==================== con_bus_ctrl
con_bus_ctrl/sizing.png
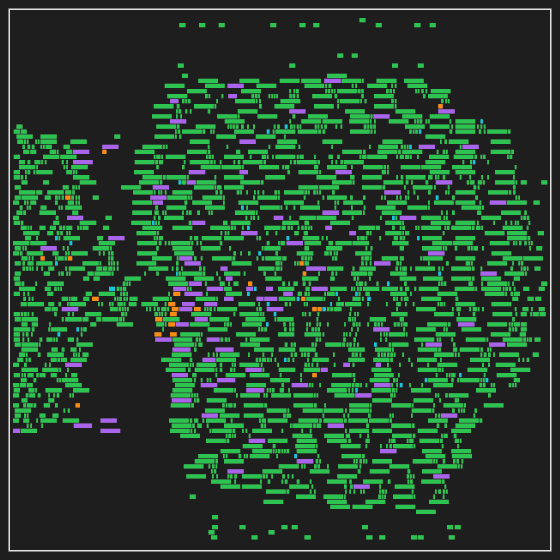

==> src/rtl/con_bus_ctrl.sv <==
// con_bus_ctrl: controller for the shared bidirectional lanes between the chip
// and the external host.
//  - RX: captures NB_LANES lane words per host handshake into a one-entry
//    output register that the datapath drains with rx_valid/rx_ready.
//  - TX: packs accumulation results into lane beats, queues them in an output
//    FIFO and drains them to the host, which accepts a beat with con_valid.
//  - Owns bus direction (driving_cons) and inserts TURNAROUND_CYCLES idle
//    cycles with no driver on every direction change.
// Optional build macro CON_BUS_SAT_EN: when defined, each result word is
// saturated to the signed lane range instead of truncated to its low bits.
module con_bus_ctrl #(
  parameter int IO_DATA_WIDTH      = 16,
  parameter int NB_LANES           = 3,
  parameter int ACCUMULATION_WIDTH = 32,
  parameter int OUT_FIFO_DEPTH     = 8,
  parameter int TURNAROUND_CYCLES  = 1
) (
  input  logic                                  clk,
  input  logic                                  arst_n_in,
  input  logic [NB_LANES*IO_DATA_WIDTH-1:0]     con_in,
  output logic [NB_LANES*IO_DATA_WIDTH-1:0]     con_out,
  output logic                                  driving_cons,
  input  logic                                  con_valid,
  output logic                                  con_ready,
  output logic                                  output_valid,
  output logic                                  output_last,
  input  logic                                  tx_mode,
  output logic [NB_LANES*IO_DATA_WIDTH-1:0]     rx_data,
  output logic                                  rx_valid,
  input  logic                                  rx_ready,
  input  logic [ACCUMULATION_WIDTH-1:0]         tx_data,
  input  logic                                  tx_valid,
  input  logic                                  tx_last,
  output logic                                  tx_ready,
  output logic [$clog2(OUT_FIFO_DEPTH):0]       fifo_level
);

  localparam int IW      = IO_DATA_WIDTH;
  localparam int LANES_W = NB_LANES * IO_DATA_WIDTH;
  localparam int AW      = $clog2(OUT_FIFO_DEPTH);
  localparam int PW      = (NB_LANES > 1) ? $clog2(NB_LANES) : 1;
  localparam int TW      = (TURNAROUND_CYCLES > 1) ? $clog2(TURNAROUND_CYCLES) : 1;

  localparam logic [AW:0]   FULL_LEVEL = (AW+1)'(OUT_FIFO_DEPTH);
  localparam logic [PW-1:0] LAST_LANE  = PW'(NB_LANES - 1);
  localparam logic [TW-1:0] TURN_LAST  = TW'(TURNAROUND_CYCLES - 1);

  localparam logic [1:0] RX_S      = 2'd0;
  localparam logic [1:0] TURN_TX_S = 2'd1;
  localparam logic [1:0] TX_S      = 2'd2;
  localparam logic [1:0] TURN_RX_S = 2'd3;

  logic [1:0]    state;
  logic [1:0]    state_nxt;
  logic [TW-1:0] turn_cnt;
  logic          turn_done;

  logic          fifo_empty;
  logic          fifo_full;
  logic          fifo_push;
  logic          fifo_pop;
  logic [AW-1:0] wr_ptr;
  logic [AW-1:0] rd_ptr;
  logic [LANES_W-1:0] mem_data [OUT_FIFO_DEPTH];
  logic               mem_last [OUT_FIFO_DEPTH];

  logic [PW-1:0]      pack_cnt;
  logic [LANES_W-1:0] pack_buf;
  logic [LANES_W-1:0] beat_next;
  logic [IW-1:0]      lane_word;
  logic               tx_accept;
  logic               beat_close;
  logic               rx_capture;

  assign turn_done = (turn_cnt == TURN_LAST);

  // Direction FSM next-state: a tx_mode change is only looked at in RX_S/TX_S,
  // so requests arriving during a turnaround wait until it completes.
  always_comb begin
    // NOTE: every signal assigned in always_comb gets a default first so no latch is inferred.
    state_nxt = state;
    case (state)
      RX_S:      if (tx_mode)                  state_nxt = TURN_TX_S;
      TURN_TX_S: if (turn_done)                state_nxt = TX_S;
      TX_S:      if (!tx_mode && fifo_empty)   state_nxt = TURN_RX_S;
      TURN_RX_S: if (turn_done)                state_nxt = RX_S;
      default:                                 state_nxt = RX_S;
    endcase
  end

  // Direction FSM state, turnaround counter and registered bus-drive enable.
  always_ff @(posedge clk or negedge arst_n_in) begin
    // NOTE: sequential state uses non-blocking assignments so all flops update together.
    if (!arst_n_in) begin
      state        <= RX_S;
      turn_cnt     <= '0;
      driving_cons <= 1'b0;
    end else begin
      state        <= state_nxt;
      driving_cons <= (state_nxt == TX_S);
      if (state_nxt != state)
        turn_cnt <= '0;
      else if (state == TURN_TX_S || state == TURN_RX_S)
        turn_cnt <= turn_cnt + 1'b1;
    end
  end

  // RX handshake: accept new lanes while in RX_S when the holding register is
  // free or being emptied this cycle, which sustains one beat per cycle.
  assign con_ready  = (state == RX_S) && (!rx_valid || rx_ready);
  assign rx_capture = con_valid && con_ready;

  // RX holding register; rx_valid persists across a direction change until consumed.
  always_ff @(posedge clk or negedge arst_n_in) begin
    if (!arst_n_in) begin
      rx_valid <= 1'b0;
      rx_data  <= '0;
    end else if (rx_capture) begin
      rx_valid <= 1'b1;
      rx_data  <= con_in;
    end else if (rx_ready) begin
      rx_valid <= 1'b0;
    end
  end

`ifdef CON_BUS_SAT_EN
  logic [ACCUMULATION_WIDTH-IW:0] word_hi;

  // Saturating conversion: the word fits if all bits from the lane sign bit
  // upward agree; otherwise clamp to the signed lane extreme of its sign.
  always_comb begin
    word_hi   = tx_data[ACCUMULATION_WIDTH-1:IW-1];
    lane_word = tx_data[IW-1:0];
    if (!((&word_hi) || !(|word_hi)))
      lane_word = tx_data[ACCUMULATION_WIDTH-1] ? {1'b1, {(IW-1){1'b0}}}
                                                : {1'b0, {(IW-1){1'b1}}};
  end
`else
  logic unused_tx_hi;

  // Truncating conversion keeps only the low lane bits of the result word.
  assign lane_word    = tx_data[IW-1:0];
  assign unused_tx_hi = ^tx_data[ACCUMULATION_WIDTH-1:IW];
`endif

  assign tx_ready   = !fifo_full;
  assign tx_accept  = tx_valid && tx_ready;
  assign beat_close = (pack_cnt == LAST_LANE) || tx_last;
  assign fifo_push  = tx_accept && beat_close;

  // Beat under construction with the current word in lane pack_cnt; lanes not
  // yet filled read as zero so a tx_last flush pads the beat.
  always_comb begin
    beat_next = '0;
    for (int k = 0; k < NB_LANES; k++) begin
      if (PW'(k) < pack_cnt)
        beat_next[k*IW +: IW] = pack_buf[k*IW +: IW];
      else if (PW'(k) == pack_cnt)
        beat_next[k*IW +: IW] = lane_word;
    end
  end

  // Packing state: lane index and partially filled beat.
  always_ff @(posedge clk or negedge arst_n_in) begin
    if (!arst_n_in) begin
      pack_cnt <= '0;
      pack_buf <= '0;
    end else if (tx_accept) begin
      if (beat_close) begin
        pack_cnt <= '0;
        pack_buf <= '0;
      end else begin
        pack_cnt <= pack_cnt + 1'b1;
        pack_buf <= beat_next;
      end
    end
  end

  // FIFO storage write port.
  always_ff @(posedge clk) begin
    // NOTE: FIFO storage has no reset; stale entries are never visible since con_out is gated by output_valid.
    if (fifo_push) begin
      mem_data[wr_ptr] <= beat_next;
      mem_last[wr_ptr] <= tx_last;
    end
  end

  assign fifo_empty   = (fifo_level == '0);
  assign fifo_full    = (fifo_level == FULL_LEVEL);
  assign output_valid = (state == TX_S) && !fifo_empty;
  assign fifo_pop     = output_valid && con_valid;
  assign con_out      = output_valid ? mem_data[rd_ptr] : '0;
  assign output_last  = output_valid && mem_last[rd_ptr];

  // FIFO pointers (wrap naturally, depth is a power of two) and exact occupancy.
  always_ff @(posedge clk or negedge arst_n_in) begin
    if (!arst_n_in) begin
      wr_ptr     <= '0;
      rd_ptr     <= '0;
      fifo_level <= '0;
    end else begin
      if (fifo_push) wr_ptr <= wr_ptr + 1'b1;
      if (fifo_pop)  rd_ptr <= rd_ptr + 1'b1;
      case ({fifo_push, fifo_pop})
        2'b10:   fifo_level <= fifo_level + 1'b1;
        2'b01:   fifo_level <= fifo_level - 1'b1;
        default: fifo_level <= fifo_level;
      endcase
    end
  end

endmodule

==> config.mk <==
export PLATFORM = sky130hd
export DESIGN_NAME = con_bus_ctrl
export DESIGN_NICKNAME = d
export VERILOG_FILES = /design/src/rtl/con_bus_ctrl.sv
export SDC_FILE = /design/constraint.sdc
export NUM_CORES = 1
export LEC_CHECK = 0
export ABC_AREA = 1
export CORE_UTILIZATION = 25
export DETAILED_ROUTE_END_ITERATION = 8
export GPL_TIMING_DRIVEN = 0
export PLACE_DENSITY = 0.44
export SLEW_MARGIN = 10
export SYNTH_ARGS = -nofsm -noshare
export SYNTH_HDL_FRONTEND = slang
export SYNTH_SLANG_ARGS = --single-unit
export TNS_END_PERCENT = 5
==> constraint.sdc <==
create_clock -name clk -period 5.1 [get_ports clk]
set_input_delay 0.51 -clock clk [delete_from_list [all_inputs] [get_ports clk]]
set_output_delay 0.51 -clock clk [all_outputs]
set_load 0.02 [all_outputs]
==================== mux41_scan_sequencer
<file path="src/rtl/mux41_scan_sequencer.sv">
// Scan sequencer for a MUX41bh: steps the selects, samples Y into a 4-bit frame, and hands it off with a valid/ready handshake.
// Optional change-only delivery is enabled with the macro MUX41_SCAN_CHANGE_DETECT_EN.
`timescale 1ns/1ps
module mux41_scan_sequencer #(
  parameter int SETTLE_CYCLES = 1
) (
  input  logic       clk,
  input  logic       rst_n,
  input  logic       en,
  output logic       S0,
  output logic       S1,
  input  logic       Y,
  output logic [3:0] frame,
  output logic       frame_valid,
  input  logic       frame_ready
);

  typedef enum logic [1:0] {
    IDLE    = 2'd0,
    SETTLE  = 2'd1,
    PRESENT = 2'd2
  } state_t;

  localparam logic [3:0] CNT_RELOAD = 4'(SETTLE_CYCLES);

  state_t     state_q, state_d;
  logic [1:0] sel_q, sel_d;
  logic [3:0] cnt_q, cnt_d;
  logic [3:0] shadow_q, shadow_d;
  logic [3:0] frame_q, frame_d;
  logic       valid_q, valid_d;
  logic [1:0] s_q, s_d;
  logic [3:0] shadow_cap_s;
  logic       skip_s;
`ifdef MUX41_SCAN_CHANGE_DETECT_EN
  logic       delivered_q, delivered_d;
`endif

  // Next-state, datapath and registered-output computation.
  always_comb begin
    state_d  = state_q;
    sel_d    = sel_q;
    cnt_d    = cnt_q;
    shadow_d = shadow_q;
    frame_d  = frame_q;
`ifdef MUX41_SCAN_CHANGE_DETECT_EN
    delivered_d = delivered_q;
`endif
    shadow_cap_s        = shadow_q;
    shadow_cap_s[sel_q] = Y;
`ifdef MUX41_SCAN_CHANGE_DETECT_EN
    skip_s = delivered_q && (shadow_cap_s == frame_q);
`else
    skip_s = 1'b0;
`endif

    case (state_q)
      IDLE: begin
        if (en) begin
          state_d = SETTLE;
          sel_d   = 2'd0;
          cnt_d   = CNT_RELOAD;
        end else begin
          state_d = IDLE;
        end
      end
      SETTLE: begin
        if (!en) begin
          // Abort discards the partial shadow; frame keeps its last value.
          state_d  = IDLE;
          sel_d    = 2'd0;
          cnt_d    = 4'd0;
          shadow_d = 4'd0;
        end else if (cnt_q != 4'd0) begin
          cnt_d = cnt_q - 4'd1;
        end else begin
          shadow_d = shadow_cap_s;
          cnt_d    = CNT_RELOAD;
          if (sel_q != 2'd3) begin
            sel_d = sel_q + 2'd1;
          end else begin
            sel_d = 2'd0;
            if (skip_s) begin
              state_d = SETTLE;
            end else begin
              state_d = PRESENT;
              frame_d = shadow_cap_s;
`ifdef MUX41_SCAN_CHANGE_DETECT_EN
              delivered_d = 1'b1;
`endif
            end
          end
        end
      end
      PRESENT: begin
        if (frame_ready) begin
          sel_d = 2'd0;
          if (en) begin
            state_d = SETTLE;
            cnt_d   = CNT_RELOAD;
          end else begin
            state_d = IDLE;
            cnt_d   = 4'd0;
          end
        end else begin
          state_d = PRESENT;
        end
      end
      default: begin
        state_d = IDLE;
        sel_d   = 2'd0;
        cnt_d   = 4'd0;
      end
    endcase

    valid_d = (state_d == PRESENT);
    s_d     = (state_d == SETTLE) ? sel_d : 2'd0;
  end

  // State and output registers with synchronous active-low reset.
  always_ff @(posedge clk) begin
    if (!rst_n) begin
      state_q  <= IDLE;
      sel_q    <= 2'd0;
      cnt_q    <= 4'd0;
      shadow_q <= 4'd0;
      frame_q  <= 4'd0;
      valid_q  <= 1'b0;
      s_q      <= 2'd0;
`ifdef MUX41_SCAN_CHANGE_DETECT_EN
      delivered_q <= 1'b0;
`endif
    end else begin
      state_q  <= state_d;
      sel_q    <= sel_d;
      cnt_q    <= cnt_d;
      shadow_q <= shadow_d;
      frame_q  <= frame_d;
      valid_q  <= valid_d;
      s_q      <= s_d;
`ifdef MUX41_SCAN_CHANGE_DETECT_EN
      delivered_q <= delivered_d;
`endif
    end
  end

  assign S0          = s_q[0];
  assign S1          = s_q[1];
  assign frame       = frame_q;
  assign frame_valid = valid_q;

endmodule

</file>
<file path="config.mk">
export PLATFORM = sky130hd
export DESIGN_NAME = mux41_scan_sequencer
export DESIGN_NICKNAME = d
export VERILOG_FILES = /design/src/rtl/mux41_scan_sequencer.sv
export SDC_FILE = /design/constraint.sdc
export NUM_CORES = 1
export LEC_CHECK = 0
export CORE_MARGIN = 3
export CORE_UTILIZATION = 55
export DETAILED_ROUTE_END_ITERATION = 7
export GPL_TIMING_DRIVEN = 0
export PLACE_DENSITY = 0.85
export SYNTH_ARGS = -nofsm -noshare
export SYNTH_HDL_FRONTEND = slang
export SYNTH_SLANG_ARGS = --single-unit
</file>
<file path="constraint.sdc">
create_clock -name clk -period 3.5 [get_ports clk]
set_clock_uncertainty 0.2 [all_clocks]
set_input_delay 0.875 -clock clk [delete_from_list [all_inputs] [get_ports clk]]
set_output_delay 0.875 -clock clk [all_outputs]
set_load 0.01 [all_outputs]
</file>
==================== dft_bus_master
--- src/rtl/dft_bus_master.sv ---
// dft_bus_master: streams 8-sample frames into a memory-mapped DFT block
// (registers BASE..BASE+7) and then reads 8 results back out.
// Build option: define DFT_MASTER_FRAMECNT_EN to get a wrapping 8-bit count
// of completed frames on frame_count. Without it, frame_count is tied to 0.
module dft_bus_master #(
  parameter int unsigned      WIDTH = 8,
  parameter logic [WIDTH-1:0] BASE  = 8'hF8
) (
  input  logic             clk,
  input  logic             reset_n,
  input  logic [WIDTH-1:0] in_data,
  input  logic             in_valid,
  output logic             in_ready,
  output logic [WIDTH-1:0] out_data,
  output logic             out_valid,
  input  logic             out_ready,
  output logic             memwrite,
  output logic [WIDTH-1:0] adr,
  output logic [WIDTH-1:0] writedata,
  input  logic [WIDTH-1:0] memdata,
  output logic             busy,
  output logic             frame_done,
  output logic [7:0]       frame_count
);

  typedef enum logic [2:0] {IDLE, LOAD, FLUSH, SETTLE, READ, DONE} state_t;

  state_t           state_q;
  logic [2:0]       widx_q;
  logic [2:0]       ridx_q;
  logic             memwrite_q;
  logic [WIDTH-1:0] adr_q;
  logic [WIDTH-1:0] writedata_q;
  logic [WIDTH-1:0] out_data_q;
  logic             out_valid_q;
  logic             busy_q;
  logic             frame_done_q;

  // Bus address of DFT register idx; wraps modulo 2^WIDTH.
  function automatic logic [WIDTH-1:0] bus_addr(input logic [2:0] idx);
    return BASE + WIDTH'(idx);
  endfunction

  // Frame sequencer with all bus/stream outputs registered.
  always_ff @(posedge clk or negedge reset_n) begin
    if (!reset_n) begin
      state_q      <= IDLE;
      widx_q       <= 3'd0;
      ridx_q       <= 3'd0;
      memwrite_q   <= 1'b0;
      adr_q        <= BASE;
      writedata_q  <= '0;
      out_data_q   <= '0;
      out_valid_q  <= 1'b0;
      busy_q       <= 1'b0;
      frame_done_q <= 1'b0;
    end else begin
      // Strobes default low; a pending result drops once consumed unless a
      // fresh capture below replaces it on the same edge.
      memwrite_q   <= 1'b0;
      frame_done_q <= 1'b0;
      if (out_valid_q && out_ready) out_valid_q <= 1'b0;
      case (state_q)
        IDLE: begin
          widx_q  <= 3'd0;
          ridx_q  <= 3'd0;
          busy_q  <= 1'b0;
          state_q <= LOAD;
        end
        LOAD: begin
          if (in_valid) begin
            memwrite_q  <= 1'b1;
            adr_q       <= bus_addr(widx_q);
            writedata_q <= in_data;
            widx_q      <= widx_q + 3'd1;
            busy_q      <= 1'b1;
            if (widx_q == 3'd7) state_q <= FLUSH;
          end
        end
        FLUSH: begin
          // The last write is on the bus this cycle; point at register 0
          // so the address is settled well before the first read.
          adr_q   <= bus_addr(3'd0);
          state_q <= SETTLE;
        end
        SETTLE: begin
          state_q <= READ;
        end
        READ: begin
          if (!out_valid_q || out_ready) begin
            out_data_q  <= memdata;
            out_valid_q <= 1'b1;
            ridx_q      <= ridx_q + 3'd1;
            adr_q       <= bus_addr(ridx_q + 3'd1);
            if (ridx_q == 3'd7) begin
              state_q      <= DONE;
              frame_done_q <= 1'b1;
            end
          end
        end
        DONE: begin
          widx_q  <= 3'd0;
          ridx_q  <= 3'd0;
          busy_q  <= 1'b0;
          state_q <= IDLE;
        end
        default: begin
          state_q <= IDLE;
        end
      endcase
    end
  end

  assign in_ready   = (state_q == LOAD);
  assign memwrite   = memwrite_q;
  assign adr        = adr_q;
  assign writedata  = writedata_q;
  assign out_data   = out_data_q;
  assign out_valid  = out_valid_q;
  assign busy       = busy_q;
  assign frame_done = frame_done_q;

`ifdef DFT_MASTER_FRAMECNT_EN
  logic [7:0] frame_count_q;

  // Completed-frame counter, advancing on the edge that leaves DONE.
  always_ff @(posedge clk or negedge reset_n) begin
    if (!reset_n) begin
      frame_count_q <= 8'd0;
    end else if (state_q == DONE) begin
      frame_count_q <= frame_count_q + 8'd1;
    end
  end

  assign frame_count = frame_count_q;
`else
  assign frame_count = 8'd0;
`endif

endmodule

--- config.mk ---
export PLATFORM = sky130hd
export DESIGN_NAME = dft_bus_master
export DESIGN_NICKNAME = d
export VERILOG_FILES = /design/src/rtl/dft_bus_master.sv
export SDC_FILE = /design/constraint.sdc
export NUM_CORES = 1
export LEC_CHECK = 0
export ABC_AREA = 0
export ABC_CLOCK_PERIOD_IN_PS = 1600
export CORE_ASPECT_RATIO = 1.25
export CORE_MARGIN = 4
export CORE_UTILIZATION = 40
export CTS_CLUSTER_SIZE = 24
export DETAILED_ROUTE_END_ITERATION = 7
export PLACE_DENSITY = 0.76
export SLEW_MARGIN = 20
export SYNTH_ARGS = -nofsm -noshare
export SYNTH_HDL_FRONTEND = slang
export SYNTH_SLANG_ARGS = --single-unit
export TNS_END_PERCENT = 30
--- constraint.sdc ---
create_clock -name clk -period 1.6 [get_ports clk]
set_clock_uncertainty 0.1 [all_clocks]
set_input_delay 0.32 -clock clk [delete_from_list [all_inputs] [get_ports clk]]
set_output_delay 0.32 -clock clk [all_outputs]
set_load 0.02 [all_outputs]
==================== imem_loader
File: config.mk
export PLATFORM = sky130hd
export DESIGN_NAME = imem_loader
export DESIGN_NICKNAME = d
export VERILOG_FILES = /design/src/rtl/cpu_pkg.sv /design/src/rtl/loader_timeout.sv /design/src/rtl/imem_loader.sv
export SDC_FILE = /design/constraint.sdc
export NUM_CORES = 1
export LEC_CHECK = 0
export CELL_PAD_IN_SITES_DETAIL_PLACEMENT = 0
export CELL_PAD_IN_SITES_GLOBAL_PLACEMENT = 1
export CORE_UTILIZATION = 49
export CTS_BUF_LIST = sky130_fd_sc_hd__clkbuf_4 sky130_fd_sc_hd__clkbuf_8
export CTS_CLUSTER_SIZE = 20
export DETAILED_ROUTE_END_ITERATION = 10
export PLACE_DENSITY_LB_ADDON = 0.25
export SETUP_SLACK_MARGIN = 0.4
export SYNTH_ARGS = -nofsm -noshare
export SYNTH_HDL_FRONTEND = slang
export SYNTH_SLANG_ARGS = --single-unit
File: constraint.sdc
create_clock -name clock -period 5.05 [get_ports clock]
set_input_delay 1.01 -clock clock [delete_from_list [all_inputs] [get_ports clock]]
set_output_delay 1.01 -clock clock [all_outputs]
set_load 0.01 [all_outputs]
File: src/rtl/cpu_pkg.sv
// Shared loader types: FSM state encoding, frame field layout and checksum width.
package cpu_pkg;

    typedef enum logic [2:0] {
        ST_IDLE,
        ST_LEN_HI,
        ST_LEN_LO,
        ST_DATA,
        ST_CSUM,
        ST_DONE,
        ST_ERR
    } ld_state_t;

    localparam int BYTE_W     = 8;
    localparam int CSUM_W     = 8;
    localparam int LEN_W      = 16;
    localparam int LEN_HI_LSB = 8;
    localparam int LEN_LO_LSB = 0;
    localparam int WORD_BYTES = 4;
    localparam int INSTR_W    = BYTE_W * WORD_BYTES;

    // States in which a frame is being received and the core must be held.
    function automatic logic is_busy(input ld_state_t st);
        return (st == ST_LEN_HI) || (st == ST_LEN_LO) || (st == ST_DATA) || (st == ST_CSUM);
    endfunction

endpackage

File: src/rtl/loader_timeout.sv
// Idle counter: expires when LIMIT enabled cycles pass without a clear.
module loader_timeout
    import cpu_pkg::*;
#(
    parameter int LIMIT = 1000000
) (
    input  logic clock,
    input  logic reset,
    input  logic clear,
    input  logic enable,
    output logic expired
);

    localparam int CNT_W = $clog2(LIMIT + 1);

    logic [CNT_W-1:0] cnt;

    always_ff @(posedge clock or negedge reset) begin
        if (!reset) begin
            cnt <= '0;
        end else if (clear) begin
            cnt <= '0;
        end else if (enable && (cnt != CNT_W'(LIMIT))) begin
            cnt <= cnt + CNT_W'(1);
        end
    end

    // Fires on the edge that would bring the count to LIMIT; a same-cycle clear wins.
    assign expired = enable && !clear && (cnt == CNT_W'(LIMIT - 1));

endmodule

File: src/rtl/imem_loader.sv
// Serial program loader: assembles big-endian words from a byte stream, writes
// them into instruction memory and holds the core in reset until the frame verifies.
module imem_loader
    import cpu_pkg::*;
#(
    parameter int ADDR_W         = 14,
    parameter int MAX_WORDS      = 16384,
    parameter int TIMEOUT_CYCLES = 1000000
) (
    input  logic                clock,
    input  logic                reset,
    input  logic                start,
    input  logic                rx_valid,
    input  logic [BYTE_W-1:0]   rx_byte,
    output logic                imem_we,
    output logic [ADDR_W-1:0]   imem_addr,
    output logic [INSTR_W-1:0]  imem_wdata,
    output logic                cpu_hold,
    output logic                done,
    output logic                error,
    output logic [ADDR_W:0]     word_count
);

    ld_state_t state, state_next;

    logic [BYTE_W-1:0]          len_hi;
    logic [LEN_W-1:0]           len;
    logic [INSTR_W-BYTE_W-1:0]  word_sr;
    logic [1:0]                 byte_idx;
    logic [CSUM_W-1:0]          csum;

    logic                       busy;
    logic                       start_go;
    logic                       data_acc;
    logic                       word_fill;
    logic                       last_word;
    logic [LEN_W-1:0]           len_rx;
    logic [INSTR_W-1:0]         word_next;
    logic [31:0]                wc_next;
    logic                       tmo_clear;
    logic                       tmo_expired;

    function automatic logic [CSUM_W-1:0] csum_add(input logic [CSUM_W-1:0] acc,
                                                   input logic [BYTE_W-1:0] b);
        return acc + CSUM_W'(b);
    endfunction

    assign busy      = is_busy(state);
    assign start_go  = start && !busy;
    assign data_acc  = (state == ST_DATA) && rx_valid;
    assign word_fill = data_acc && (byte_idx == 2'd3);
    assign len_rx    = (LEN_W'(len_hi) << LEN_HI_LSB) | (LEN_W'(rx_byte) << LEN_LO_LSB);
    assign word_next = {word_sr, rx_byte};
    assign wc_next   = 32'(word_count) + 32'd1;
    assign last_word = word_fill && (wc_next == 32'(len));

    // Counter sits at zero whenever no frame is in flight.
    assign tmo_clear = !busy || rx_valid;

    loader_timeout #(
        .LIMIT   (TIMEOUT_CYCLES)
    ) u_timeout (
        .clock   (clock),
        .reset   (reset),
        .clear   (tmo_clear),
        .enable  (busy),
        .expired (tmo_expired)
    );

    always_ff @(posedge clock or negedge reset) begin
        if (!reset) begin
            state <= ST_IDLE;
        end else begin
            state <= state_next;
        end
    end

    always_comb begin
        state_next = state;
        case (state)
            ST_IDLE, ST_DONE, ST_ERR: begin
                if (start) begin
                    state_next = ST_LEN_HI;
                end
            end
            ST_LEN_HI: begin
                if (rx_valid) begin
                    state_next = ST_LEN_LO;
                end
            end
            ST_LEN_LO: begin
                if (rx_valid) begin
                    if ((len_rx == '0) || (int'(len_rx) > MAX_WORDS)) begin
                        state_next = ST_ERR;
                    end else begin
                        state_next = ST_DATA;
                    end
                end
            end
            ST_DATA: begin
                if (last_word) begin
                    state_next = ST_CSUM;
                end
            end
            ST_CSUM: begin
                if (rx_valid) begin
                    state_next = (rx_byte == csum) ? ST_DONE : ST_ERR;
                end
            end
            default: state_next = ST_IDLE;
        endcase
        if (tmo_expired) begin
            state_next = ST_ERR;
        end
    end

    assign cpu_hold = (state != ST_IDLE) && (state != ST_DONE);
    assign done     = (state == ST_DONE);
    assign error    = (state == ST_ERR);

    // Control and write-port registers; a reset mid-word drops the partial word.
    always_ff @(posedge clock or negedge reset) begin
        if (!reset) begin
            imem_we    <= 1'b0;
            imem_addr  <= '0;
            imem_wdata <= '0;
            word_count <= '0;
            byte_idx   <= '0;
            csum       <= '0;
        end else begin
            imem_we <= 1'b0;
            if (start_go) begin
                word_count <= '0;
                byte_idx   <= '0;
                csum       <= '0;
            end
            if (data_acc) begin
                csum     <= csum_add(csum, rx_byte);
                byte_idx <= byte_idx + 2'd1;
            end
            if (word_fill) begin
                imem_we    <= 1'b1;
                imem_addr  <= word_count[ADDR_W-1:0];
                imem_wdata <= word_next;
                word_count <= word_count + (ADDR_W+1)'(1);
            end
        end
    end

    always_ff @(posedge clock) begin
        if ((state == ST_LEN_HI) && rx_valid) begin
            len_hi <= rx_byte;
        end
        if ((state == ST_LEN_LO) && rx_valid) begin
            len <= len_rx;
        end
        if (data_acc) begin
            word_sr <= word_next[INSTR_W-BYTE_W-1:0];
        end
    end

endmodule

mux41_scan_sequencer/sizing.png
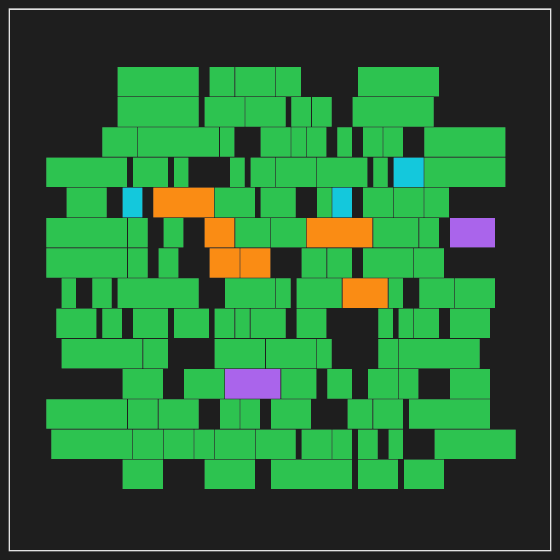
| color | size | cells | share |
|---|---|---|---|
| purple | x6 and larger | 2 | 1.6% |
| cyan | x2 | 3 | 2.5% |
| green | x1 and smaller | 111 | 91% |
| orange | x3 and x4 | 6 | 4.9% |

==> results.toml, mux41_scan_sequencer <==
# synthesis and place-and-route metrics
[global_routing]
grt_pass1_vias = 838
antenna_found_initial = 0
met2_usage_pct = 31.0
use_met3_pct = 4.29

[outcome]
status = "finished clean"

[sta]
worst_slack_ns = 1.12
fmaxAchievable_mhz = 420

[cts]
post-cts-setup-buffer-count = 0
cts_resized = 0

[logic_synthesis]
ys_async_sr_fraction_pct = 0
synth_nets = 118
area_leaders = "dfxtp_1 36%, ha_1 7.5%, mux2i_1 7.0%"

[finish]
layout.cells.most_common = "dfxtp_1"
n_fill_cell = 136

[floorplan]
fp_util_pct = 62.0

[drt]
remaining_drc_errors = 0

[critical_path]
path_class = "primary input to flip-flop"

[power_and_ir_drop]
pg_comb_mw = 0.0619
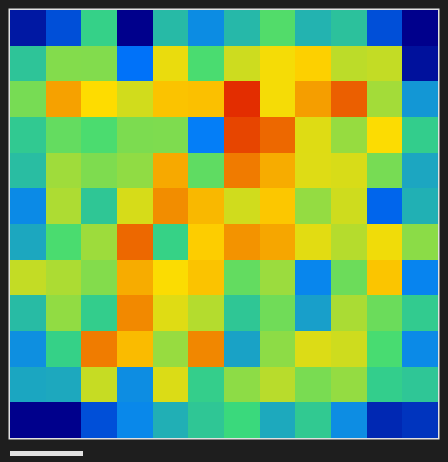
imem_loader/util_map.png
The bar under the picture is 20 µm long. 12 x 12 tiles, from dark blue (low) to red (high), 0 to 100% covered.
tiles over 75% full: 18%
densest ninth of the die: center
mean over tiles: 55%
fullest tile: 95%

==> results.toml, imem_loader <==
# synthesis and place-and-route metrics
[logic_synthesis]
logic_family = "simple AND/OR/NAND/NOR gates"
ys_async_sr_fraction_pct = 66.4
yosys-mux-area-fraction_pct = 1.25
synth_cells = 629
top_cell_area_share_pct = 36.5

[critical_path]
setup.worst_path.end = "csum[7]$_DFFE_PN0P_"
critPathCaptureType = "flip-flop"
path_class = "primary input to flip-flop"
path_max_fanout = 7

[finish]
area_share_nonclk_buffers_pct = 10.3
ff_count = 143
nClkBuffers = 21
finish.utilization_pct = 60.9
clk_share_pct = 4.63
diodes = 0

[worst_hold_path]
hold_path_class = "flip-flop to flip-flop"

[placed_design]
pre_cts_ws_ns = 1.50

[power_and_ir_drop]
clock_power_mw = 0.826
p_sw_mw = 1.09
ir_drop_uv = 240
maxPowerGroup = "sequential cells"
powerDensity_mw_per_mm2 = 442

[global_routing]
grt_pass1_vias = 4655
top_usage_layer = "met2"

[sta]
period_used_pct = 61.0
worst_slack_ns = 1.97

[floorplan]
io_pins = 77

[outcome]
status = "finished clean"

[cts]
clkLatencyLatePin_ns = 0.45

[drt]
dr.pass1.iters = 4
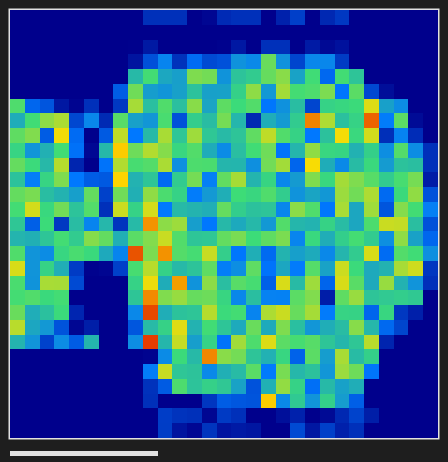
con_bus_ctrl/util_map.png
The bar under the picture is 100 µm long. 29 x 29 tiles, from dark blue (low) to red (high), 0 to 100% covered.
tiles over 75% full: 1.5%
emptiest ninth of the die: lower left
mean over tiles: 29%

con_bus_ctrl/route_heat.png
The bar under the picture is 100 µm long. 29 x 29 tiles, from dark blue (low) to red (high), scaled to the fullest tile. Values are wire area over tile area, all layers added.
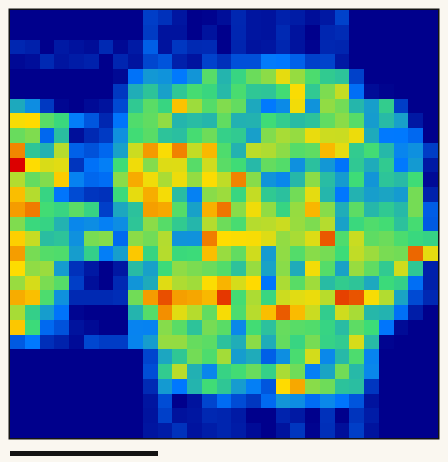
emptiest ninth of the die: lower left
nearly empty tiles: 22%
densest ninth of the die: center
tiles over half the peak: 33%

## Picture notes: con_bus_ctrl/sizing.png
| color | size | cells | share |
|---|---|---|---|
| cyan | x2 | 43 | 2.0% |
| purple | x6 and larger | 96 | 4.5% |
| orange | x3 and x4 | 23 | 1.1% |
| green | x1 and smaller | 1967 | 92% |

==> results.toml, con_bus_ctrl <==
# synthesis and place-and-route metrics
[critical_path]
worstSetupStartpointType = "flip-flop"
setup.worst_path.end = "con_out[29]"
reg2reg_from = "pack_cnt[0]$_DFFE_PN0N_"
cp.required_ns = 4.59

[logic_synthesis]
top_area_cell = "edfxtp_1"
yosys-stat-cells = 1832
synth_flops = 505
synth.distinct_cells = 34
flop_cell = "edfxtp_1"

[sta]
worst_slew_pin_slew_ns = 0.850

[cts]
cts.htree.levels = 2
cts_resized = 0

[drt]
wl_met2_um = 28500
post_drt_wl_per_cell_um = 19.2

[global_routing]
track_usage_pct = 14.7

[finish]
layout.cells.most_common = "nor2_1"
sh_comb_area_pct = 20.0

[outcome]
status = "finished clean"
dft_bus_master/congestion_map.png
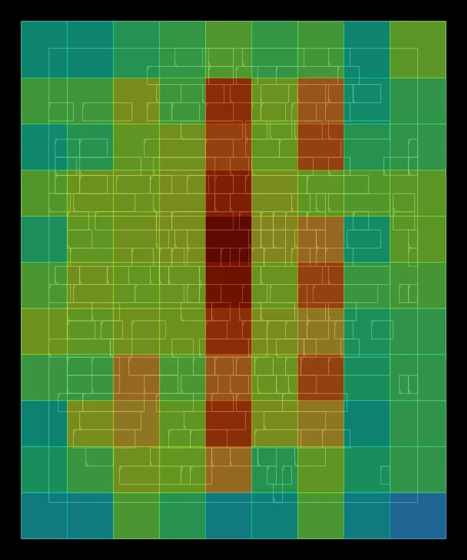
Most Crowded Layer GR: met2
Core Util, Final: 61.5%

==> results.toml, dft_bus_master <==
# synthesis and place-and-route metrics
[power_and_ir_drop]
clkPwrFrac_pct = 17.2
power_frac_comb_pct = 47.0
pg_comb_mw = 1.72
maxPowerGroup = "combinational logic"
netSwitchingFraction_pct = 36.2
p_seq_mw = 1.31

[finish]
design_area_mm2 = 0.00231
area_share_nonclk_buffers_pct = 26.3
clk_share_pct = 4.06

[drt]
dr.first_iter.drc_count = 26
remaining_drc_errors = 0

[critical_path]
setup.worst_path.end = "adr[0]$_DFFE_PN0P_"
cp-startpoint = "state_q[2]$_DFFE_PN0P_"
crit_cells = 4

[sta]
setup_viol = 16
worst_slack_ns = -0.0670
period_needed_ns = 1.67

[outcome]
violations = "negative setup slack"
status = "complete, but fails checks"

[logic_synthesis]
top_area_cell = "dfrtp_1"
yosysMostFrequentCell = "dfrtp_1"

[placed_design]
pre_cts_ws_ns = -0.361
place_hpwl_um = 2610

[worst_hold_path]
hold_path_class = "primary input to asynchronous set/reset pin"

==================== wb_lsu
**config.mk**
```make
export PLATFORM = sky130hd
export DESIGN_NAME = wb_lsu
export DESIGN_NICKNAME = d
export VERILOG_FILES = /design/src/rtl/wb_lsu.sv
export SDC_FILE = /design/constraint.sdc
export NUM_CORES = 1
export LEC_CHECK = 0
export CAP_MARGIN = 20
export CORE_AREA = 2 2 86 88
export CTS_BUF_LIST = sky130_fd_sc_hd__clkbuf_16
export CTS_CLUSTER_DIAMETER = 80
export CTS_CLUSTER_SIZE = 24
export DETAILED_ROUTE_END_ITERATION = 8
export DIE_AREA = 0 0 88 90
export PLACE_DENSITY = 0.82
export SYNTH_ARGS = -nofsm -noshare
export SYNTH_HDL_FRONTEND = slang
export SYNTH_SLANG_ARGS = --single-unit
```
**constraint.sdc**
```tcl
create_clock -name clk -period 4.92 [get_ports clk]
set_input_delay 0.984 -clock clk [delete_from_list [all_inputs] [get_ports clk]]
set_output_delay 0.984 -clock clk [all_outputs]
set_load 0.1 [all_outputs]
```
**src/rtl/wb_lsu.sv**
```systemverilog
`default_nettype none
// ============================================================================
// Module   : wb_lsu
// Brief    : Write-back stage load/store unit (req/gnt/rvalid data bus).
//            Optional macro LSU_MISALIGN_TRAP_EN traps misaligned accesses.
// Revision : 1.0
// ============================================================================
module wb_lsu #(
  parameter int WORD_WIDTH = 32,
  parameter int ADDR_WIDTH = 5
) (
  input  logic                  clk,
  input  logic                  rst_n,
  input  logic [2:0]            load_type_i,
  input  logic [1:0]            store_type_i,
  input  logic                  write_en_i,
  input  logic [WORD_WIDTH-1:0] ex_data_i,
  input  logic [WORD_WIDTH-1:0] store_data_i,
  input  logic [ADDR_WIDTH-1:0] reg_waddr_i,
  output logic                  data_req_o,
  input  logic                  data_gnt_i,
  input  logic                  data_rvalid_i,
  output logic [WORD_WIDTH-1:0] data_addr_o,
  output logic                  data_we_o,
  output logic [3:0]            data_be_o,
  output logic [WORD_WIDTH-1:0] data_wdata_o,
  input  logic [WORD_WIDTH-1:0] data_rdata_i,
  output logic                  reg_we_o,
  output logic [ADDR_WIDTH-1:0] reg_waddr_o,
  output logic [WORD_WIDTH-1:0] reg_wdata_o,
  output logic                  stall_o,
  output logic                  misaligned_o
);

  typedef enum logic [1:0] {
    S_IDLE  = 2'd0,
    S_REQ   = 2'd1,
    S_RWAIT = 2'd2
  } state_t;

  state_t r_state;

  logic                  w_is_load;
  logic                  w_is_store;
  logic                  w_op;
  logic                  w_misaligned;
  logic                  w_trap;
  logic                  w_active;
  logic                  w_req;
  logic                  w_completing;
  logic                  w_wb;
  logic [7:0]            w_byte;
  logic [15:0]           w_half;
  logic [WORD_WIDTH-1:0] w_load_data;

  assign w_is_load  = load_type_i inside {3'b001, 3'b010, 3'b011, 3'b101, 3'b110};
  assign w_is_store = ~w_is_load & (store_type_i != 2'b00);
  assign w_op       = w_is_load | w_is_store;

`ifdef LSU_MISALIGN_TRAP_EN
  logic w_half_acc;
  logic w_word_acc;
  assign w_half_acc   = w_is_load ? (load_type_i[1:0] == 2'b10) : (store_type_i == 2'b10);
  assign w_word_acc   = w_is_load ? (load_type_i == 3'b011) : (store_type_i == 2'b11);
  assign w_misaligned = (w_half_acc & ex_data_i[0]) | (w_word_acc & (ex_data_i[1:0] != 2'b00));
`else
  // Low address bits are simply ignored for the access width (aligned down).
  assign w_misaligned = 1'b0;
`endif

  assign w_trap       = w_misaligned & w_op & (r_state == S_IDLE);
  assign w_active     = w_op & ~w_trap & ~rst_n;
  assign w_req        = w_active & (r_state != S_RWAIT);
  assign w_completing = (w_req & w_is_store & data_gnt_i) |
                        ((r_state == S_RWAIT) & data_rvalid_i);
  assign w_wb         = (r_state == S_RWAIT) & data_rvalid_i & w_is_load & ~rst_n;

  always_ff @(posedge clk) begin
    if (rst_n) begin
      r_state <= S_IDLE;
    end else begin
      case (r_state)
        S_IDLE, S_REQ: begin
          if (w_req) begin
            if (data_gnt_i) r_state <= w_is_load ? S_RWAIT : S_IDLE;
            else            r_state <= S_REQ;
          end else begin
            r_state <= S_IDLE;
          end
        end
        S_RWAIT: begin
          if (data_rvalid_i) r_state <= S_IDLE;
        end
        default: r_state <= S_IDLE;
      endcase
    end
  end

  assign data_req_o  = w_req;
  assign data_addr_o = {ex_data_i[WORD_WIDTH-1:2], 2'b00};
  assign data_we_o   = w_is_store;

  always_comb begin
    data_be_o    = 4'b1111;
    data_wdata_o = store_data_i;
    if (w_is_store) begin
      case (store_type_i)
        2'b01: begin
          data_be_o    = 4'b0001 << ex_data_i[1:0];
          data_wdata_o = {4{store_data_i[7:0]}};
        end
        2'b10: begin
          data_be_o    = ex_data_i[1] ? 4'b1100 : 4'b0011;
          data_wdata_o = {2{store_data_i[15:0]}};
        end
        default: begin
          data_be_o    = 4'b1111;
          data_wdata_o = store_data_i;
        end
      endcase
    end
  end

  always_comb begin
    w_byte = data_rdata_i[7:0];
    case (ex_data_i[1:0])
      2'b01:   w_byte = data_rdata_i[15:8];
      2'b10:   w_byte = data_rdata_i[23:16];
      2'b11:   w_byte = data_rdata_i[31:24];
      default: w_byte = data_rdata_i[7:0];
    endcase
    w_half = ex_data_i[1] ? data_rdata_i[31:16] : data_rdata_i[15:0];
    case (load_type_i)
      3'b001:  w_load_data = {{24{w_byte[7]}}, w_byte};
      3'b010:  w_load_data = {{16{w_half[15]}}, w_half};
      3'b101:  w_load_data = {24'd0, w_byte};
      3'b110:  w_load_data = {16'd0, w_half};
      default: w_load_data = data_rdata_i;
    endcase
  end

  // Non-memory ops bypass straight to the register file; loads write only on rvalid.
  assign reg_we_o     = w_wb ? write_en_i : (~w_op & ~rst_n & write_en_i);
  assign reg_waddr_o  = reg_waddr_i;
  assign reg_wdata_o  = w_op ? w_load_data : ex_data_i;
  assign stall_o      = w_active & ~w_completing;
  assign misaligned_o = w_trap & ~rst_n;

endmodule
`default_nettype wire

```
==================== mem_arbiter
File: src/rtl/cpu_pkg.sv
// Shared CPU definitions: memory geometry defaults, arbiter state and owner encodings.
// No logic, so no latency or backpressure.
// Imported by the memory arbiter and its starvation counter.
package cpu_pkg;

    localparam int ADDR_W_DEF = 8;
    localparam int DATA_W_DEF = 16;

    typedef enum logic [1:0] {
        IDLE   = 2'd0,
        ACCESS = 2'd1,
        RESP   = 2'd2
    } arb_state_t;

    typedef enum logic {
        OWN_CPU = 1'b0,
        OWN_EXT = 1'b1
    } arb_owner_t;

endpackage

File: src/rtl/arb_starve_ctr.sv
// Counts CPU grants taken while the external port waits; flags when it must win.
// One cycle from inc/clr to cnt/at_max; clear beats increment.
// No backpressure; it saturates at STARVE_MAX instead of wrapping.
module arb_starve_ctr #(
    parameter int STARVE_MAX = 4
) (
    input  logic       CLK,
    input  logic       reset,
    input  logic       inc,
    input  logic       clr,
    output logic [3:0] cnt,
    output logic       at_max
);

    localparam logic [3:0] CNT_MAX = 4'(STARVE_MAX);

    always_ff @(posedge CLK) begin
        if (reset) begin
            cnt <= 4'd0;
        end else if (clr) begin
            cnt <= 4'd0;
        end else if (inc && (cnt != CNT_MAX)) begin
            cnt <= cnt + 4'd1;
        end
    end

    assign at_max = (cnt == CNT_MAX);

endmodule

File: src/rtl/mem_arbiter.sv
// Shares one synchronous memory between the CPU core and an external loader/debug port.
// Write: strobe and ack one cycle after grant; read: strobe +1, ack and rdata +2.
// Losers keep req high and wait; gnt only in IDLE, CPU favoured but bounded by the starve counter.
module mem_arbiter
    import cpu_pkg::*;
#(
    parameter int ADDR_W     = ADDR_W_DEF,
    parameter int DATA_W     = DATA_W_DEF,
    parameter int STARVE_MAX = 4
) (
    input  logic              CLK,
    input  logic              reset,

    input  logic              cpu_req,
    input  logic              cpu_we,
    input  logic [ADDR_W-1:0] cpu_addr,
    input  logic [DATA_W-1:0] cpu_wdata,
    output logic              cpu_gnt,
    output logic              cpu_ack,
    output logic [DATA_W-1:0] cpu_rdata,

    input  logic              ext_req,
    input  logic              ext_we,
    input  logic [ADDR_W-1:0] ext_addr,
    input  logic [DATA_W-1:0] ext_wdata,
    output logic              ext_gnt,
    output logic              ext_ack,
    output logic [DATA_W-1:0] ext_rdata,
    input  logic              ext_lock,

    output logic [ADDR_W-1:0] mem_addr,
    output logic [DATA_W-1:0] mem_wdata,
    output logic              mem_wren,
    output logic              mem_rden,
    input  logic [DATA_W-1:0] mem_q
);

    arb_state_t        state;
    arb_owner_t        owner;
    logic              lat_we;
    logic [DATA_W-1:0] cpu_rdata_q;
    logic [DATA_W-1:0] ext_rdata_q;

    logic              at_max;
    logic [3:0]        starve_cnt;
    logic              arb_ok;
    logic              cpu_win;
    logic              ext_win;
    logic              cpu_xfer;
    logic              ext_xfer;
    logic              nxt_we;

    // Lock and starvation both force ext; otherwise the CPU wins any tie.
    assign arb_ok   = (state == IDLE) && !reset;
    assign ext_win  = ext_req && (ext_lock || at_max || !cpu_req);
    assign cpu_win  = cpu_req && !ext_lock && !(at_max && ext_req);
    assign cpu_gnt  = arb_ok && cpu_win;
    assign ext_gnt  = arb_ok && ext_win;
    assign cpu_xfer = cpu_req && cpu_gnt;
    assign ext_xfer = ext_req && ext_gnt;
    assign nxt_we   = ext_xfer ? ext_we : cpu_we;

    arb_starve_ctr #(.STARVE_MAX(STARVE_MAX)) u_starve (
        .CLK    (CLK),
        .reset  (reset),
        .inc    (cpu_xfer && ext_req),
        .clr    (ext_xfer || ((state == IDLE) && !ext_req)),
        .cnt    (starve_cnt),
        .at_max (at_max)
    );

    always_ff @(posedge CLK) begin
        if (reset) begin
            state       <= IDLE;
            owner       <= OWN_CPU;
            lat_we      <= 1'b0;
            mem_addr    <= '0;
            mem_wdata   <= '0;
            mem_wren    <= 1'b0;
            mem_rden    <= 1'b0;
            cpu_ack     <= 1'b0;
            ext_ack     <= 1'b0;
            cpu_rdata_q <= '0;
            ext_rdata_q <= '0;
        end else begin
            mem_wren <= 1'b0;
            mem_rden <= 1'b0;
            cpu_ack  <= 1'b0;
            ext_ack  <= 1'b0;
            case (state)
                IDLE: begin
                    if (cpu_xfer || ext_xfer) begin
                        owner     <= ext_xfer ? OWN_EXT : OWN_CPU;
                        lat_we    <= nxt_we;
                        mem_addr  <= ext_xfer ? ext_addr : cpu_addr;
                        mem_wdata <= ext_xfer ? ext_wdata : cpu_wdata;
                        mem_wren  <= nxt_we;
                        mem_rden  <= !nxt_we;
                        cpu_ack   <= nxt_we && cpu_xfer;
                        ext_ack   <= nxt_we && ext_xfer;
                        state     <= ACCESS;
                    end
                end
                ACCESS: begin
                    if (lat_we) begin
                        state <= IDLE;
                    end else begin
                        cpu_ack <= (owner == OWN_CPU);
                        ext_ack <= (owner == OWN_EXT);
                        state   <= RESP;
                    end
                end
                RESP: begin
                    if (owner == OWN_CPU) cpu_rdata_q <= mem_q;
                    else                  ext_rdata_q <= mem_q;
                    state <= IDLE;
                end
                default: state <= IDLE;
            endcase
        end
    end

    // mem_q is only valid during RESP, so it is forwarded then and held afterwards.
    assign cpu_rdata = ((state == RESP) && (owner == OWN_CPU)) ? mem_q : cpu_rdata_q;
    assign ext_rdata = ((state == RESP) && (owner == OWN_EXT)) ? mem_q : ext_rdata_q;

endmodule

File: config.mk
export PLATFORM = sky130hd
export DESIGN_NAME = mem_arbiter
export DESIGN_NICKNAME = d
export VERILOG_FILES = /design/src/rtl/cpu_pkg.sv /design/src/rtl/arb_starve_ctr.sv /design/src/rtl/mem_arbiter.sv
export SDC_FILE = /design/constraint.sdc
export NUM_CORES = 1
export LEC_CHECK = 0
export CAP_MARGIN = 30
export CORE_ASPECT_RATIO = 1.5
export CORE_MARGIN = 2
export CORE_UTILIZATION = 35
export CTS_CLUSTER_SIZE = 25
export DETAILED_ROUTE_END_ITERATION = 8
export PLACE_DENSITY = 0.7
export SYNTH_ARGS = -nofsm -noshare
export SYNTH_HDL_FRONTEND = slang
export SYNTH_SLANG_ARGS = --single-unit
export TNS_END_PERCENT = 10
File: constraint.sdc
create_clock -name CLK -period 2.05 [get_ports CLK]
set_input_delay 0.41 -clock CLK [delete_from_list [all_inputs] [get_ports CLK]]
set_output_delay 0.41 -clock CLK [all_outputs]
set_load 0.02 [all_outputs]
mem_arbiter/route_heat.png
The bar under the picture is 20 µm long. 16 x 23 tiles, from dark blue (low) to red (high), scaled to the fullest tile. Values are wire area over tile area, all layers added.
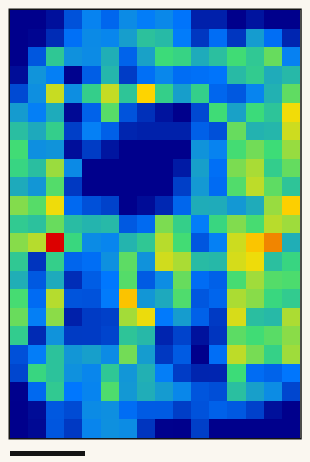
tiles over half the peak: 21%
nearly empty tiles: 11%
densest ninth of the die: middle right
fullest tile: 0.42
mean over tiles: 0.13

mem_arbiter/util_map.png
The bar under the picture is 20 µm long. 8 x 11 tiles, from dark blue (low) to red (high), 0 to 100% covered.
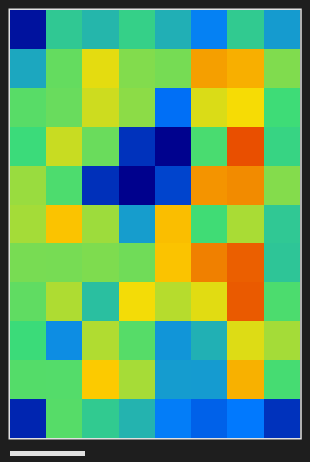
mean over tiles: 52%
nearly empty tiles: 2.3%
tiles over 75% full: 15%

==> results.toml, mem_arbiter <==
# synthesis and place-and-route metrics
[logic_synthesis]
logic_family = "multiplexers"
ys_sh_aoi_pct = 9.41
area_leaders = "dfxtp_1 48%, mux2_2 13%, mux2i_1 8.8%"
yosys-mux-area-fraction_pct = 21.5
top_cell_area_share_pct = 47.8
synthXorXnorAreaFrac_pct = 0
postSynthAreaPerCell_um2 = 10.5

[finish]
logic_gate_count = 181
layout-drive-gt1-share_pct = 26.8
top_area_cell_class = "buffers"

[drt]
antenna_left = 0
top_layer = "met4"

[cts]
clock-root-buffer = "clkbuf_16"

[global_routing]
track_usage_pct = 15.8
grt_pass1_vias = 2430

[critical_path]
worstSetupStartpointType = "flip-flop"
slowest_delay_ns = 0.36

[outcome]
status = "finished clean"

[job]
maxCapViolCount = 0
wb_lsu/route_heat.png
The bar under the picture is 20 µm long. 18 x 18 tiles, from dark blue (low) to red (high), scaled to the fullest tile. Values are wire area over tile area, all layers added.
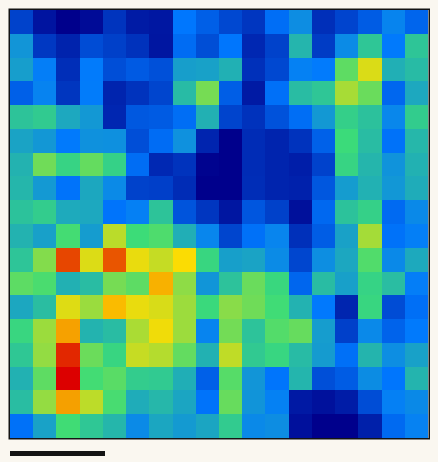
mean over tiles: 0.21
densest ninth of the die: lower left
tiles over half the peak: 19%
fullest tile: 0.62

wb_lsu/class_map.png
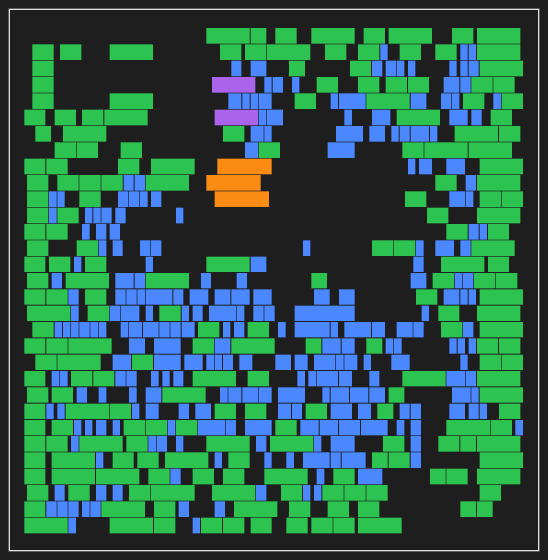
| color | class | cells | share of their area |
|---|---|---|---|
| orange | clock-net drivers | 3 | 1.8% |
| purple | sequential cells | 2 | 0.94% |
| green | remaining buffers and delay cells | 213 | 63% |
| blue | remaining logic cells | 255 | 35% |

==> results.toml, wb_lsu <==
# synthesis and place-and-route metrics
[outcome]
status = "finished clean"

[critical_path]
slowest_delay_ns = 0.97
crit_cells = 5
path_max_fanout = 23

[finish]
n_fill_cell = 595

[drt]
post_drt_wl_per_cell_um = 17.2
dr.pass1.iters = 4

[global_routing]
grt_pass1_vias = 3006
overflow = 0

[sta]
worst_slew_pin_slew_ns = 1.07
fin_worst_skew_ns = 0.00175

[cts]
clock-root-buffer = "clkbuf_16"
post-cts-setup-buffer-count = 0
cts.reportedPaths.clkPinSlew_ns = 0.03

[floorplan]
core_area_mm2 = 0.00702

[placed_design]
post-place-cells = 569

[job]
maxCapViolCount = 0

==================== rr_mux16_arbiter
$ cat config.mk
export PLATFORM = sky130hd
export DESIGN_NAME = rr_mux16_arbiter
export DESIGN_NICKNAME = d
export VERILOG_FILES = /design/src/rtl/mux_arb_pkg.sv /design/src/rtl/mux16.sv /design/src/rtl/rr_mux16_arbiter.sv
export SDC_FILE = /design/constraint.sdc
export NUM_CORES = 1
export LEC_CHECK = 0
export ABC_AREA = 1
export CAP_MARGIN = 10
export CELL_PAD_IN_SITES_DETAIL_PLACEMENT = 0
export CELL_PAD_IN_SITES_GLOBAL_PLACEMENT = 1
export CORE_UTILIZATION = 31
export CTS_CLUSTER_SIZE = 12
export DETAILED_ROUTE_END_ITERATION = 8
export GPL_TIMING_DRIVEN = 1
export PLACE_DENSITY_LB_ADDON = 0.05
export SLEW_MARGIN = 25
export SYNTH_ARGS = -nofsm -noshare
export SYNTH_HDL_FRONTEND = slang
export SYNTH_SLANG_ARGS = --single-unit
$ cat constraint.sdc
create_clock -name clk -period 4.1 [get_ports clk]
set_input_delay 0.82 -clock clk [delete_from_list [all_inputs] [get_ports clk]]
set_output_delay 0.82 -clock clk [all_outputs]
set_load 0.05 [all_outputs]
$ cat src/rtl/mux_arb_pkg.sv
// Shared types and sizes for the 16-way round-robin mux arbiter.
// Holds the requester count, id width, arbiter state encoding and a one-hot helper.
package mux_arb_pkg;

    localparam int N_REQ = 16;
    localparam int ID_W  = 4;

    typedef enum logic [1:0] {
        IDLE = 2'd0,
        RUN  = 2'd1,
        LOCK = 2'd2
    } arb_state_e;

    function automatic logic [N_REQ-1:0] onehot(input logic [ID_W-1:0] id);
        return {{(N_REQ-1){1'b0}}, 1'b1} << id;
    endfunction

endpackage

$ cat src/rtl/mux16.sv
// 16:1 single-bit data mux; the arbiter's winner index drives the select.
module mux16
    import mux_arb_pkg::*;
(
    input  logic [N_REQ-1:0] i_data,
    input  logic [ID_W-1:0]  i_sel,
    output logic             o_data
);

    assign o_data = i_data[i_sel];

endmodule

$ cat src/rtl/rr_mux16_arbiter.sv
// Round-robin arbiter over 16 single-bit requesters with optional locked bursts,
// feeding one registered output slot through a shared MUX16.
module rr_mux16_arbiter
    import mux_arb_pkg::*;
#(
    parameter int MAX_BURST = 4
) (
    input  logic             clk,
    input  logic             rst_n,
    input  logic [N_REQ-1:0] req,
    input  logic [N_REQ-1:0] lock,
    input  logic [N_REQ-1:0] din,
    input  logic             out_ready,
    output logic [N_REQ-1:0] gnt,
    output logic             out_valid,
    output logic             out_data,
    output logic [ID_W-1:0]  out_id,
    output logic             busy,
    output arb_state_e       o_dbg_state,
    output logic [ID_W-1:0]  o_dbg_ptr,
    output logic [3:0]       o_dbg_cnt
);

    localparam logic [3:0] MAX_B = 4'(MAX_BURST);

    arb_state_e       r_state, w_state_nxt;
    logic [ID_W-1:0]  r_ptr, w_ptr_nxt;
    logic [3:0]       r_cnt, w_cnt_nxt;
    logic [ID_W-1:0]  r_owner, w_owner_nxt;
    logic [N_REQ-1:0] r_gnt, w_gnt_nxt;
    logic             r_out_valid, w_valid_nxt;
    logic             r_out_data, w_data_nxt;
    logic [ID_W-1:0]  r_out_id, w_id_nxt;

    logic             w_slot_free;
    logic             w_lock_cont;
    logic             w_rr_found;
    logic [ID_W-1:0]  w_rr_win;
    logic [ID_W-1:0]  w_idx;
    logic             w_found;
    logic [ID_W-1:0]  w_win;
    logic             w_mux_out;

    assign w_slot_free = !r_out_valid || out_ready;
    assign w_lock_cont = (r_state == LOCK) && req[r_owner] && lock[r_owner] && (r_cnt < MAX_B);

    // First requester at or after ptr, wrapping 15 -> 0.
    always_comb begin
        w_rr_found = 1'b0;
        w_rr_win   = '0;
        w_idx      = '0;
        for (int k = 0; k < N_REQ; k++) begin
            w_idx = r_ptr + ID_W'(k);
            if (!w_rr_found && req[w_idx]) begin
                w_rr_found = 1'b1;
                w_rr_win   = w_idx;
            end
        end
    end

    assign w_found = w_lock_cont || w_rr_found;
    assign w_win   = w_lock_cont ? r_owner : w_rr_win;

    mux16 u_mux16 (
        .i_data (din),
        .i_sel  (w_win),
        .o_data (w_mux_out)
    );

    always_comb begin
        w_state_nxt = r_state;
        w_ptr_nxt   = r_ptr;
        w_cnt_nxt   = r_cnt;
        w_owner_nxt = r_owner;
        w_gnt_nxt   = '0;
        w_valid_nxt = r_out_valid;
        w_data_nxt  = r_out_data;
        w_id_nxt    = r_out_id;
        if (w_slot_free) begin
            if (w_found) begin
                w_valid_nxt = 1'b1;
                w_data_nxt  = w_mux_out;
                w_id_nxt    = w_win;
                w_gnt_nxt   = onehot(w_win);
                if (w_lock_cont) begin
                    // Burst continues: ptr stays put so the owner cannot starve others later.
                    w_cnt_nxt = r_cnt + 4'd1;
                end else begin
                    w_ptr_nxt = w_win + ID_W'(1);
                    if (lock[w_win]) begin
                        w_state_nxt = LOCK;
                        w_cnt_nxt   = 4'd1;
                        w_owner_nxt = w_win;
                    end else begin
                        w_state_nxt = RUN;
                        w_cnt_nxt   = 4'd0;
                    end
                end
            end else begin
                w_valid_nxt = 1'b0;
                w_state_nxt = IDLE;
                w_cnt_nxt   = 4'd0;
            end
        end
    end

    always_ff @(posedge clk) begin
        if (!rst_n) begin
            r_state     <= IDLE;
            r_ptr       <= '0;
            r_cnt       <= '0;
            r_owner     <= '0;
            r_gnt       <= '0;
            r_out_valid <= 1'b0;
            r_out_data  <= 1'b0;
            r_out_id    <= '0;
        end else begin
            r_state     <= w_state_nxt;
            r_ptr       <= w_ptr_nxt;
            r_cnt       <= w_cnt_nxt;
            r_owner     <= w_owner_nxt;
            r_gnt       <= w_gnt_nxt;
            r_out_valid <= w_valid_nxt;
            r_out_data  <= w_data_nxt;
            r_out_id    <= w_id_nxt;
        end
    end

    assign gnt         = r_gnt;
    assign out_valid   = r_out_valid;
    assign out_data    = r_out_data;
    assign out_id      = r_out_id;
    assign busy        = (r_state != IDLE);
    assign o_dbg_state = r_state;
    assign o_dbg_ptr   = r_ptr;
    assign o_dbg_cnt   = r_cnt;

endmodule

==================== fetch_unit
--- config.mk ---
export PLATFORM = sky130hd
export DESIGN_NAME = fetch_unit
export DESIGN_NICKNAME = d
export VERILOG_FILES = /design/src/rtl/fetch_pkg.sv /design/src/rtl/fetch_pc_gen.sv /design/src/rtl/fetch_unit.sv
export SDC_FILE = /design/constraint.sdc
export NUM_CORES = 1
export LEC_CHECK = 0
export CAP_MARGIN = 20
export CORE_AREA = 2 2 188 190
export CTS_CLUSTER_SIZE = 30
export DETAILED_ROUTE_END_ITERATION = 10
export DIE_AREA = 0 0 190 192
export GPL_ROUTABILITY_DRIVEN = 0
export PLACE_DENSITY = 0.7
export SYNTH_ARGS = -nofsm -noshare
export SYNTH_HDL_FRONTEND = slang
export SYNTH_HIERARCHICAL = 1
export SYNTH_SLANG_ARGS = --single-unit
--- constraint.sdc ---
create_clock -name clk -period 3.1 [get_ports clk]
set_clock_uncertainty 0.1 [all_clocks]
set_input_delay 0.465 -clock clk [delete_from_list [all_inputs] [get_ports clk]]
set_output_delay 0.465 -clock clk [all_outputs]
set_load 0.01 [all_outputs]
--- src/rtl/fetch_pkg.sv ---
// fetch_pkg: shared types and constants for the instruction-fetch stage
package fetch_pkg;
  typedef enum logic [1:0] {REQ, HOLD, DROP} fetch_state_t;
  localparam logic [31:0] NOP_INSTR = 32'h0000_0013;
  localparam int PC_STEP = 4;
endpackage

--- src/rtl/fetch_pc_gen.sv ---
// fetch_pc_gen: program counter with +4 advance and word-aligned redirect load
module fetch_pc_gen
  import fetch_pkg::*;
#(
  parameter int W = 64,
  parameter logic [W-1:0] RESET_PC = '0
) (
  input  logic         clk,
  input  logic         rst,
  input  logic         advance,
  input  logic         redirect,
  input  logic [W-1:0] redirect_pc,
  output logic [W-1:0] pc
);
  always_ff @(posedge clk) begin
    if (rst) pc <= RESET_PC;
    else if (redirect) pc <= redirect_pc & ~W'(3);
    else if (advance) pc <= pc + W'(PC_STEP);
  end
endmodule

--- src/rtl/fetch_unit.sv ---
// fetch_unit: IF stage feeding the enable-less IF/ID buffer over a req/ack imem handshake
module fetch_unit
  import fetch_pkg::*;
#(
  parameter int N = 32,
  parameter logic [2*N-1:0] RESET_PC = '0,
  parameter logic [N-1:0] NOP = N'(NOP_INSTR)
) (
  input  logic           clk,
  input  logic           rst,
  input  logic           stall,
  input  logic           redirect,
  input  logic [2*N-1:0] redirect_pc,
  output logic           imem_req,
  output logic [2*N-1:0] imem_addr,
  input  logic           imem_ack,
  input  logic [N-1:0]   imem_rdata,
  output logic [2*N-1:0] pc_next,
  output logic [N-1:0]   instruction_next,
  output logic           fetch_valid
);
  fetch_state_t state, state_nx;
  logic [2*N-1:0] pc, drop_addr, last_pc;
  logic [N-1:0] pend_instr, last_instr;
  logic last_valid, advance;
  fetch_pc_gen #(.W(2*N), .RESET_PC(RESET_PC)) u_pc (
    .clk(clk),
    .rst(rst),
    .advance(advance),
    .redirect(redirect),
    .redirect_pc(redirect_pc),
    .pc(pc)
  );
  assign advance = !redirect && !stall && ((state == REQ && imem_ack) || state == HOLD);
  assign imem_req = state == REQ || state == DROP;
  assign imem_addr = state == REQ ? pc : state == DROP ? drop_addr : '0;
  always_comb begin
    pc_next = '0;
    instruction_next = NOP;
    fetch_valid = 1'b0;
    if (redirect) begin
      pc_next = '0;
    end else if (stall) begin
      pc_next = last_pc;
      instruction_next = last_instr;
      fetch_valid = last_valid;
    end else if (state == HOLD) begin
      pc_next = pc;
      instruction_next = pend_instr;
      fetch_valid = 1'b1;
    end else if (state == REQ && imem_ack) begin
      pc_next = pc;
      instruction_next = imem_rdata;
      fetch_valid = 1'b1;
    end
  end
  always_comb begin
    state_nx = state;
    case (state)
      REQ:     state_nx = redirect ? (imem_ack ? REQ : DROP) : (imem_ack && stall) ? HOLD : REQ;
      HOLD:    state_nx = (redirect || !stall) ? REQ : HOLD;
      DROP:    state_nx = imem_ack ? REQ : DROP;
      default: state_nx = REQ;
    endcase
  end
  // a redirect with the request still open must keep its address until the stale ack lands
  always_ff @(posedge clk) begin
    if (rst) begin
      state <= REQ;
      drop_addr <= '0;
      pend_instr <= NOP;
      last_pc <= '0;
      last_instr <= NOP;
      last_valid <= 1'b0;
    end else begin
      state <= state_nx;
      last_pc <= pc_next;
      last_instr <= instruction_next;
      last_valid <= fetch_valid;
      if (state == REQ && redirect && !imem_ack) drop_addr <= pc;
      if (state == REQ && imem_ack && stall && !redirect) pend_instr <= imem_rdata;
    end
  end
endmodule
rr_mux16_arbiter/util_map.png
The bar under the picture is 20 µm long. 11 x 11 tiles, from dark blue (low) to red (high), 0 to 100% covered.
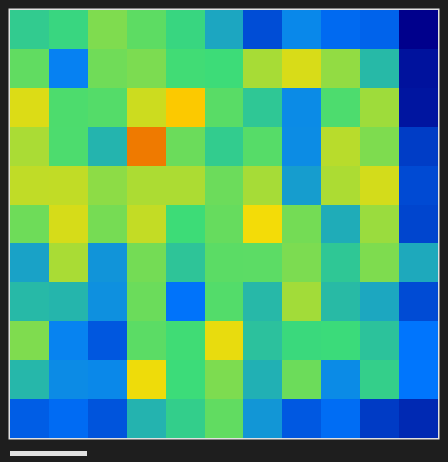
mean over tiles: 46%
tiles over 75% full: 1.7%
nearly empty tiles: 0.80%

==> results.toml, rr_mux16_arbiter <==
# synthesis and place-and-route metrics
[critical_path]
r2r_end = "o_dbg_ptr[2]$_SDFFE_PN0P_"
worstPathArrival_ns = 4.01
setup.worst_path.end = "o_dbg_ptr[2]$_SDFFE_PN0P_"
slowest_delay_ns = 0.28
crit_chain = "dlygate4sd2_1, nand2_1, nand3_1, nand3_1, nand2_1, nand2_1, nand2_1, inv_2, nand4_4, nor2_4, nand4_4, nor2_4, nand4_4, nor2_4, nand4_4, o21ai_4, nor2_4, nor2_4, buf_4, ha_1, ha_1, o21ai_1, a21oi_1"
worstSetupStartpointType = "primary input"

[finish]
syn2layout_area_growth_pct = 57.6
seq-cell-share_pct = 12.6
nClkBuffers = 7
largest_reg_flops = 16
final_cell_mix = "169 x nand2_1, 124 x nand3_1, 100 x buf_4"
seqCellArea_um2 = 729

[logic_synthesis]
ys_async_sr_fraction_pct = 0
top_cell_area_share_pct = 19.9
flop_cell = "dfxtp_1"

[floorplan]
fp_util_pct = 32.1

[outcome]
status = "finished clean"

[placed_design]
detailed_place.area_mm2 = 0.00529

[global_routing]
track_usage_pct = 23.8
top_usage_layer = "met2"
fetch_unit/congestion_map.png
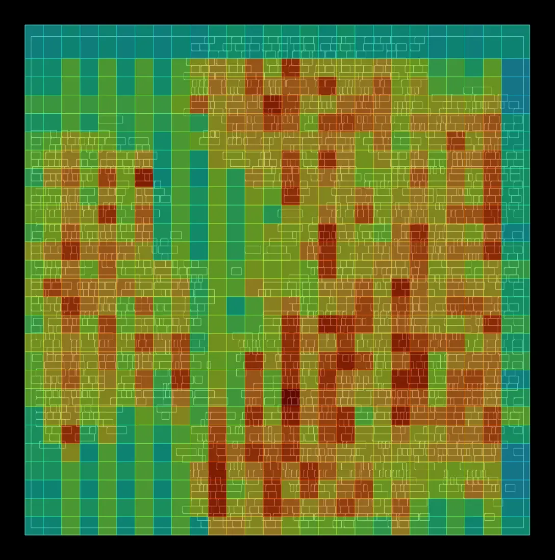
Most Crowded Layer GR: met2
met2 Usage GRT: 37.1%
GRT Util Overall: 22.1%

==> results.toml, fetch_unit <==
# synthesis and place-and-route metrics
[sta]
slew_headroom_pct = 45.3
worst_slew_pin_slew_ns = 0.820

[worst_hold_path]
hold_path_class = "primary input to flip-flop"

[drt]
met1_length_um = 18500
post_drt_wl_per_cell_um = 19.4

[outcome]
status = "finished clean"

[logic_synthesis]
yosysWarningCount = 6
yosys-stat-cells = 1504
synth_area_mm2 = 0.0129

[finish]
ff_count = 257
logic_gate_count = 1108

[critical_path]
crit_cells = 6

[cts]
tritoncts = "done"

[floorplan]
chipWidth_um = 190

[global_routing]
grt_max_degree = 74

==================== snap_capture_ctrl
snap_capture_ctrl/sizing.png
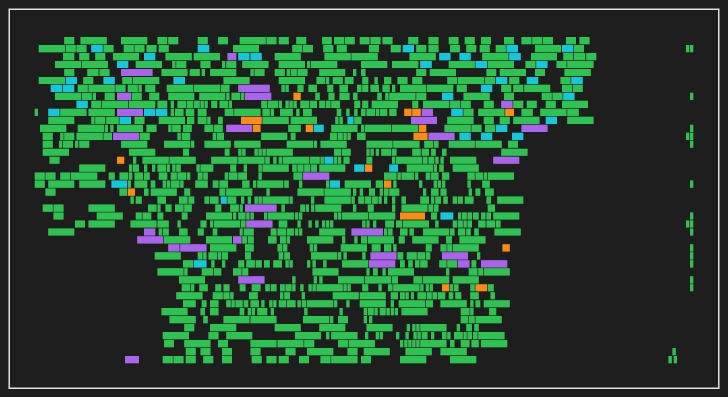

**src/rtl/snap_capture_ctrl.sv**
```systemverilog
// Snapshot capture sequencer: arms from software, qualifies the trigger, applies the
// post-delay or pre-trigger history window and drives a single-port BRAM write port.
module snap_capture_ctrl #(
  parameter int ADDR_W = 10,
  parameter int DATA_W = 32
) (
  input  logic              user_clk,
  input  logic              user_rst_n,
  input  logic [31:0]       ctrl,
  input  logic [31:0]       trig_offset,
  input  logic [DATA_W-1:0] din,
  input  logic              din_valid,
  input  logic              trig,
  output logic [ADDR_W-1:0] bram_addr,
  output logic [DATA_W-1:0] bram_data,
  output logic              bram_we,
  output logic              status_done,
  output logic [31:0]       status_addr,
  output logic [ADDR_W-1:0] trig_addr,
  output logic              busy
);
  localparam int DEPTH = 2**ADDR_W;

  typedef enum logic [2:0] {IDLE, PRE, WAIT_TRIG, DELAY, CAPTURE, DONE} state_t;
  state_t state, state_nx;

  logic [2:0]         ctrl_r;
  logic signed [31:0] off_r;
  logic               arm_prev;
  logic               tsel_q, vsel_q, pend_q;
  logic signed [31:0] off_q;
  logic [31:0]        dly_q;
  logic [ADDR_W:0]    rem_q, cnt_q;
  logic [ADDR_W-1:0]  waddr_q, taddr_q;
  logic               arm_rise, v, t, cap_like;
  logic               vld_p0, trig_hit, load_dly, dec_rem;
  logic               vld_p1;
  logic [ADDR_W-1:0]  addr_p1;
  logic [DATA_W-1:0]  data_p1;
  logic               unused_ctrl;

  assign unused_ctrl = ^ctrl[31:3];

  // Pre-trigger history length: |offset| limited to DEPTH-1 (covers -2^31 as well).
  function automatic logic [ADDR_W-1:0] clamp_m(input logic signed [31:0] off);
    logic [31:0] mag;
    mag = $unsigned(-off);
    if (mag > 32'(DEPTH - 1)) return ADDR_W'(DEPTH - 1);
    return mag[ADDR_W-1:0];
  endfunction

  assign arm_rise = ctrl_r[0] & ~arm_prev;
  assign v        = vsel_q ? din_valid : 1'b1;
  assign t        = tsel_q ? 1'b1 : trig;

  always_ff @(posedge user_clk or negedge user_rst_n) begin
    if (!user_rst_n) state <= IDLE;
    else             state <= state_nx;
  end

  always_comb begin
    state_nx = state;
    vld_p0   = 1'b0;
    trig_hit = 1'b0;
    load_dly = 1'b0;
    dec_rem  = 1'b0;
    cap_like = (state == CAPTURE) ||
               (state == DELAY && dly_q == 32'd1) ||
               (state == WAIT_TRIG && t && off_q == 32'sd0);
    if (arm_rise) begin
      state_nx = off_r[31] ? PRE : WAIT_TRIG;
    end else if (cap_like) begin
      vld_p0   = v;
      dec_rem  = v;
      state_nx = (v && rem_q == (ADDR_W+1)'(1)) ? DONE : CAPTURE;
    end else begin
      case (state)
        PRE: begin
          vld_p0 = v;
          if ((t || pend_q) && v) begin
            trig_hit = 1'b1;
            state_nx = (rem_q == '0) ? DONE : CAPTURE;
          end
        end
        WAIT_TRIG: if (t) begin
          load_dly = 1'b1;
          state_nx = DELAY;
        end
        default: ;
      endcase
    end
  end

  always_comb begin
    busy        = (state == PRE) || (state == WAIT_TRIG) || (state == DELAY) || (state == CAPTURE);
    status_done = (state == DONE);
  end

  // Stage p0: register software inputs, capture configuration at arm, track addresses.
  always_ff @(posedge user_clk or negedge user_rst_n) begin
    if (!user_rst_n) begin
      ctrl_r   <= '0;
      off_r    <= '0;
      arm_prev <= 1'b0;
      tsel_q   <= 1'b0;
      vsel_q   <= 1'b0;
      pend_q   <= 1'b0;
      off_q    <= '0;
      dly_q    <= '0;
      rem_q    <= '0;
      cnt_q    <= '0;
      waddr_q  <= '0;
      taddr_q  <= '0;
    end else begin
      ctrl_r   <= ctrl[2:0];
      off_r    <= trig_offset;
      arm_prev <= ctrl_r[0];
      if (arm_rise) begin
        tsel_q  <= ctrl_r[1];
        vsel_q  <= ctrl_r[2];
        off_q   <= off_r;
        pend_q  <= 1'b0;
        waddr_q <= '0;
        cnt_q   <= '0;
        taddr_q <= '0;
        rem_q   <= off_r[31] ? (ADDR_W+1)'(DEPTH - 1) - {1'b0, clamp_m(off_r)}
                             : (ADDR_W+1)'(DEPTH);
      end else begin
        if (vld_p0) begin
          waddr_q <= waddr_q + 1'b1;
          if (cnt_q != (ADDR_W+1)'(DEPTH)) cnt_q <= cnt_q + 1'b1;
        end
        if (state == PRE && t && !v) pend_q <= 1'b1;
        if (trig_hit) taddr_q <= waddr_q;
        if (dec_rem)  rem_q <= rem_q - 1'b1;
        if (load_dly)            dly_q <= $unsigned(off_q);
        else if (state == DELAY) dly_q <= dly_q - 1'b1;
      end
    end
  end

  // Stage p1: BRAM write port, one cycle behind sample acceptance.
  always_ff @(posedge user_clk or negedge user_rst_n) begin
    if (!user_rst_n) begin
      vld_p1  <= 1'b0;
      addr_p1 <= '0;
      data_p1 <= '0;
    end else begin
      vld_p1 <= vld_p0;
      if (vld_p0) begin
        addr_p1 <= waddr_q;
        data_p1 <= din;
      end
    end
  end

  assign bram_we     = vld_p1;
  assign bram_addr   = addr_p1;
  assign bram_data   = data_p1;
  assign trig_addr   = taddr_q;
  assign status_addr = {{(31-ADDR_W){1'b0}}, cnt_q};

endmodule

```
**config.mk**
```make
export PLATFORM = sky130hd
export DESIGN_NAME = snap_capture_ctrl
export DESIGN_NICKNAME = d
export VERILOG_FILES = /design/src/rtl/snap_capture_ctrl.sv
export SDC_FILE = /design/constraint.sdc
export NUM_CORES = 1
export LEC_CHECK = 0
export CAP_MARGIN = 20
export CORE_ASPECT_RATIO = 0.5
export CORE_MARGIN = 8
export CORE_UTILIZATION = 35
export CTS_CLUSTER_SIZE = 30
export DETAILED_ROUTE_END_ITERATION = 16
export PLACE_DENSITY = 0.66
export SETUP_SLACK_MARGIN = 0.4
export SYNTH_ARGS = -nofsm -noshare
export SYNTH_HDL_FRONTEND = slang
export SYNTH_SLANG_ARGS = --single-unit
export TNS_END_PERCENT = 30
```
**constraint.sdc**
```tcl
create_clock -name user_clk -period 9.5 [get_ports user_clk]
set_clock_uncertainty 0.1 [all_clocks]
set_input_delay 1.9 -clock user_clk [delete_from_list [all_inputs] [get_ports user_clk]]
set_output_delay 1.9 -clock user_clk [all_outputs]
set_load 0.02 [all_outputs]
```
==================== seg_adder_flat
===== src/rtl/seg_adder_if.sv =====
// rtl/seg_adder_if.sv - start/busy/done handshake and operand/result bus for seg_adder
interface seg_adder_if #(
  parameter int WIDTH = 32
);
  logic             start;
  logic             sub;
  logic             check_ovf;
  logic             flush;
  logic [WIDTH-1:0] operand_1;
  logic [WIDTH-1:0] operand_2;
  logic             busy;
  logic             done;
  logic [WIDTH-1:0] result;
  logic             carry_out;
  logic             overflow_flag;

  modport master (
    output start, sub, check_ovf, flush, operand_1, operand_2,
    input  busy, done, result, carry_out, overflow_flag
  );

  modport slave (
    input  start, sub, check_ovf, flush, operand_1, operand_2,
    output busy, done, result, carry_out, overflow_flag
  );
endinterface


===== src/rtl/seg_adder.sv =====
// rtl/seg_adder.sv - multi-cycle segmented add/subtract unit, one SEG_W slice per clock
// Optional ADDER_SAT_EN: clamp signed results on overflow instead of wrapping.
module seg_adder #(
  parameter int WIDTH = 32,
  parameter int SEG_W = 8
) (
  input  logic       clk,
  input  logic       rst,
  seg_adder_if.slave bus
);
  localparam int NSEG  = WIDTH / SEG_W;
  localparam int CNT_W = (NSEG > 1) ? $clog2(NSEG) : 1;
  localparam logic [CNT_W-1:0] LAST_SEG = CNT_W'(NSEG - 1);

  typedef enum logic [1:0] {IDLE, RUN, DONE} state_t;

  state_t           state_q;
  logic [WIDTH-1:0] a_q;
  logic [WIDTH-1:0] b_q;
  logic [WIDTH-1:0] shadow_q;
  logic [CNT_W-1:0] seg_q;
  logic             carry_q;
  logic             chk_q;

  int               base;
  logic [SEG_W-1:0] a_seg;
  logic [SEG_W-1:0] b_seg;
  logic [SEG_W:0]   seg_sum;
  logic [WIDTH-1:0] shadow_nxt;
  logic [WIDTH-1:0] final_res;
  logic             seg_ovf;
  logic             accept;

  always_comb begin
    base       = int'(seg_q) * SEG_W;
    a_seg      = a_q[base +: SEG_W];
    b_seg      = b_q[base +: SEG_W];
    seg_sum    = {1'b0, a_seg} + {1'b0, b_seg} + {{SEG_W{1'b0}}, carry_q};
    shadow_nxt = shadow_q;
    shadow_nxt[base +: SEG_W] = seg_sum[SEG_W-1:0];
    // b_seg is already inverted for subtract, so one add-style rule covers both ops
    seg_ovf    = chk_q & (a_seg[SEG_W-1] == b_seg[SEG_W-1])
                       & (seg_sum[SEG_W-1] != a_seg[SEG_W-1]);
    final_res  = shadow_nxt;
`ifdef ADDER_SAT_EN
    if (seg_ovf) begin
      final_res = a_seg[SEG_W-1] ? {1'b1, {(WIDTH-1){1'b0}}} : {1'b0, {(WIDTH-1){1'b1}}};
    end
`endif
  end

  assign accept = ((state_q == IDLE) || (state_q == DONE)) && bus.start && !bus.flush;

  always_ff @(posedge clk or posedge rst) begin
    if (rst) begin
      state_q           <= IDLE;
      a_q               <= '0;
      b_q               <= '0;
      shadow_q          <= '0;
      seg_q             <= '0;
      carry_q           <= 1'b0;
      chk_q             <= 1'b0;
      bus.busy          <= 1'b0;
      bus.done          <= 1'b0;
      bus.result        <= '0;
      bus.carry_out     <= 1'b0;
      bus.overflow_flag <= 1'b0;
    end else begin
      case (state_q)
        RUN: begin
          if (bus.flush) begin
            state_q  <= IDLE;
            bus.busy <= 1'b0;
          end else begin
            shadow_q <= shadow_nxt;
            carry_q  <= seg_sum[SEG_W];
            seg_q    <= seg_q + CNT_W'(1);
            if (seg_q == LAST_SEG) begin
              state_q           <= DONE;
              seg_q             <= '0;
              bus.busy          <= 1'b0;
              bus.done          <= 1'b1;
              bus.result        <= final_res;
              bus.carry_out     <= seg_sum[SEG_W];
              bus.overflow_flag <= seg_ovf;
            end
          end
        end
        default: begin
          bus.done <= 1'b0;
          if (accept) begin
            state_q  <= RUN;
            a_q      <= bus.operand_1;
            b_q      <= bus.sub ? ~bus.operand_2 : bus.operand_2;
            carry_q  <= bus.sub;
            chk_q    <= bus.check_ovf;
            seg_q    <= '0;
            bus.busy <= 1'b1;
          end else begin
            state_q  <= IDLE;
            bus.busy <= 1'b0;
          end
        end
      endcase
    end
  end
endmodule


===== src/flat_wrapper.sv =====
// flat-port wrapper written by rule: the top's interface ports become plain ports
module seg_adder_flat 
#(
  parameter int WIDTH = 32,
  parameter int SEG_W = 8
)
  (clk, rst, bus_start, bus_sub, bus_check_ovf, bus_flush, bus_operand_1, bus_operand_2, bus_busy, bus_done, bus_result, bus_carry_out, bus_overflow_flag);
  seg_adder_if #(.WIDTH(WIDTH)) bus_i ();
  input  logic clk;
  input  logic rst;
  input wire logic [$bits(bus_i.start)-1:0] bus_start;
  input wire logic [$bits(bus_i.sub)-1:0] bus_sub;
  input wire logic [$bits(bus_i.check_ovf)-1:0] bus_check_ovf;
  input wire logic [$bits(bus_i.flush)-1:0] bus_flush;
  input wire logic [$bits(bus_i.operand_1)-1:0] bus_operand_1;
  input wire logic [$bits(bus_i.operand_2)-1:0] bus_operand_2;
  output wire logic [$bits(bus_i.busy)-1:0] bus_busy;
  output wire logic [$bits(bus_i.done)-1:0] bus_done;
  output wire logic [$bits(bus_i.result)-1:0] bus_result;
  output wire logic [$bits(bus_i.carry_out)-1:0] bus_carry_out;
  output wire logic [$bits(bus_i.overflow_flag)-1:0] bus_overflow_flag;
  assign bus_i.start = bus_start;
  assign bus_i.sub = bus_sub;
  assign bus_i.check_ovf = bus_check_ovf;
  assign bus_i.flush = bus_flush;
  assign bus_i.operand_1 = bus_operand_1;
  assign bus_i.operand_2 = bus_operand_2;
  assign bus_busy = bus_i.busy;
  assign bus_done = bus_i.done;
  assign bus_result = bus_i.result;
  assign bus_carry_out = bus_i.carry_out;
  assign bus_overflow_flag = bus_i.overflow_flag;
  seg_adder #(.WIDTH(WIDTH), .SEG_W(SEG_W)) u_core (.clk(clk), .rst(rst), .bus(bus_i));
endmodule

===== config.mk =====
export PLATFORM = sky130hd
export DESIGN_NAME = seg_adder_flat
export DESIGN_NICKNAME = d
export VERILOG_FILES = /design/src/rtl/seg_adder_if.sv /design/src/rtl/seg_adder.sv /design/src/flat_wrapper.sv
export SDC_FILE = /design/constraint.sdc
export NUM_CORES = 1
export LEC_CHECK = 0
export CAP_MARGIN = 10
export CORE_MARGIN = 1
export CORE_UTILIZATION = 50
export DETAILED_ROUTE_END_ITERATION = 7
export GPL_TIMING_DRIVEN = 0
export HOLD_SLACK_MARGIN = 0.03
export PLACE_DENSITY_LB_ADDON = 0.25
export RECOVER_POWER = 100
export SLEW_MARGIN = 15
export SYNTH_ARGS = -nofsm -noshare
export SYNTH_HDL_FRONTEND = slang
export SYNTH_SLANG_ARGS = --single-unit

===== constraint.sdc =====
create_clock -name clk -period 6 [get_ports clk]
set_input_delay 1.5 -clock clk [delete_from_list [all_inputs] [get_ports clk]]
set_output_delay 1.5 -clock clk [all_outputs]
set_load 0.02 [all_outputs]

==================== cdb_arbiter
File: src/rtl/cpu_pkg.sv
// Shared CPU definitions for the common data bus: widths, requester ids,
// the CDB lane record and a request population counter.
package cpu_pkg;

    localparam int NUM_REQ = 4;
    localparam int NUM_CDB = 2;
    localparam int TAG_W   = 4;
    localparam int DATA_W  = 16;
    localparam int PTR_W   = 2;

    localparam logic [PTR_W-1:0] REQ_FXU0 = 2'd0;
    localparam logic [PTR_W-1:0] REQ_FXU1 = 2'd1;
    localparam logic [PTR_W-1:0] REQ_LSU  = 2'd2;
    localparam logic [PTR_W-1:0] REQ_BR   = 2'd3;

    // Lane count in the width of a request population count.
    localparam logic [PTR_W:0] NUM_CDB_CNT = (PTR_W+1)'(NUM_CDB);

    typedef struct packed {
        logic              valid;
        logic [TAG_W-1:0]  tag;
        logic [DATA_W-1:0] value;
        logic [PTR_W-1:0]  src;
    } cdb_lane_t;

    function automatic logic [PTR_W:0] count_valid(input logic [NUM_REQ-1:0] v);
        logic [PTR_W:0] cnt;
        cnt = '0;
        for (int i = 0; i < NUM_REQ; i++) begin
            cnt = cnt + {{PTR_W{1'b0}}, v[i]};
        end
        return cnt;
    endfunction

endpackage

File: src/rtl/rr_multi_grant.sv
// Combinational circular picker: grants up to NUM_CDB valid requesters in
// scan order starting at rr_ptr, one lane per grant, and proposes the next pointer.
module rr_multi_grant #(
    parameter int NUM_REQ = 4,
    parameter int NUM_CDB = 2,
    parameter int PTR_W   = 2
) (
    input  logic [NUM_REQ-1:0]             req_valid,
    input  logic [PTR_W-1:0]               rr_ptr,
    output logic [NUM_REQ-1:0]             grant,
    output logic [NUM_CDB-1:0][PTR_W-1:0]  lane_src,
    output logic [NUM_CDB-1:0]             lane_valid,
    output logic [PTR_W-1:0]               next_ptr
);

    logic [NUM_REQ-1:0] avail_s;
    logic               found_s;
    logic [PTR_W-1:0]   idx_s;

    function automatic logic [PTR_W-1:0] wrap_idx(input logic [PTR_W-1:0] base, input int off);
        int s;
        s = int'(base) + off;
        if (s >= NUM_REQ) begin
            s = s - NUM_REQ;
        end else begin
            s = s;
        end
        return PTR_W'(s);
    endfunction

    // Each lane takes the first still-available requester in scan order.
    always_comb begin
        grant      = '0;
        lane_src   = '0;
        lane_valid = '0;
        next_ptr   = rr_ptr;
        avail_s    = req_valid;
        found_s    = 1'b0;
        idx_s      = '0;
        for (int k = 0; k < NUM_CDB; k++) begin
            found_s = 1'b0;
            for (int off = 0; off < NUM_REQ; off++) begin
                idx_s = wrap_idx(rr_ptr, off);
                if (!found_s && avail_s[idx_s]) begin
                    found_s        = 1'b1;
                    avail_s[idx_s] = 1'b0;
                    grant[idx_s]   = 1'b1;
                    lane_src[k]    = idx_s;
                    lane_valid[k]  = 1'b1;
                    next_ptr       = wrap_idx(idx_s, 1);
                end else begin
                    found_s = found_s;
                end
            end
        end
    end

endmodule

File: src/rtl/cdb_arbiter.sv
// CDB arbiter: round-robin multi-lane grant of functional-unit results onto
// registered broadcast lanes, with flush handling and a saturating stall counter.
module cdb_arbiter
    import cpu_pkg::*;
(
    input  logic                      clk,
    input  logic                      rst_n,
    input  logic                      flush,
    input  logic [NUM_REQ-1:0]        req_valid,
    input  logic [NUM_REQ*TAG_W-1:0]  req_tag,
    input  logic [NUM_REQ*DATA_W-1:0] req_value,
    output logic [NUM_REQ-1:0]        req_ready,
    output logic [NUM_CDB-1:0]        cdb_valid,
    output logic [NUM_CDB*TAG_W-1:0]  cdb_index,
    output logic [NUM_CDB*DATA_W-1:0] cdb_value,
    output logic [NUM_CDB*PTR_W-1:0]  cdb_src,
    output logic [15:0]               stall_cycles
);

    logic [NUM_REQ-1:0]            grant_s;
    logic [NUM_CDB-1:0][PTR_W-1:0] lane_src_s;
    logic [NUM_CDB-1:0]            lane_valid_s;
    logic [PTR_W-1:0]              next_ptr_s;
    logic [PTR_W-1:0]              rr_ptr_r;
    logic                          grant_en_s;
    logic [PTR_W:0]                nvalid_s;
    cdb_lane_t [NUM_CDB-1:0]       lane_r;
    cdb_lane_t [NUM_CDB-1:0]       lane_nxt_s;
    logic [15:0]                   stall_r;
    logic [TAG_W-1:0]              tag_arr_s [NUM_REQ];
    logic [DATA_W-1:0]             value_arr_s [NUM_REQ];

    for (genvar i = 0; i < NUM_REQ; i++) begin : g_unpack
        assign tag_arr_s[i]   = req_tag[i*TAG_W +: TAG_W];
        assign value_arr_s[i] = req_value[i*DATA_W +: DATA_W];
    end

    rr_multi_grant #(
        .NUM_REQ (NUM_REQ),
        .NUM_CDB (NUM_CDB),
        .PTR_W   (PTR_W)
    ) u_pick (
        .req_valid  (req_valid),
        .rr_ptr     (rr_ptr_r),
        .grant      (grant_s),
        .lane_src   (lane_src_s),
        .lane_valid (lane_valid_s),
        .next_ptr   (next_ptr_s)
    );

    // Grants are suppressed during reset and flush; nothing transfers then.
    assign grant_en_s = rst_n & ~flush;
    assign req_ready  = grant_s & {NUM_REQ{grant_en_s}};
    assign nvalid_s   = count_valid(req_valid);

    // Next lane contents; payload is held on lanes that go invalid.
    always_comb begin
        lane_nxt_s = lane_r;
        for (int k = 0; k < NUM_CDB; k++) begin
            if (lane_valid_s[k] && grant_en_s) begin
                lane_nxt_s[k].valid = 1'b1;
                lane_nxt_s[k].tag   = tag_arr_s[lane_src_s[k]];
                lane_nxt_s[k].value = value_arr_s[lane_src_s[k]];
                lane_nxt_s[k].src   = lane_src_s[k];
            end else begin
                lane_nxt_s[k].valid = 1'b0;
            end
        end
    end

    // Lane registers, round-robin pointer and saturating stall counter.
    always_ff @(posedge clk or negedge rst_n) begin
        if (!rst_n) begin
            lane_r   <= '0;
            rr_ptr_r <= '0;
            stall_r  <= 16'h0000;
        end else begin
            lane_r <= lane_nxt_s;
            if ((grant_s != '0) && !flush) begin
                rr_ptr_r <= next_ptr_s;
            end
            if ((nvalid_s > NUM_CDB_CNT) && !flush && (stall_r != 16'hFFFF)) begin
                stall_r <= stall_r + 16'h0001;
            end
        end
    end

    for (genvar k = 0; k < NUM_CDB; k++) begin : g_lanes
        assign cdb_valid[k]                  = lane_r[k].valid;
        assign cdb_index[k*TAG_W +: TAG_W]   = lane_r[k].tag;
        assign cdb_value[k*DATA_W +: DATA_W] = lane_r[k].value;
        assign cdb_src[k*PTR_W +: PTR_W]     = lane_r[k].src;
    end

    assign stall_cycles = stall_r;

endmodule

File: config.mk
export PLATFORM = sky130hd
export DESIGN_NAME = cdb_arbiter
export DESIGN_NICKNAME = d
export VERILOG_FILES = /design/src/rtl/cpu_pkg.sv /design/src/rtl/rr_multi_grant.sv /design/src/rtl/cdb_arbiter.sv
export SDC_FILE = /design/constraint.sdc
export NUM_CORES = 1
export LEC_CHECK = 0
export CORE_ASPECT_RATIO = 1.4
export CORE_MARGIN = 3
export CORE_UTILIZATION = 49
export CTS_CLUSTER_DIAMETER = 80
export DETAILED_ROUTE_END_ITERATION = 10
export PLACE_DENSITY = 0.83
export SYNTH_ARGS = -nofsm -noshare
export SYNTH_HDL_FRONTEND = slang
export SYNTH_SLANG_ARGS = --single-unit
File: constraint.sdc
create_clock -name clk -period 6.1 [get_ports clk]
set_clock_uncertainty 0.2 [all_clocks]
set_input_delay 0.61 -clock clk [delete_from_list [all_inputs] [get_ports clk]]
set_output_delay 0.61 -clock clk [all_outputs]
set_load 0.02 [all_outputs]

## Gallery

Congestion heat map.
image #1
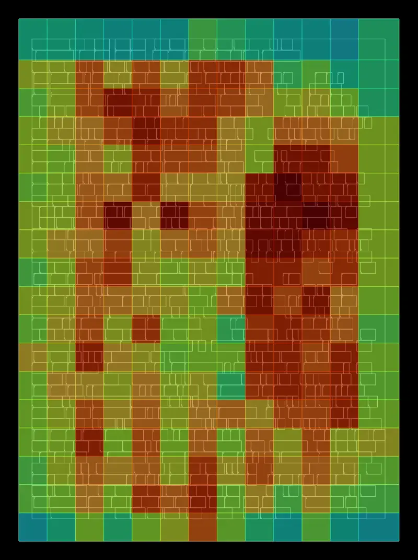
image #2
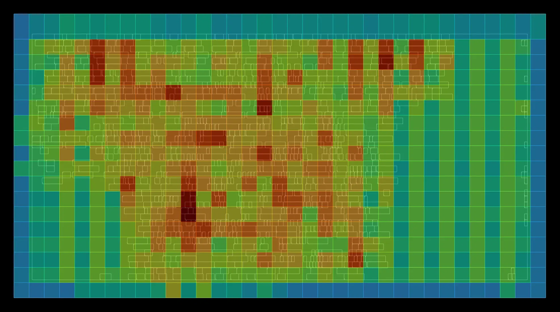
image #3
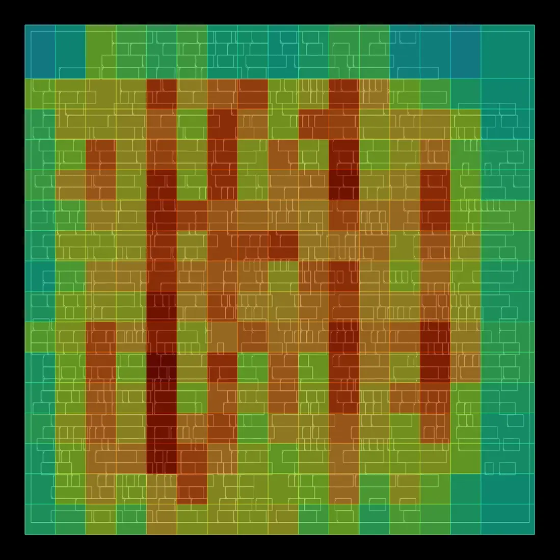
The one with the lowest track usage is image #2.
The one with the most wire per cell is image #1.
- cdb_arbiter = image #1
- snap_capture_ctrl = image #2
- seg_adder_flat = image #3

cdb_arbiter/route_heat.png
The bar under the picture is 20 µm long. 19 x 25 tiles, from dark blue (low) to red (high), scaled to the fullest tile. Values are wire area over tile area, all layers added.
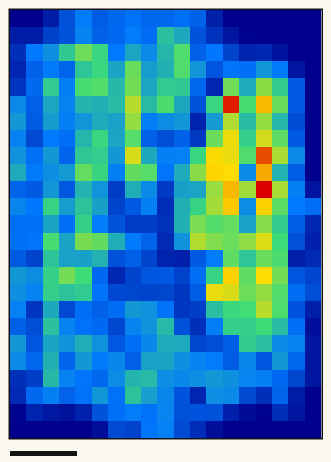
fullest tile: 0.90
mean over tiles: 0.26
nearly empty tiles: 7.8%
densest ninth of the die: middle right
tiles over half the peak: 16%

cdb_arbiter/class_map.png
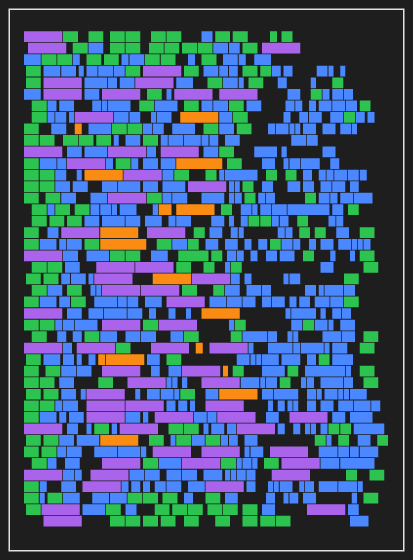
| color | class | cells | share of their area |
|---|---|---|---|
| blue | remaining logic cells | 435 | 48% |
| green | remaining buffers and delay cells | 193 | 26% |
| orange | clock drivers and dummy loads | 16 | 4.4% |
| purple | sequential cells | 64 | 22% |

==> results.toml, cdb_arbiter <==
# synthesis and place-and-route metrics
[outcome]
status = "finished clean"

[finish]
n_fill_cell = 751
layout-drive-gt1-share_pct = 18.8

[power_and_ir_drop]
maxPowerGroup = "combinational logic"
clkPwrFrac_pct = 9.8

[sta]
period_needed_ns = 5.83
worst_slack_ns = 0.267
grt_setup_unrepaired = "false"

[logic_synthesis]
synth_area_mm2 = 0.00515
top_area_cell = "dfrtp_1"

[worst_hold_path]
hold_path_class = "primary input to asynchronous set/reset pin"

[global_routing]
antenna_found_initial = 0

[critical_path]
critPathCaptureType = "output port"

[job]
openroad.warnings = 30

[drt]
dr.pass1.iters = 6
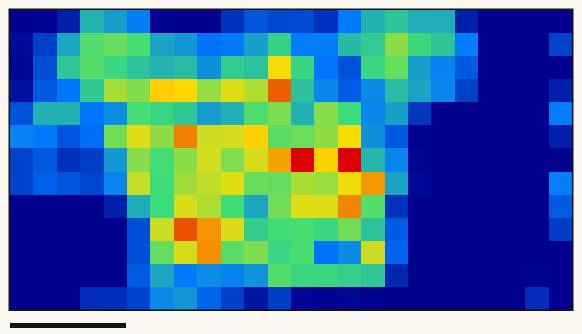
snap_capture_ctrl/route_heat.png
The bar under the picture is 50 µm long. 24 x 13 tiles, from dark blue (low) to red (high), scaled to the fullest tile. Values are wire area over tile area, all layers added.
tiles over half the peak: 24%
emptiest ninth of the die: lower right
fullest tile: 0.42
nearly empty tiles: 33%
densest ninth of the die: center

## Picture notes: snap_capture_ctrl/sizing.png
| color | size | cells | share |
|---|---|---|---|
| orange | x3 and x4 | 17 | 1.7% |
| purple | x6 and larger | 30 | 3.0% |
| green | x1 and smaller | 904 | 91% |
| cyan | x2 | 47 | 4.7% |

==> results.toml, snap_capture_ctrl <==
# synthesis and place-and-route metrics
[outcome]
status = "finished clean"

[sta]
fin_tns_setup_ns = 0
grt_setup_unrepaired = "false"
period_used_pct = 54.1

[finish]
nets = 1093
logic_gate_count = 614

[logic_synthesis]
yosys-mux-area-fraction_pct = 6.78
top_cell_area_share_pct = 53.7
ys_sh_aoi_pct = 9.05

[critical_path]
cp_slowest_cell = "or4b_2"
path_max_fanout = 44
crit_buf_inv = 2

[drt]
dr.pass1.iters = 5
post_drt_wl_per_cell_um = 17.1

[global_routing]
grtUsageMet1_pct = 19.9

[cts]
clkLatencyLatePin_ns = 0.44
clockBufferDepth = 2
cts_resized = 0
cts.reportedPaths.clkPinSlew_ns = 0.07

[floorplan]
chipArea_mm2 = 0.0311
fp_util_pct = 35.5

[power_and_ir_drop]
power_frac_comb_pct = 32.0
seg_adder_flat/util_map.png
The bar under the picture is 20 µm long. 12 x 12 tiles, from dark blue (low) to red (high), 0 to 100% covered.
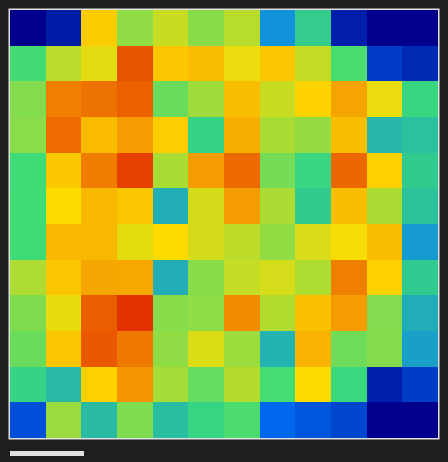
nearly empty tiles: 3.5%
densest ninth of the die: middle left
mean over tiles: 60%
tiles over 75% full: 33%

seg_adder_flat/sizing.png
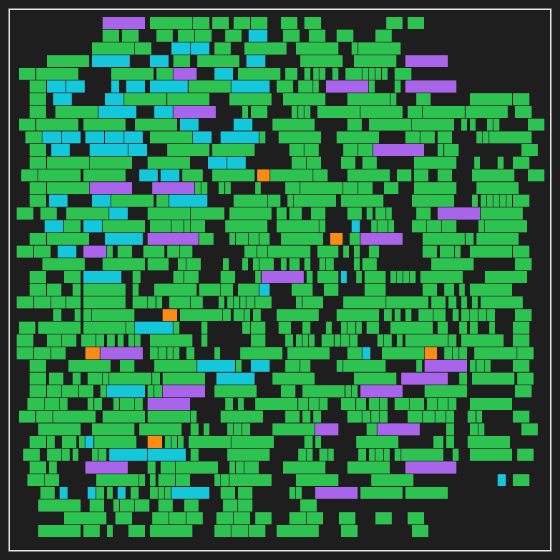
| color | size | cells | share |
|---|---|---|---|
| orange | x3 and x4 | 6 | 0.87% |
| cyan | x2 | 59 | 8.6% |
| green | x1 and smaller | 600 | 87% |
| purple | x6 and larger | 25 | 3.6% |

==> results.toml, seg_adder_flat <==
# synthesis and place-and-route metrics
[finish]
nets = 762
ff_count = 137
area_share_nonclk_buffers_pct = 14.6
seqCellArea_mm2 = 0.00343
nClkBuffers = 21

[logic_synthesis]
yosys-stat-cells = 553
synth_nets = 638
synth_cells = 553

[critical_path]
r2r_end = "u_core.shadow_q[23]$_DFFE_PP0P_"
cp.required_ns = 6.37
cp_top_family = "simple AND/OR/NAND/NOR gates"

[sta]
drv_slew = 80
worst_slew_pin_slew_ns = 2.66

[job]
maxCapViolCount = 3
openroad.warnings = 31

[power_and_ir_drop]
clock_power_mw = 1.12
p_int_mw = 2.59

[outcome]
status = "complete, but fails checks"
violations = "max-capacitance violations, max-slew violations"

[global_routing]
track_usage_pct = 25.4
use_met3_pct = 5.07

==================== vmem_arbiter
vmem_arbiter/util_map.png
The bar under the picture is 20 µm long. 12 x 12 tiles, from dark blue (low) to red (high), 0 to 100% covered.
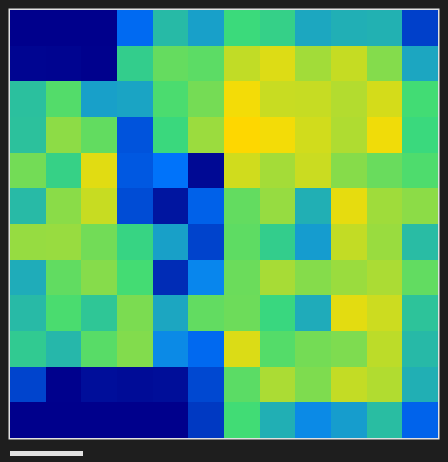

[config.mk]
export PLATFORM = sky130hd
export DESIGN_NAME = vmem_arbiter
export DESIGN_NICKNAME = d
export VERILOG_FILES = /design/src/rtl/vmem_arbiter.sv
export SDC_FILE = /design/constraint.sdc
export NUM_CORES = 1
export LEC_CHECK = 0
export CELL_PAD_IN_SITES_DETAIL_PLACEMENT = 1
export CELL_PAD_IN_SITES_GLOBAL_PLACEMENT = 1
export CORE_UTILIZATION = 23
export CTS_CLUSTER_SIZE = 28
export DETAILED_ROUTE_END_ITERATION = 8
export PLACE_DENSITY = 0.86
export SLEW_MARGIN = 10
export SYNTH_ARGS = -nofsm -noshare
export SYNTH_HDL_FRONTEND = slang
export SYNTH_SLANG_ARGS = --single-unit
[constraint.sdc]
create_clock -name clk -period 1.8 [get_ports clk]
set_clock_uncertainty 0.1 [all_clocks]
set_input_delay 0.27 -clock clk [delete_from_list [all_inputs] [get_ports clk]]
set_output_delay 0.27 -clock clk [all_outputs]
set_load 0.005 [all_outputs]
[src/rtl/vmem_arbiter.sv]
// Video memory arbiter: shares a single-port synchronous-read RAM between the
// CPU load/store path and the real-time scanout engine, with a CPU starvation guard.
module vmem_arbiter #(
  parameter int unsigned ADDR_W   = 15,
  parameter int unsigned DATA_W   = 32,
  parameter int unsigned MAX_WAIT = 4
) (
  input  logic              clk,
  input  logic              rst,
  input  logic              cpu_req_i,
  input  logic              cpu_we_i,
  input  logic [ADDR_W-1:0] cpu_addr_i,
  input  logic [DATA_W-1:0] cpu_wdata_i,
  output logic              cpu_ack_o,
  output logic [DATA_W-1:0] cpu_rdata_o,
  input  logic              vid_req_i,
  input  logic [ADDR_W-1:0] vid_addr_i,
  output logic              vid_ack_o,
  output logic [DATA_W-1:0] vid_rdata_o,
  output logic              mem_en_o,
  output logic              mem_we_o,
  output logic [ADDR_W-1:0] mem_addr_o,
  output logic [DATA_W-1:0] mem_wdata_o,
  input  logic [DATA_W-1:0] mem_rdata_i
);

  localparam int unsigned CNT_W = 4;
  localparam logic [CNT_W-1:0] CNT_SAT  = '1;
  localparam logic [CNT_W-1:0] WAIT_LIM = CNT_W'(MAX_WAIT);

  typedef enum logic [1:0] {
    ST_IDLE = 2'd0,
    ST_ACC  = 2'd1,
    ST_RESP = 2'd2
  } state_e;

  typedef enum logic {
    OWN_VID = 1'b0,
    OWN_CPU = 1'b1
  } owner_e;

  state_e            state_q, state_d;
  owner_e            owner_q, owner_d;
  logic              lat_we_q, lat_we_d;
  logic [ADDR_W-1:0] lat_addr_q, lat_addr_d;
  logic [DATA_W-1:0] lat_wdata_q, lat_wdata_d;
  logic [CNT_W-1:0]  wait_cnt_q, wait_cnt_d;
  logic [CNT_W-1:0]  wait_inc;
  logic              vid_win;

  assign wait_inc = (wait_cnt_q == CNT_SAT) ? wait_cnt_q : wait_cnt_q + CNT_W'(1);

  // Next-state, latch and output decode
  always_comb begin
    state_d     = state_q;
    owner_d     = owner_q;
    lat_we_d    = lat_we_q;
    lat_addr_d  = lat_addr_q;
    lat_wdata_d = lat_wdata_q;
    wait_cnt_d  = wait_cnt_q;
    vid_win     = 1'b0;
    cpu_ack_o   = 1'b0;
    cpu_rdata_o = '0;
    vid_ack_o   = 1'b0;
    vid_rdata_o = '0;
    mem_en_o    = 1'b0;
    mem_we_o    = 1'b0;
    mem_addr_o  = '0;
    mem_wdata_o = '0;

    unique case (state_q)
      ST_IDLE: begin
        // Scanout wins unless the CPU has already lost MAX_WAIT rounds in a row
        vid_win = vid_req_i && (!cpu_req_i || (wait_cnt_q < WAIT_LIM));
        if (vid_win) begin
          owner_d     = OWN_VID;
          lat_we_d    = 1'b0;
          lat_addr_d  = vid_addr_i;
          lat_wdata_d = '0;
          wait_cnt_d  = cpu_req_i ? wait_inc : '0;
          state_d     = ST_ACC;
        end else if (cpu_req_i) begin
          owner_d     = OWN_CPU;
          lat_we_d    = cpu_we_i;
          lat_addr_d  = cpu_addr_i;
          lat_wdata_d = cpu_wdata_i;
          wait_cnt_d  = '0;
          state_d     = ST_ACC;
        end else begin
          wait_cnt_d  = '0;
        end
      end

      ST_ACC: begin
        // Strobes are gated by rst so an aborted access never reaches the RAM
        mem_en_o    = !rst;
        mem_we_o    = lat_we_q && !rst;
        mem_addr_o  = lat_addr_q;
        mem_wdata_o = lat_wdata_q;
        state_d     = ST_RESP;
      end

      ST_RESP: begin
        if (owner_q == OWN_CPU) begin
          cpu_ack_o   = 1'b1;
          cpu_rdata_o = lat_we_q ? '0 : mem_rdata_i;
        end else begin
          vid_ack_o   = 1'b1;
          vid_rdata_o = mem_rdata_i;
        end
        state_d = ST_IDLE;
      end

      default: begin
        state_d = ST_IDLE;
      end
    endcase
  end

  // State and latch registers
  always_ff @(posedge clk) begin
    if (rst) begin
      state_q     <= ST_IDLE;
      owner_q     <= OWN_VID;
      lat_we_q    <= 1'b0;
      lat_addr_q  <= '0;
      lat_wdata_q <= '0;
      wait_cnt_q  <= '0;
    end else begin
      state_q     <= state_d;
      owner_q     <= owner_d;
      lat_we_q    <= lat_we_d;
      lat_addr_q  <= lat_addr_d;
      lat_wdata_q <= lat_wdata_d;
      wait_cnt_q  <= wait_cnt_d;
    end
  end

endmodule

==================== wb_write_arbiter
--- src/rtl/cpu_pkg.sv ---
// cpu_pkg: shared register-file widths and the writeback request type used by the MDU and the writeback arbiter
package cpu_pkg;
  localparam int REG_AW = 5;
  localparam int DATA_W = 32;
  localparam logic [REG_AW-1:0] REG_ZERO = 5'd0;
  typedef struct packed {
    logic [REG_AW-1:0] dst;
    logic [DATA_W-1:0] data;
  } wb_req_t;
endpackage

--- src/rtl/wb_fifo.sv ---
// wb_fifo: circular FIFO of writeback requests exposing its storage and a per-slot valid mask
module wb_fifo
  import cpu_pkg::*;
#(
  parameter int DEPTH = 4,
  localparam int AW = $clog2(DEPTH),
  localparam int CW = AW + 1
) (
  input  logic          clk,
  input  logic          rst_n,
  input  logic          push,
  input  logic          pop,
  input  wb_req_t       din,
  output wb_req_t       head,
  output logic          full,
  output logic          empty,
  output logic [CW-1:0] count,
  output wb_req_t       entries [DEPTH],
  output logic [DEPTH-1:0] valid
);
  logic [AW-1:0] wr, rd;
  always_ff @(posedge clk or negedge rst_n) begin
    if (!rst_n) begin
      wr <= '0;
      rd <= '0;
      count <= '0;
    end else begin
      wr <= push ? wr + 1'b1 : wr;
      rd <= pop ? rd + 1'b1 : rd;
      count <= count + CW'(push) - CW'(pop);
    end
  end
  always_ff @(posedge clk) if (push) entries[wr] <= din;
  assign head = entries[rd];
  assign full = count == CW'(DEPTH);
  assign empty = count == '0;
  // a slot is live when its distance from the read pointer is below the occupancy
  for (genvar i = 0; i < DEPTH; i++) begin : g_valid
    assign valid[i] = {1'b0, AW'(i) - rd} < count;
  end
endmodule

--- src/rtl/wb_write_arbiter.sv ---
// wb_write_arbiter: merges the pipeline writeback and queued MDU results into one regfile write port,
// with pending-write hazard reporting and a starvation stall request
module wb_write_arbiter
  import cpu_pkg::*;
#(
  parameter int DEPTH = 4,
  parameter int STARVE_MAX = 8
) (
  input  logic                     clk,
  input  logic                     rst_n,
  input  logic                     pipe_wr,
  input  logic [REG_AW-1:0]        pipe_dst,
  input  logic [DATA_W-1:0]        pipe_data,
  input  logic                     mdu_valid,
  input  logic [REG_AW-1:0]        mdu_dst,
  input  logic [DATA_W-1:0]        mdu_data,
  output logic                     mdu_ready,
  output logic                     reg_wr,
  output logic [REG_AW-1:0]        reg_dst,
  output logic [DATA_W-1:0]        reg_wd,
  input  logic [REG_AW-1:0]        chk_rs,
  input  logic [REG_AW-1:0]        chk_rt,
  output logic                     rs_pending,
  output logic                     rt_pending,
  output logic                     stall_req,
  output logic [$clog2(DEPTH):0]   fifo_count
);
  localparam int SW = $clog2(STARVE_MAX + 1);
  wb_req_t din, head;
  wb_req_t entries [DEPTH];
  logic [DEPTH-1:0] valid;
  logic full, empty, pipe_ok, pop, push, rs_hit, rt_hit;
  logic [SW-1:0] starve;
  assign pipe_ok = pipe_wr && pipe_dst != REG_ZERO;
  assign pop = rst_n && !pipe_ok && !empty;
  assign mdu_ready = rst_n && !full;
  assign push = mdu_valid && mdu_ready && mdu_dst != REG_ZERO;
  assign din = '{dst: mdu_dst, data: mdu_data};
  wb_fifo #(.DEPTH(DEPTH)) u_fifo (
    .clk     (clk),
    .rst_n   (rst_n),
    .push    (push),
    .pop     (pop),
    .din     (din),
    .head    (head),
    .full    (full),
    .empty   (empty),
    .count   (fifo_count),
    .entries (entries),
    .valid   (valid)
  );
  always_comb begin
    reg_wr = rst_n && (pipe_ok || !empty);
    reg_dst = !rst_n ? REG_ZERO : pipe_ok ? pipe_dst : pop ? head.dst : REG_ZERO;
    reg_wd = !rst_n ? '0 : pipe_ok ? pipe_data : pop ? head.data : '0;
  end
  always_comb begin
    rs_hit = 1'b0;
    rt_hit = 1'b0;
    for (int i = 0; i < DEPTH; i++) begin
      rs_hit |= valid[i] && entries[i].dst == chk_rs;
      rt_hit |= valid[i] && entries[i].dst == chk_rt;
    end
    rs_pending = rs_hit && chk_rs != REG_ZERO;
    rt_pending = rt_hit && chk_rt != REG_ZERO;
  end
  always_ff @(posedge clk or negedge rst_n) begin
    if (!rst_n) starve <= '0;
    else if (empty || pop) starve <= '0;
    else if (starve != SW'(STARVE_MAX)) starve <= starve + 1'b1;
  end
  assign stall_req = rst_n && (starve == SW'(STARVE_MAX) || full);
endmodule

--- config.mk ---
export PLATFORM = sky130hd
export DESIGN_NAME = wb_write_arbiter
export DESIGN_NICKNAME = d
export VERILOG_FILES = /design/src/rtl/cpu_pkg.sv /design/src/rtl/wb_fifo.sv /design/src/rtl/wb_write_arbiter.sv
export SDC_FILE = /design/constraint.sdc
export NUM_CORES = 1
export LEC_CHECK = 0
export CAP_MARGIN = 20
export CORE_MARGIN = 2
export CORE_UTILIZATION = 55
export CTS_BUF_LIST = sky130_fd_sc_hd__clkbuf_16
export CTS_CLUSTER_DIAMETER = 80
export DETAILED_ROUTE_END_ITERATION = 6
export GPL_TIMING_DRIVEN = 0
export PLACE_DENSITY = 0.82
export SLEW_MARGIN = 20
export SYNTH_ARGS = -nofsm -noshare
export SYNTH_HDL_FRONTEND = slang
export SYNTH_SLANG_ARGS = --single-unit
export TNS_END_PERCENT = 100
--- constraint.sdc ---
create_clock -name clk -period 4 [get_ports clk]
set_input_delay 0.8 -clock clk [delete_from_list [all_inputs] [get_ports clk]]
set_output_delay 0.8 -clock clk [all_outputs]
set_load 0.01 [all_outputs]
wb_write_arbiter/class_map.png
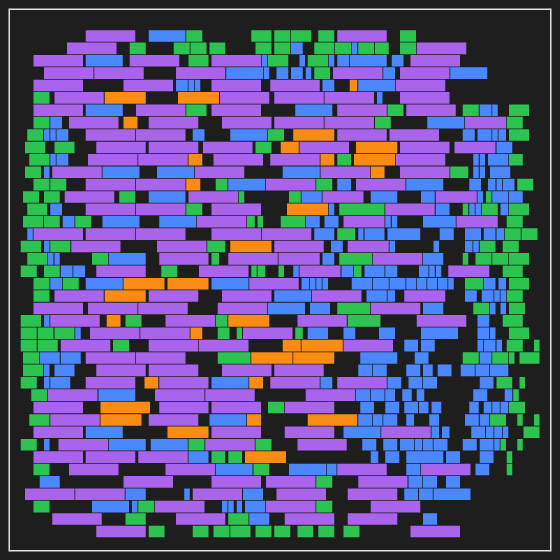
| color | class | cells | share of their area |
|---|---|---|---|
| purple | sequential cells | 159 | 51% |
| orange | clock drivers and dummy loads | 32 | 6.5% |
| blue | remaining logic cells | 248 | 25% |
| green | remaining buffers and delay cells | 159 | 17% |

==> results.toml, wb_write_arbiter <==
# synthesis and place-and-route metrics
[placed_design]
place_hpwl_um = 10700
finalWeightedCongestion = 0.904

[cts]
clock-root-buffer = "clkbuf_16"
numCtsBuffers = 17
ctsHoldBuffers = 0
cts.sinks = 159

[critical_path]
crit_chain = "clkdlybuf4s50_1, or4_4, o21a_1, buf_6, nor2_8, buf_6, a22oi_1, nor2_1, clkdlybuf4s50_1"
ff2ff_setup_slack_ns = 1.56

[power_and_ir_drop]
clkPwrFrac_pct = 28.9
p_seq_mw = 2.15
netSwitchingFraction_pct = 30.5
pg_comb_mw = 1.84
power_frac_comb_pct = 32.8

[global_routing]
grt_pass1_wl_um = 25100

[sta]
setup_viol = 0
fin_tns_setup_ns = 0

[finish]
fin_cells = 770

[logic_synthesis]
yosysSeqAreaShare_pct = 65.4
area_leaders = "edfxtp_1 62%, mux4_2 12%, dfrtp_1 3.8%"

[drt]
antenna_left = 0

[outcome]
status = "finished clean"
vmem_arbiter/sizing.png
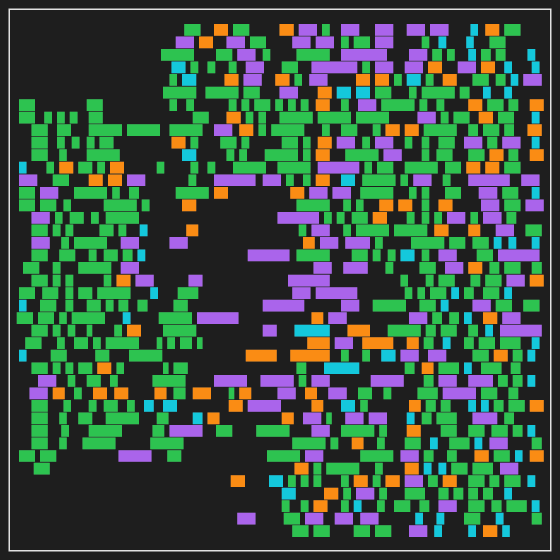
| color | size | cells | share |
|---|---|---|---|
| purple | x6 and larger | 111 | 17% |
| cyan | x2 | 69 | 11% |
| green | x1 and smaller | 376 | 59% |
| orange | x3 and x4 | 85 | 13% |

vmem_arbiter/congestion_map.png
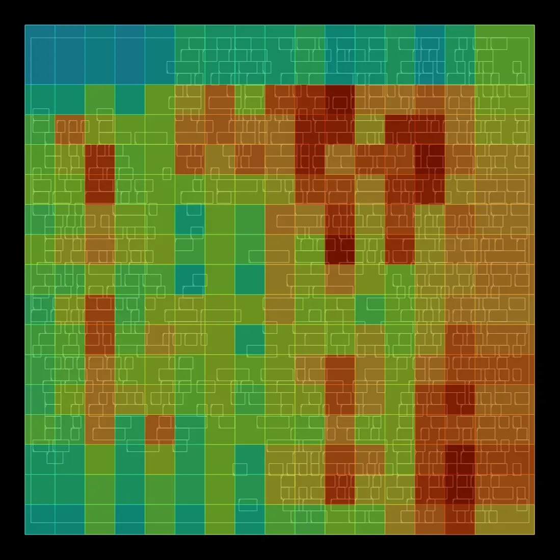
Avg WL per Cell: 20.0 µm
Core Util, Final: 49.2%
met2 Usage GRT: 39.6%

Notes on vmem_arbiter/util_map.png above:
mean over tiles: 44%
tiles over 75% full: 0.70%
nearly empty tiles: 9.0%

==> results.toml, vmem_arbiter <==
# synthesis and place-and-route metrics
[finish]
nonClockBufferCount = 277
layout.cells.most_common = "clkdlybuf4s50_1"
logic_gate_count = 300
ff_count = 55
n_fill_cell = 1460
top_register = "lat_wdata_q"

[global_routing]
grt_pass1_wl_um = 20400

[outcome]
status = "complete, but fails checks"
violations = "negative setup slack"

[sta]
setup_viol = 104
worst_slack_ns = -0.219

[drt]
met1_length_um = 5830
remaining_drc_errors = 0

[logic_synthesis]
top_area_cell = "dfxtp_1"

[power_and_ir_drop]
ir_drop_uv = 365

[cts]
numCtsBuffers = 5


## Gallery

Sizing map.
(a)
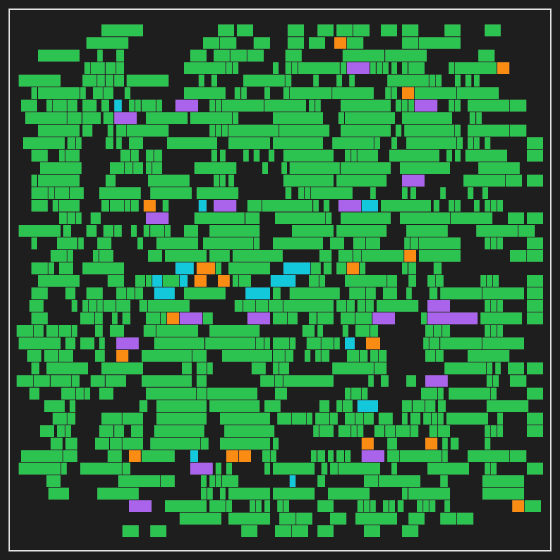
(b)
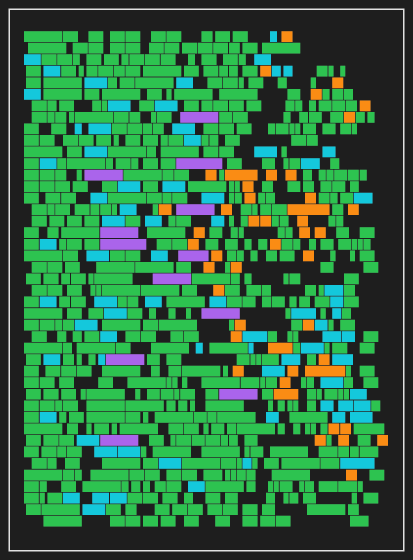
(c)
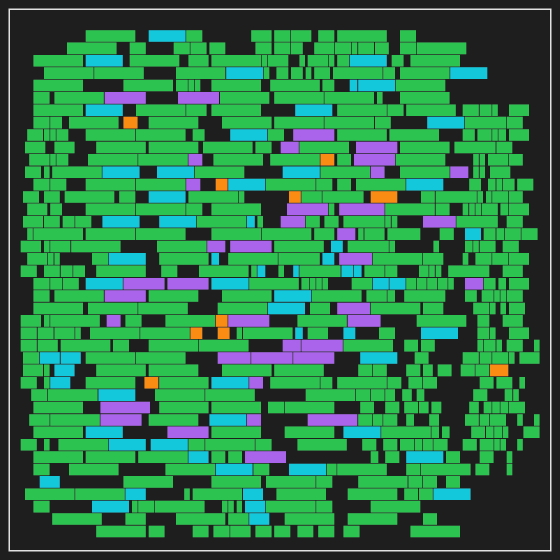
(d)
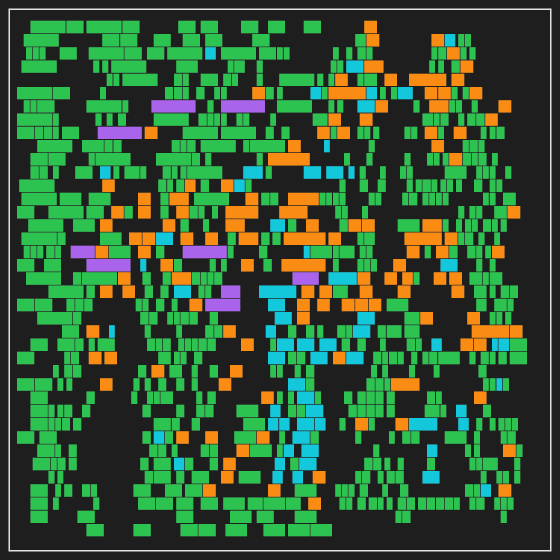
(e)
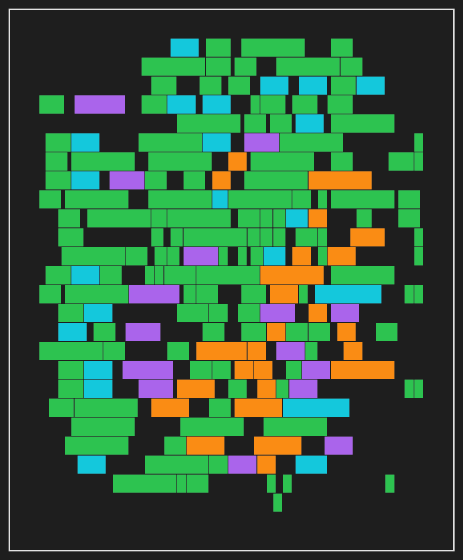
(f)
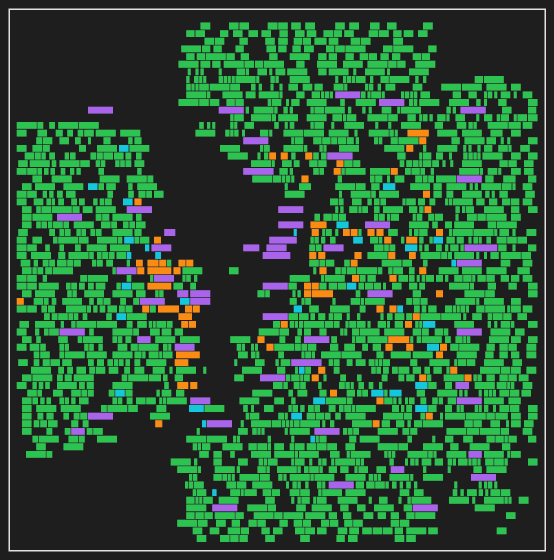
rr_mux16_arbiter -> (d)
imem_loader -> (a)
fetch_unit -> (f)
dft_bus_master -> (e)
wb_write_arbiter -> (c)
cdb_arbiter -> (b)
The one with the most cells is (f).

Key to (a):
| color | size | cells | share |
|---|---|---|---|
| cyan | x2 | 14 | 2.0% |
| green | x1 and smaller | 664 | 93% |
| orange | x3 and x4 | 18 | 2.5% |
| purple | x6 and larger | 18 | 2.5% |


==> gallery <==
Cell area per tile.
shot_01.png
The bar under the picture is 50 µm long. 19 x 19 tiles, from dark blue (low) to red (high), 0 to 100% covered.
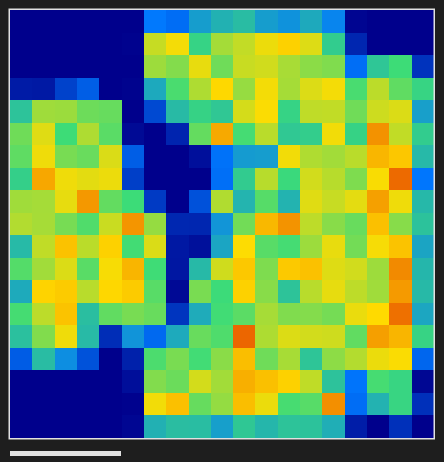
shot_02.png
The bar under the picture is 20 µm long. 6 x 8 tiles, from dark blue (low) to red (high), 0 to 100% covered.
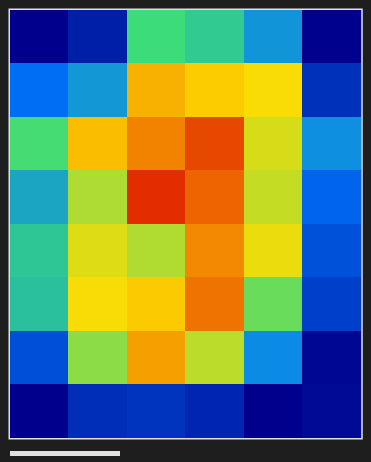
shot_03.png
The bar under the picture is 10 µm long. 10 x 10 tiles, from dark blue (low) to red (high), 0 to 100% covered.
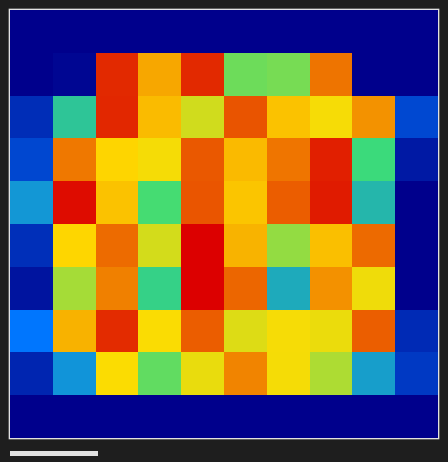
shot_04.png
The bar under the picture is 20 µm long. 9 x 9 tiles, from dark blue (low) to red (high), 0 to 100% covered.
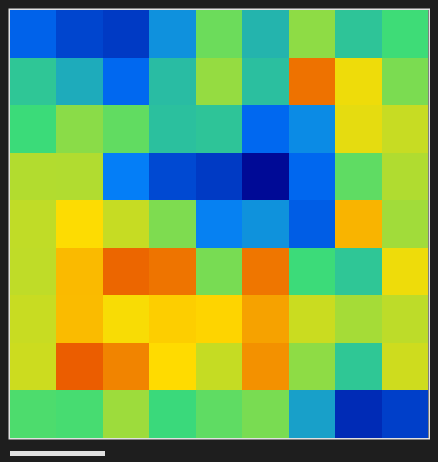
shot_05.png
The bar under the picture is 20 µm long. 12 x 12 tiles, from dark blue (low) to red (high), 0 to 100% covered.
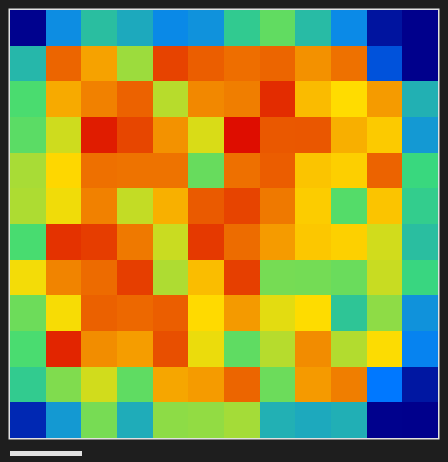
shot_06.png
The bar under the picture is 20 µm long. 9 x 13 tiles, from dark blue (low) to red (high), 0 to 100% covered.
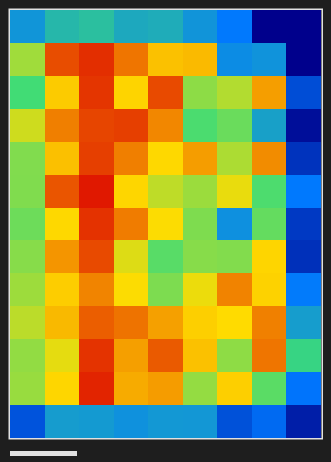
The one with the largest die is shot_01.png.
The one with the smallest die is shot_03.png.
shot_02.png comes from dft_bus_master.
shot_06.png comes from cdb_arbiter.
shot_01.png comes from fetch_unit.
shot_04.png comes from wb_lsu.
shot_05.png comes from wb_write_arbiter.
shot_03.png comes from mux41_scan_sequencer.

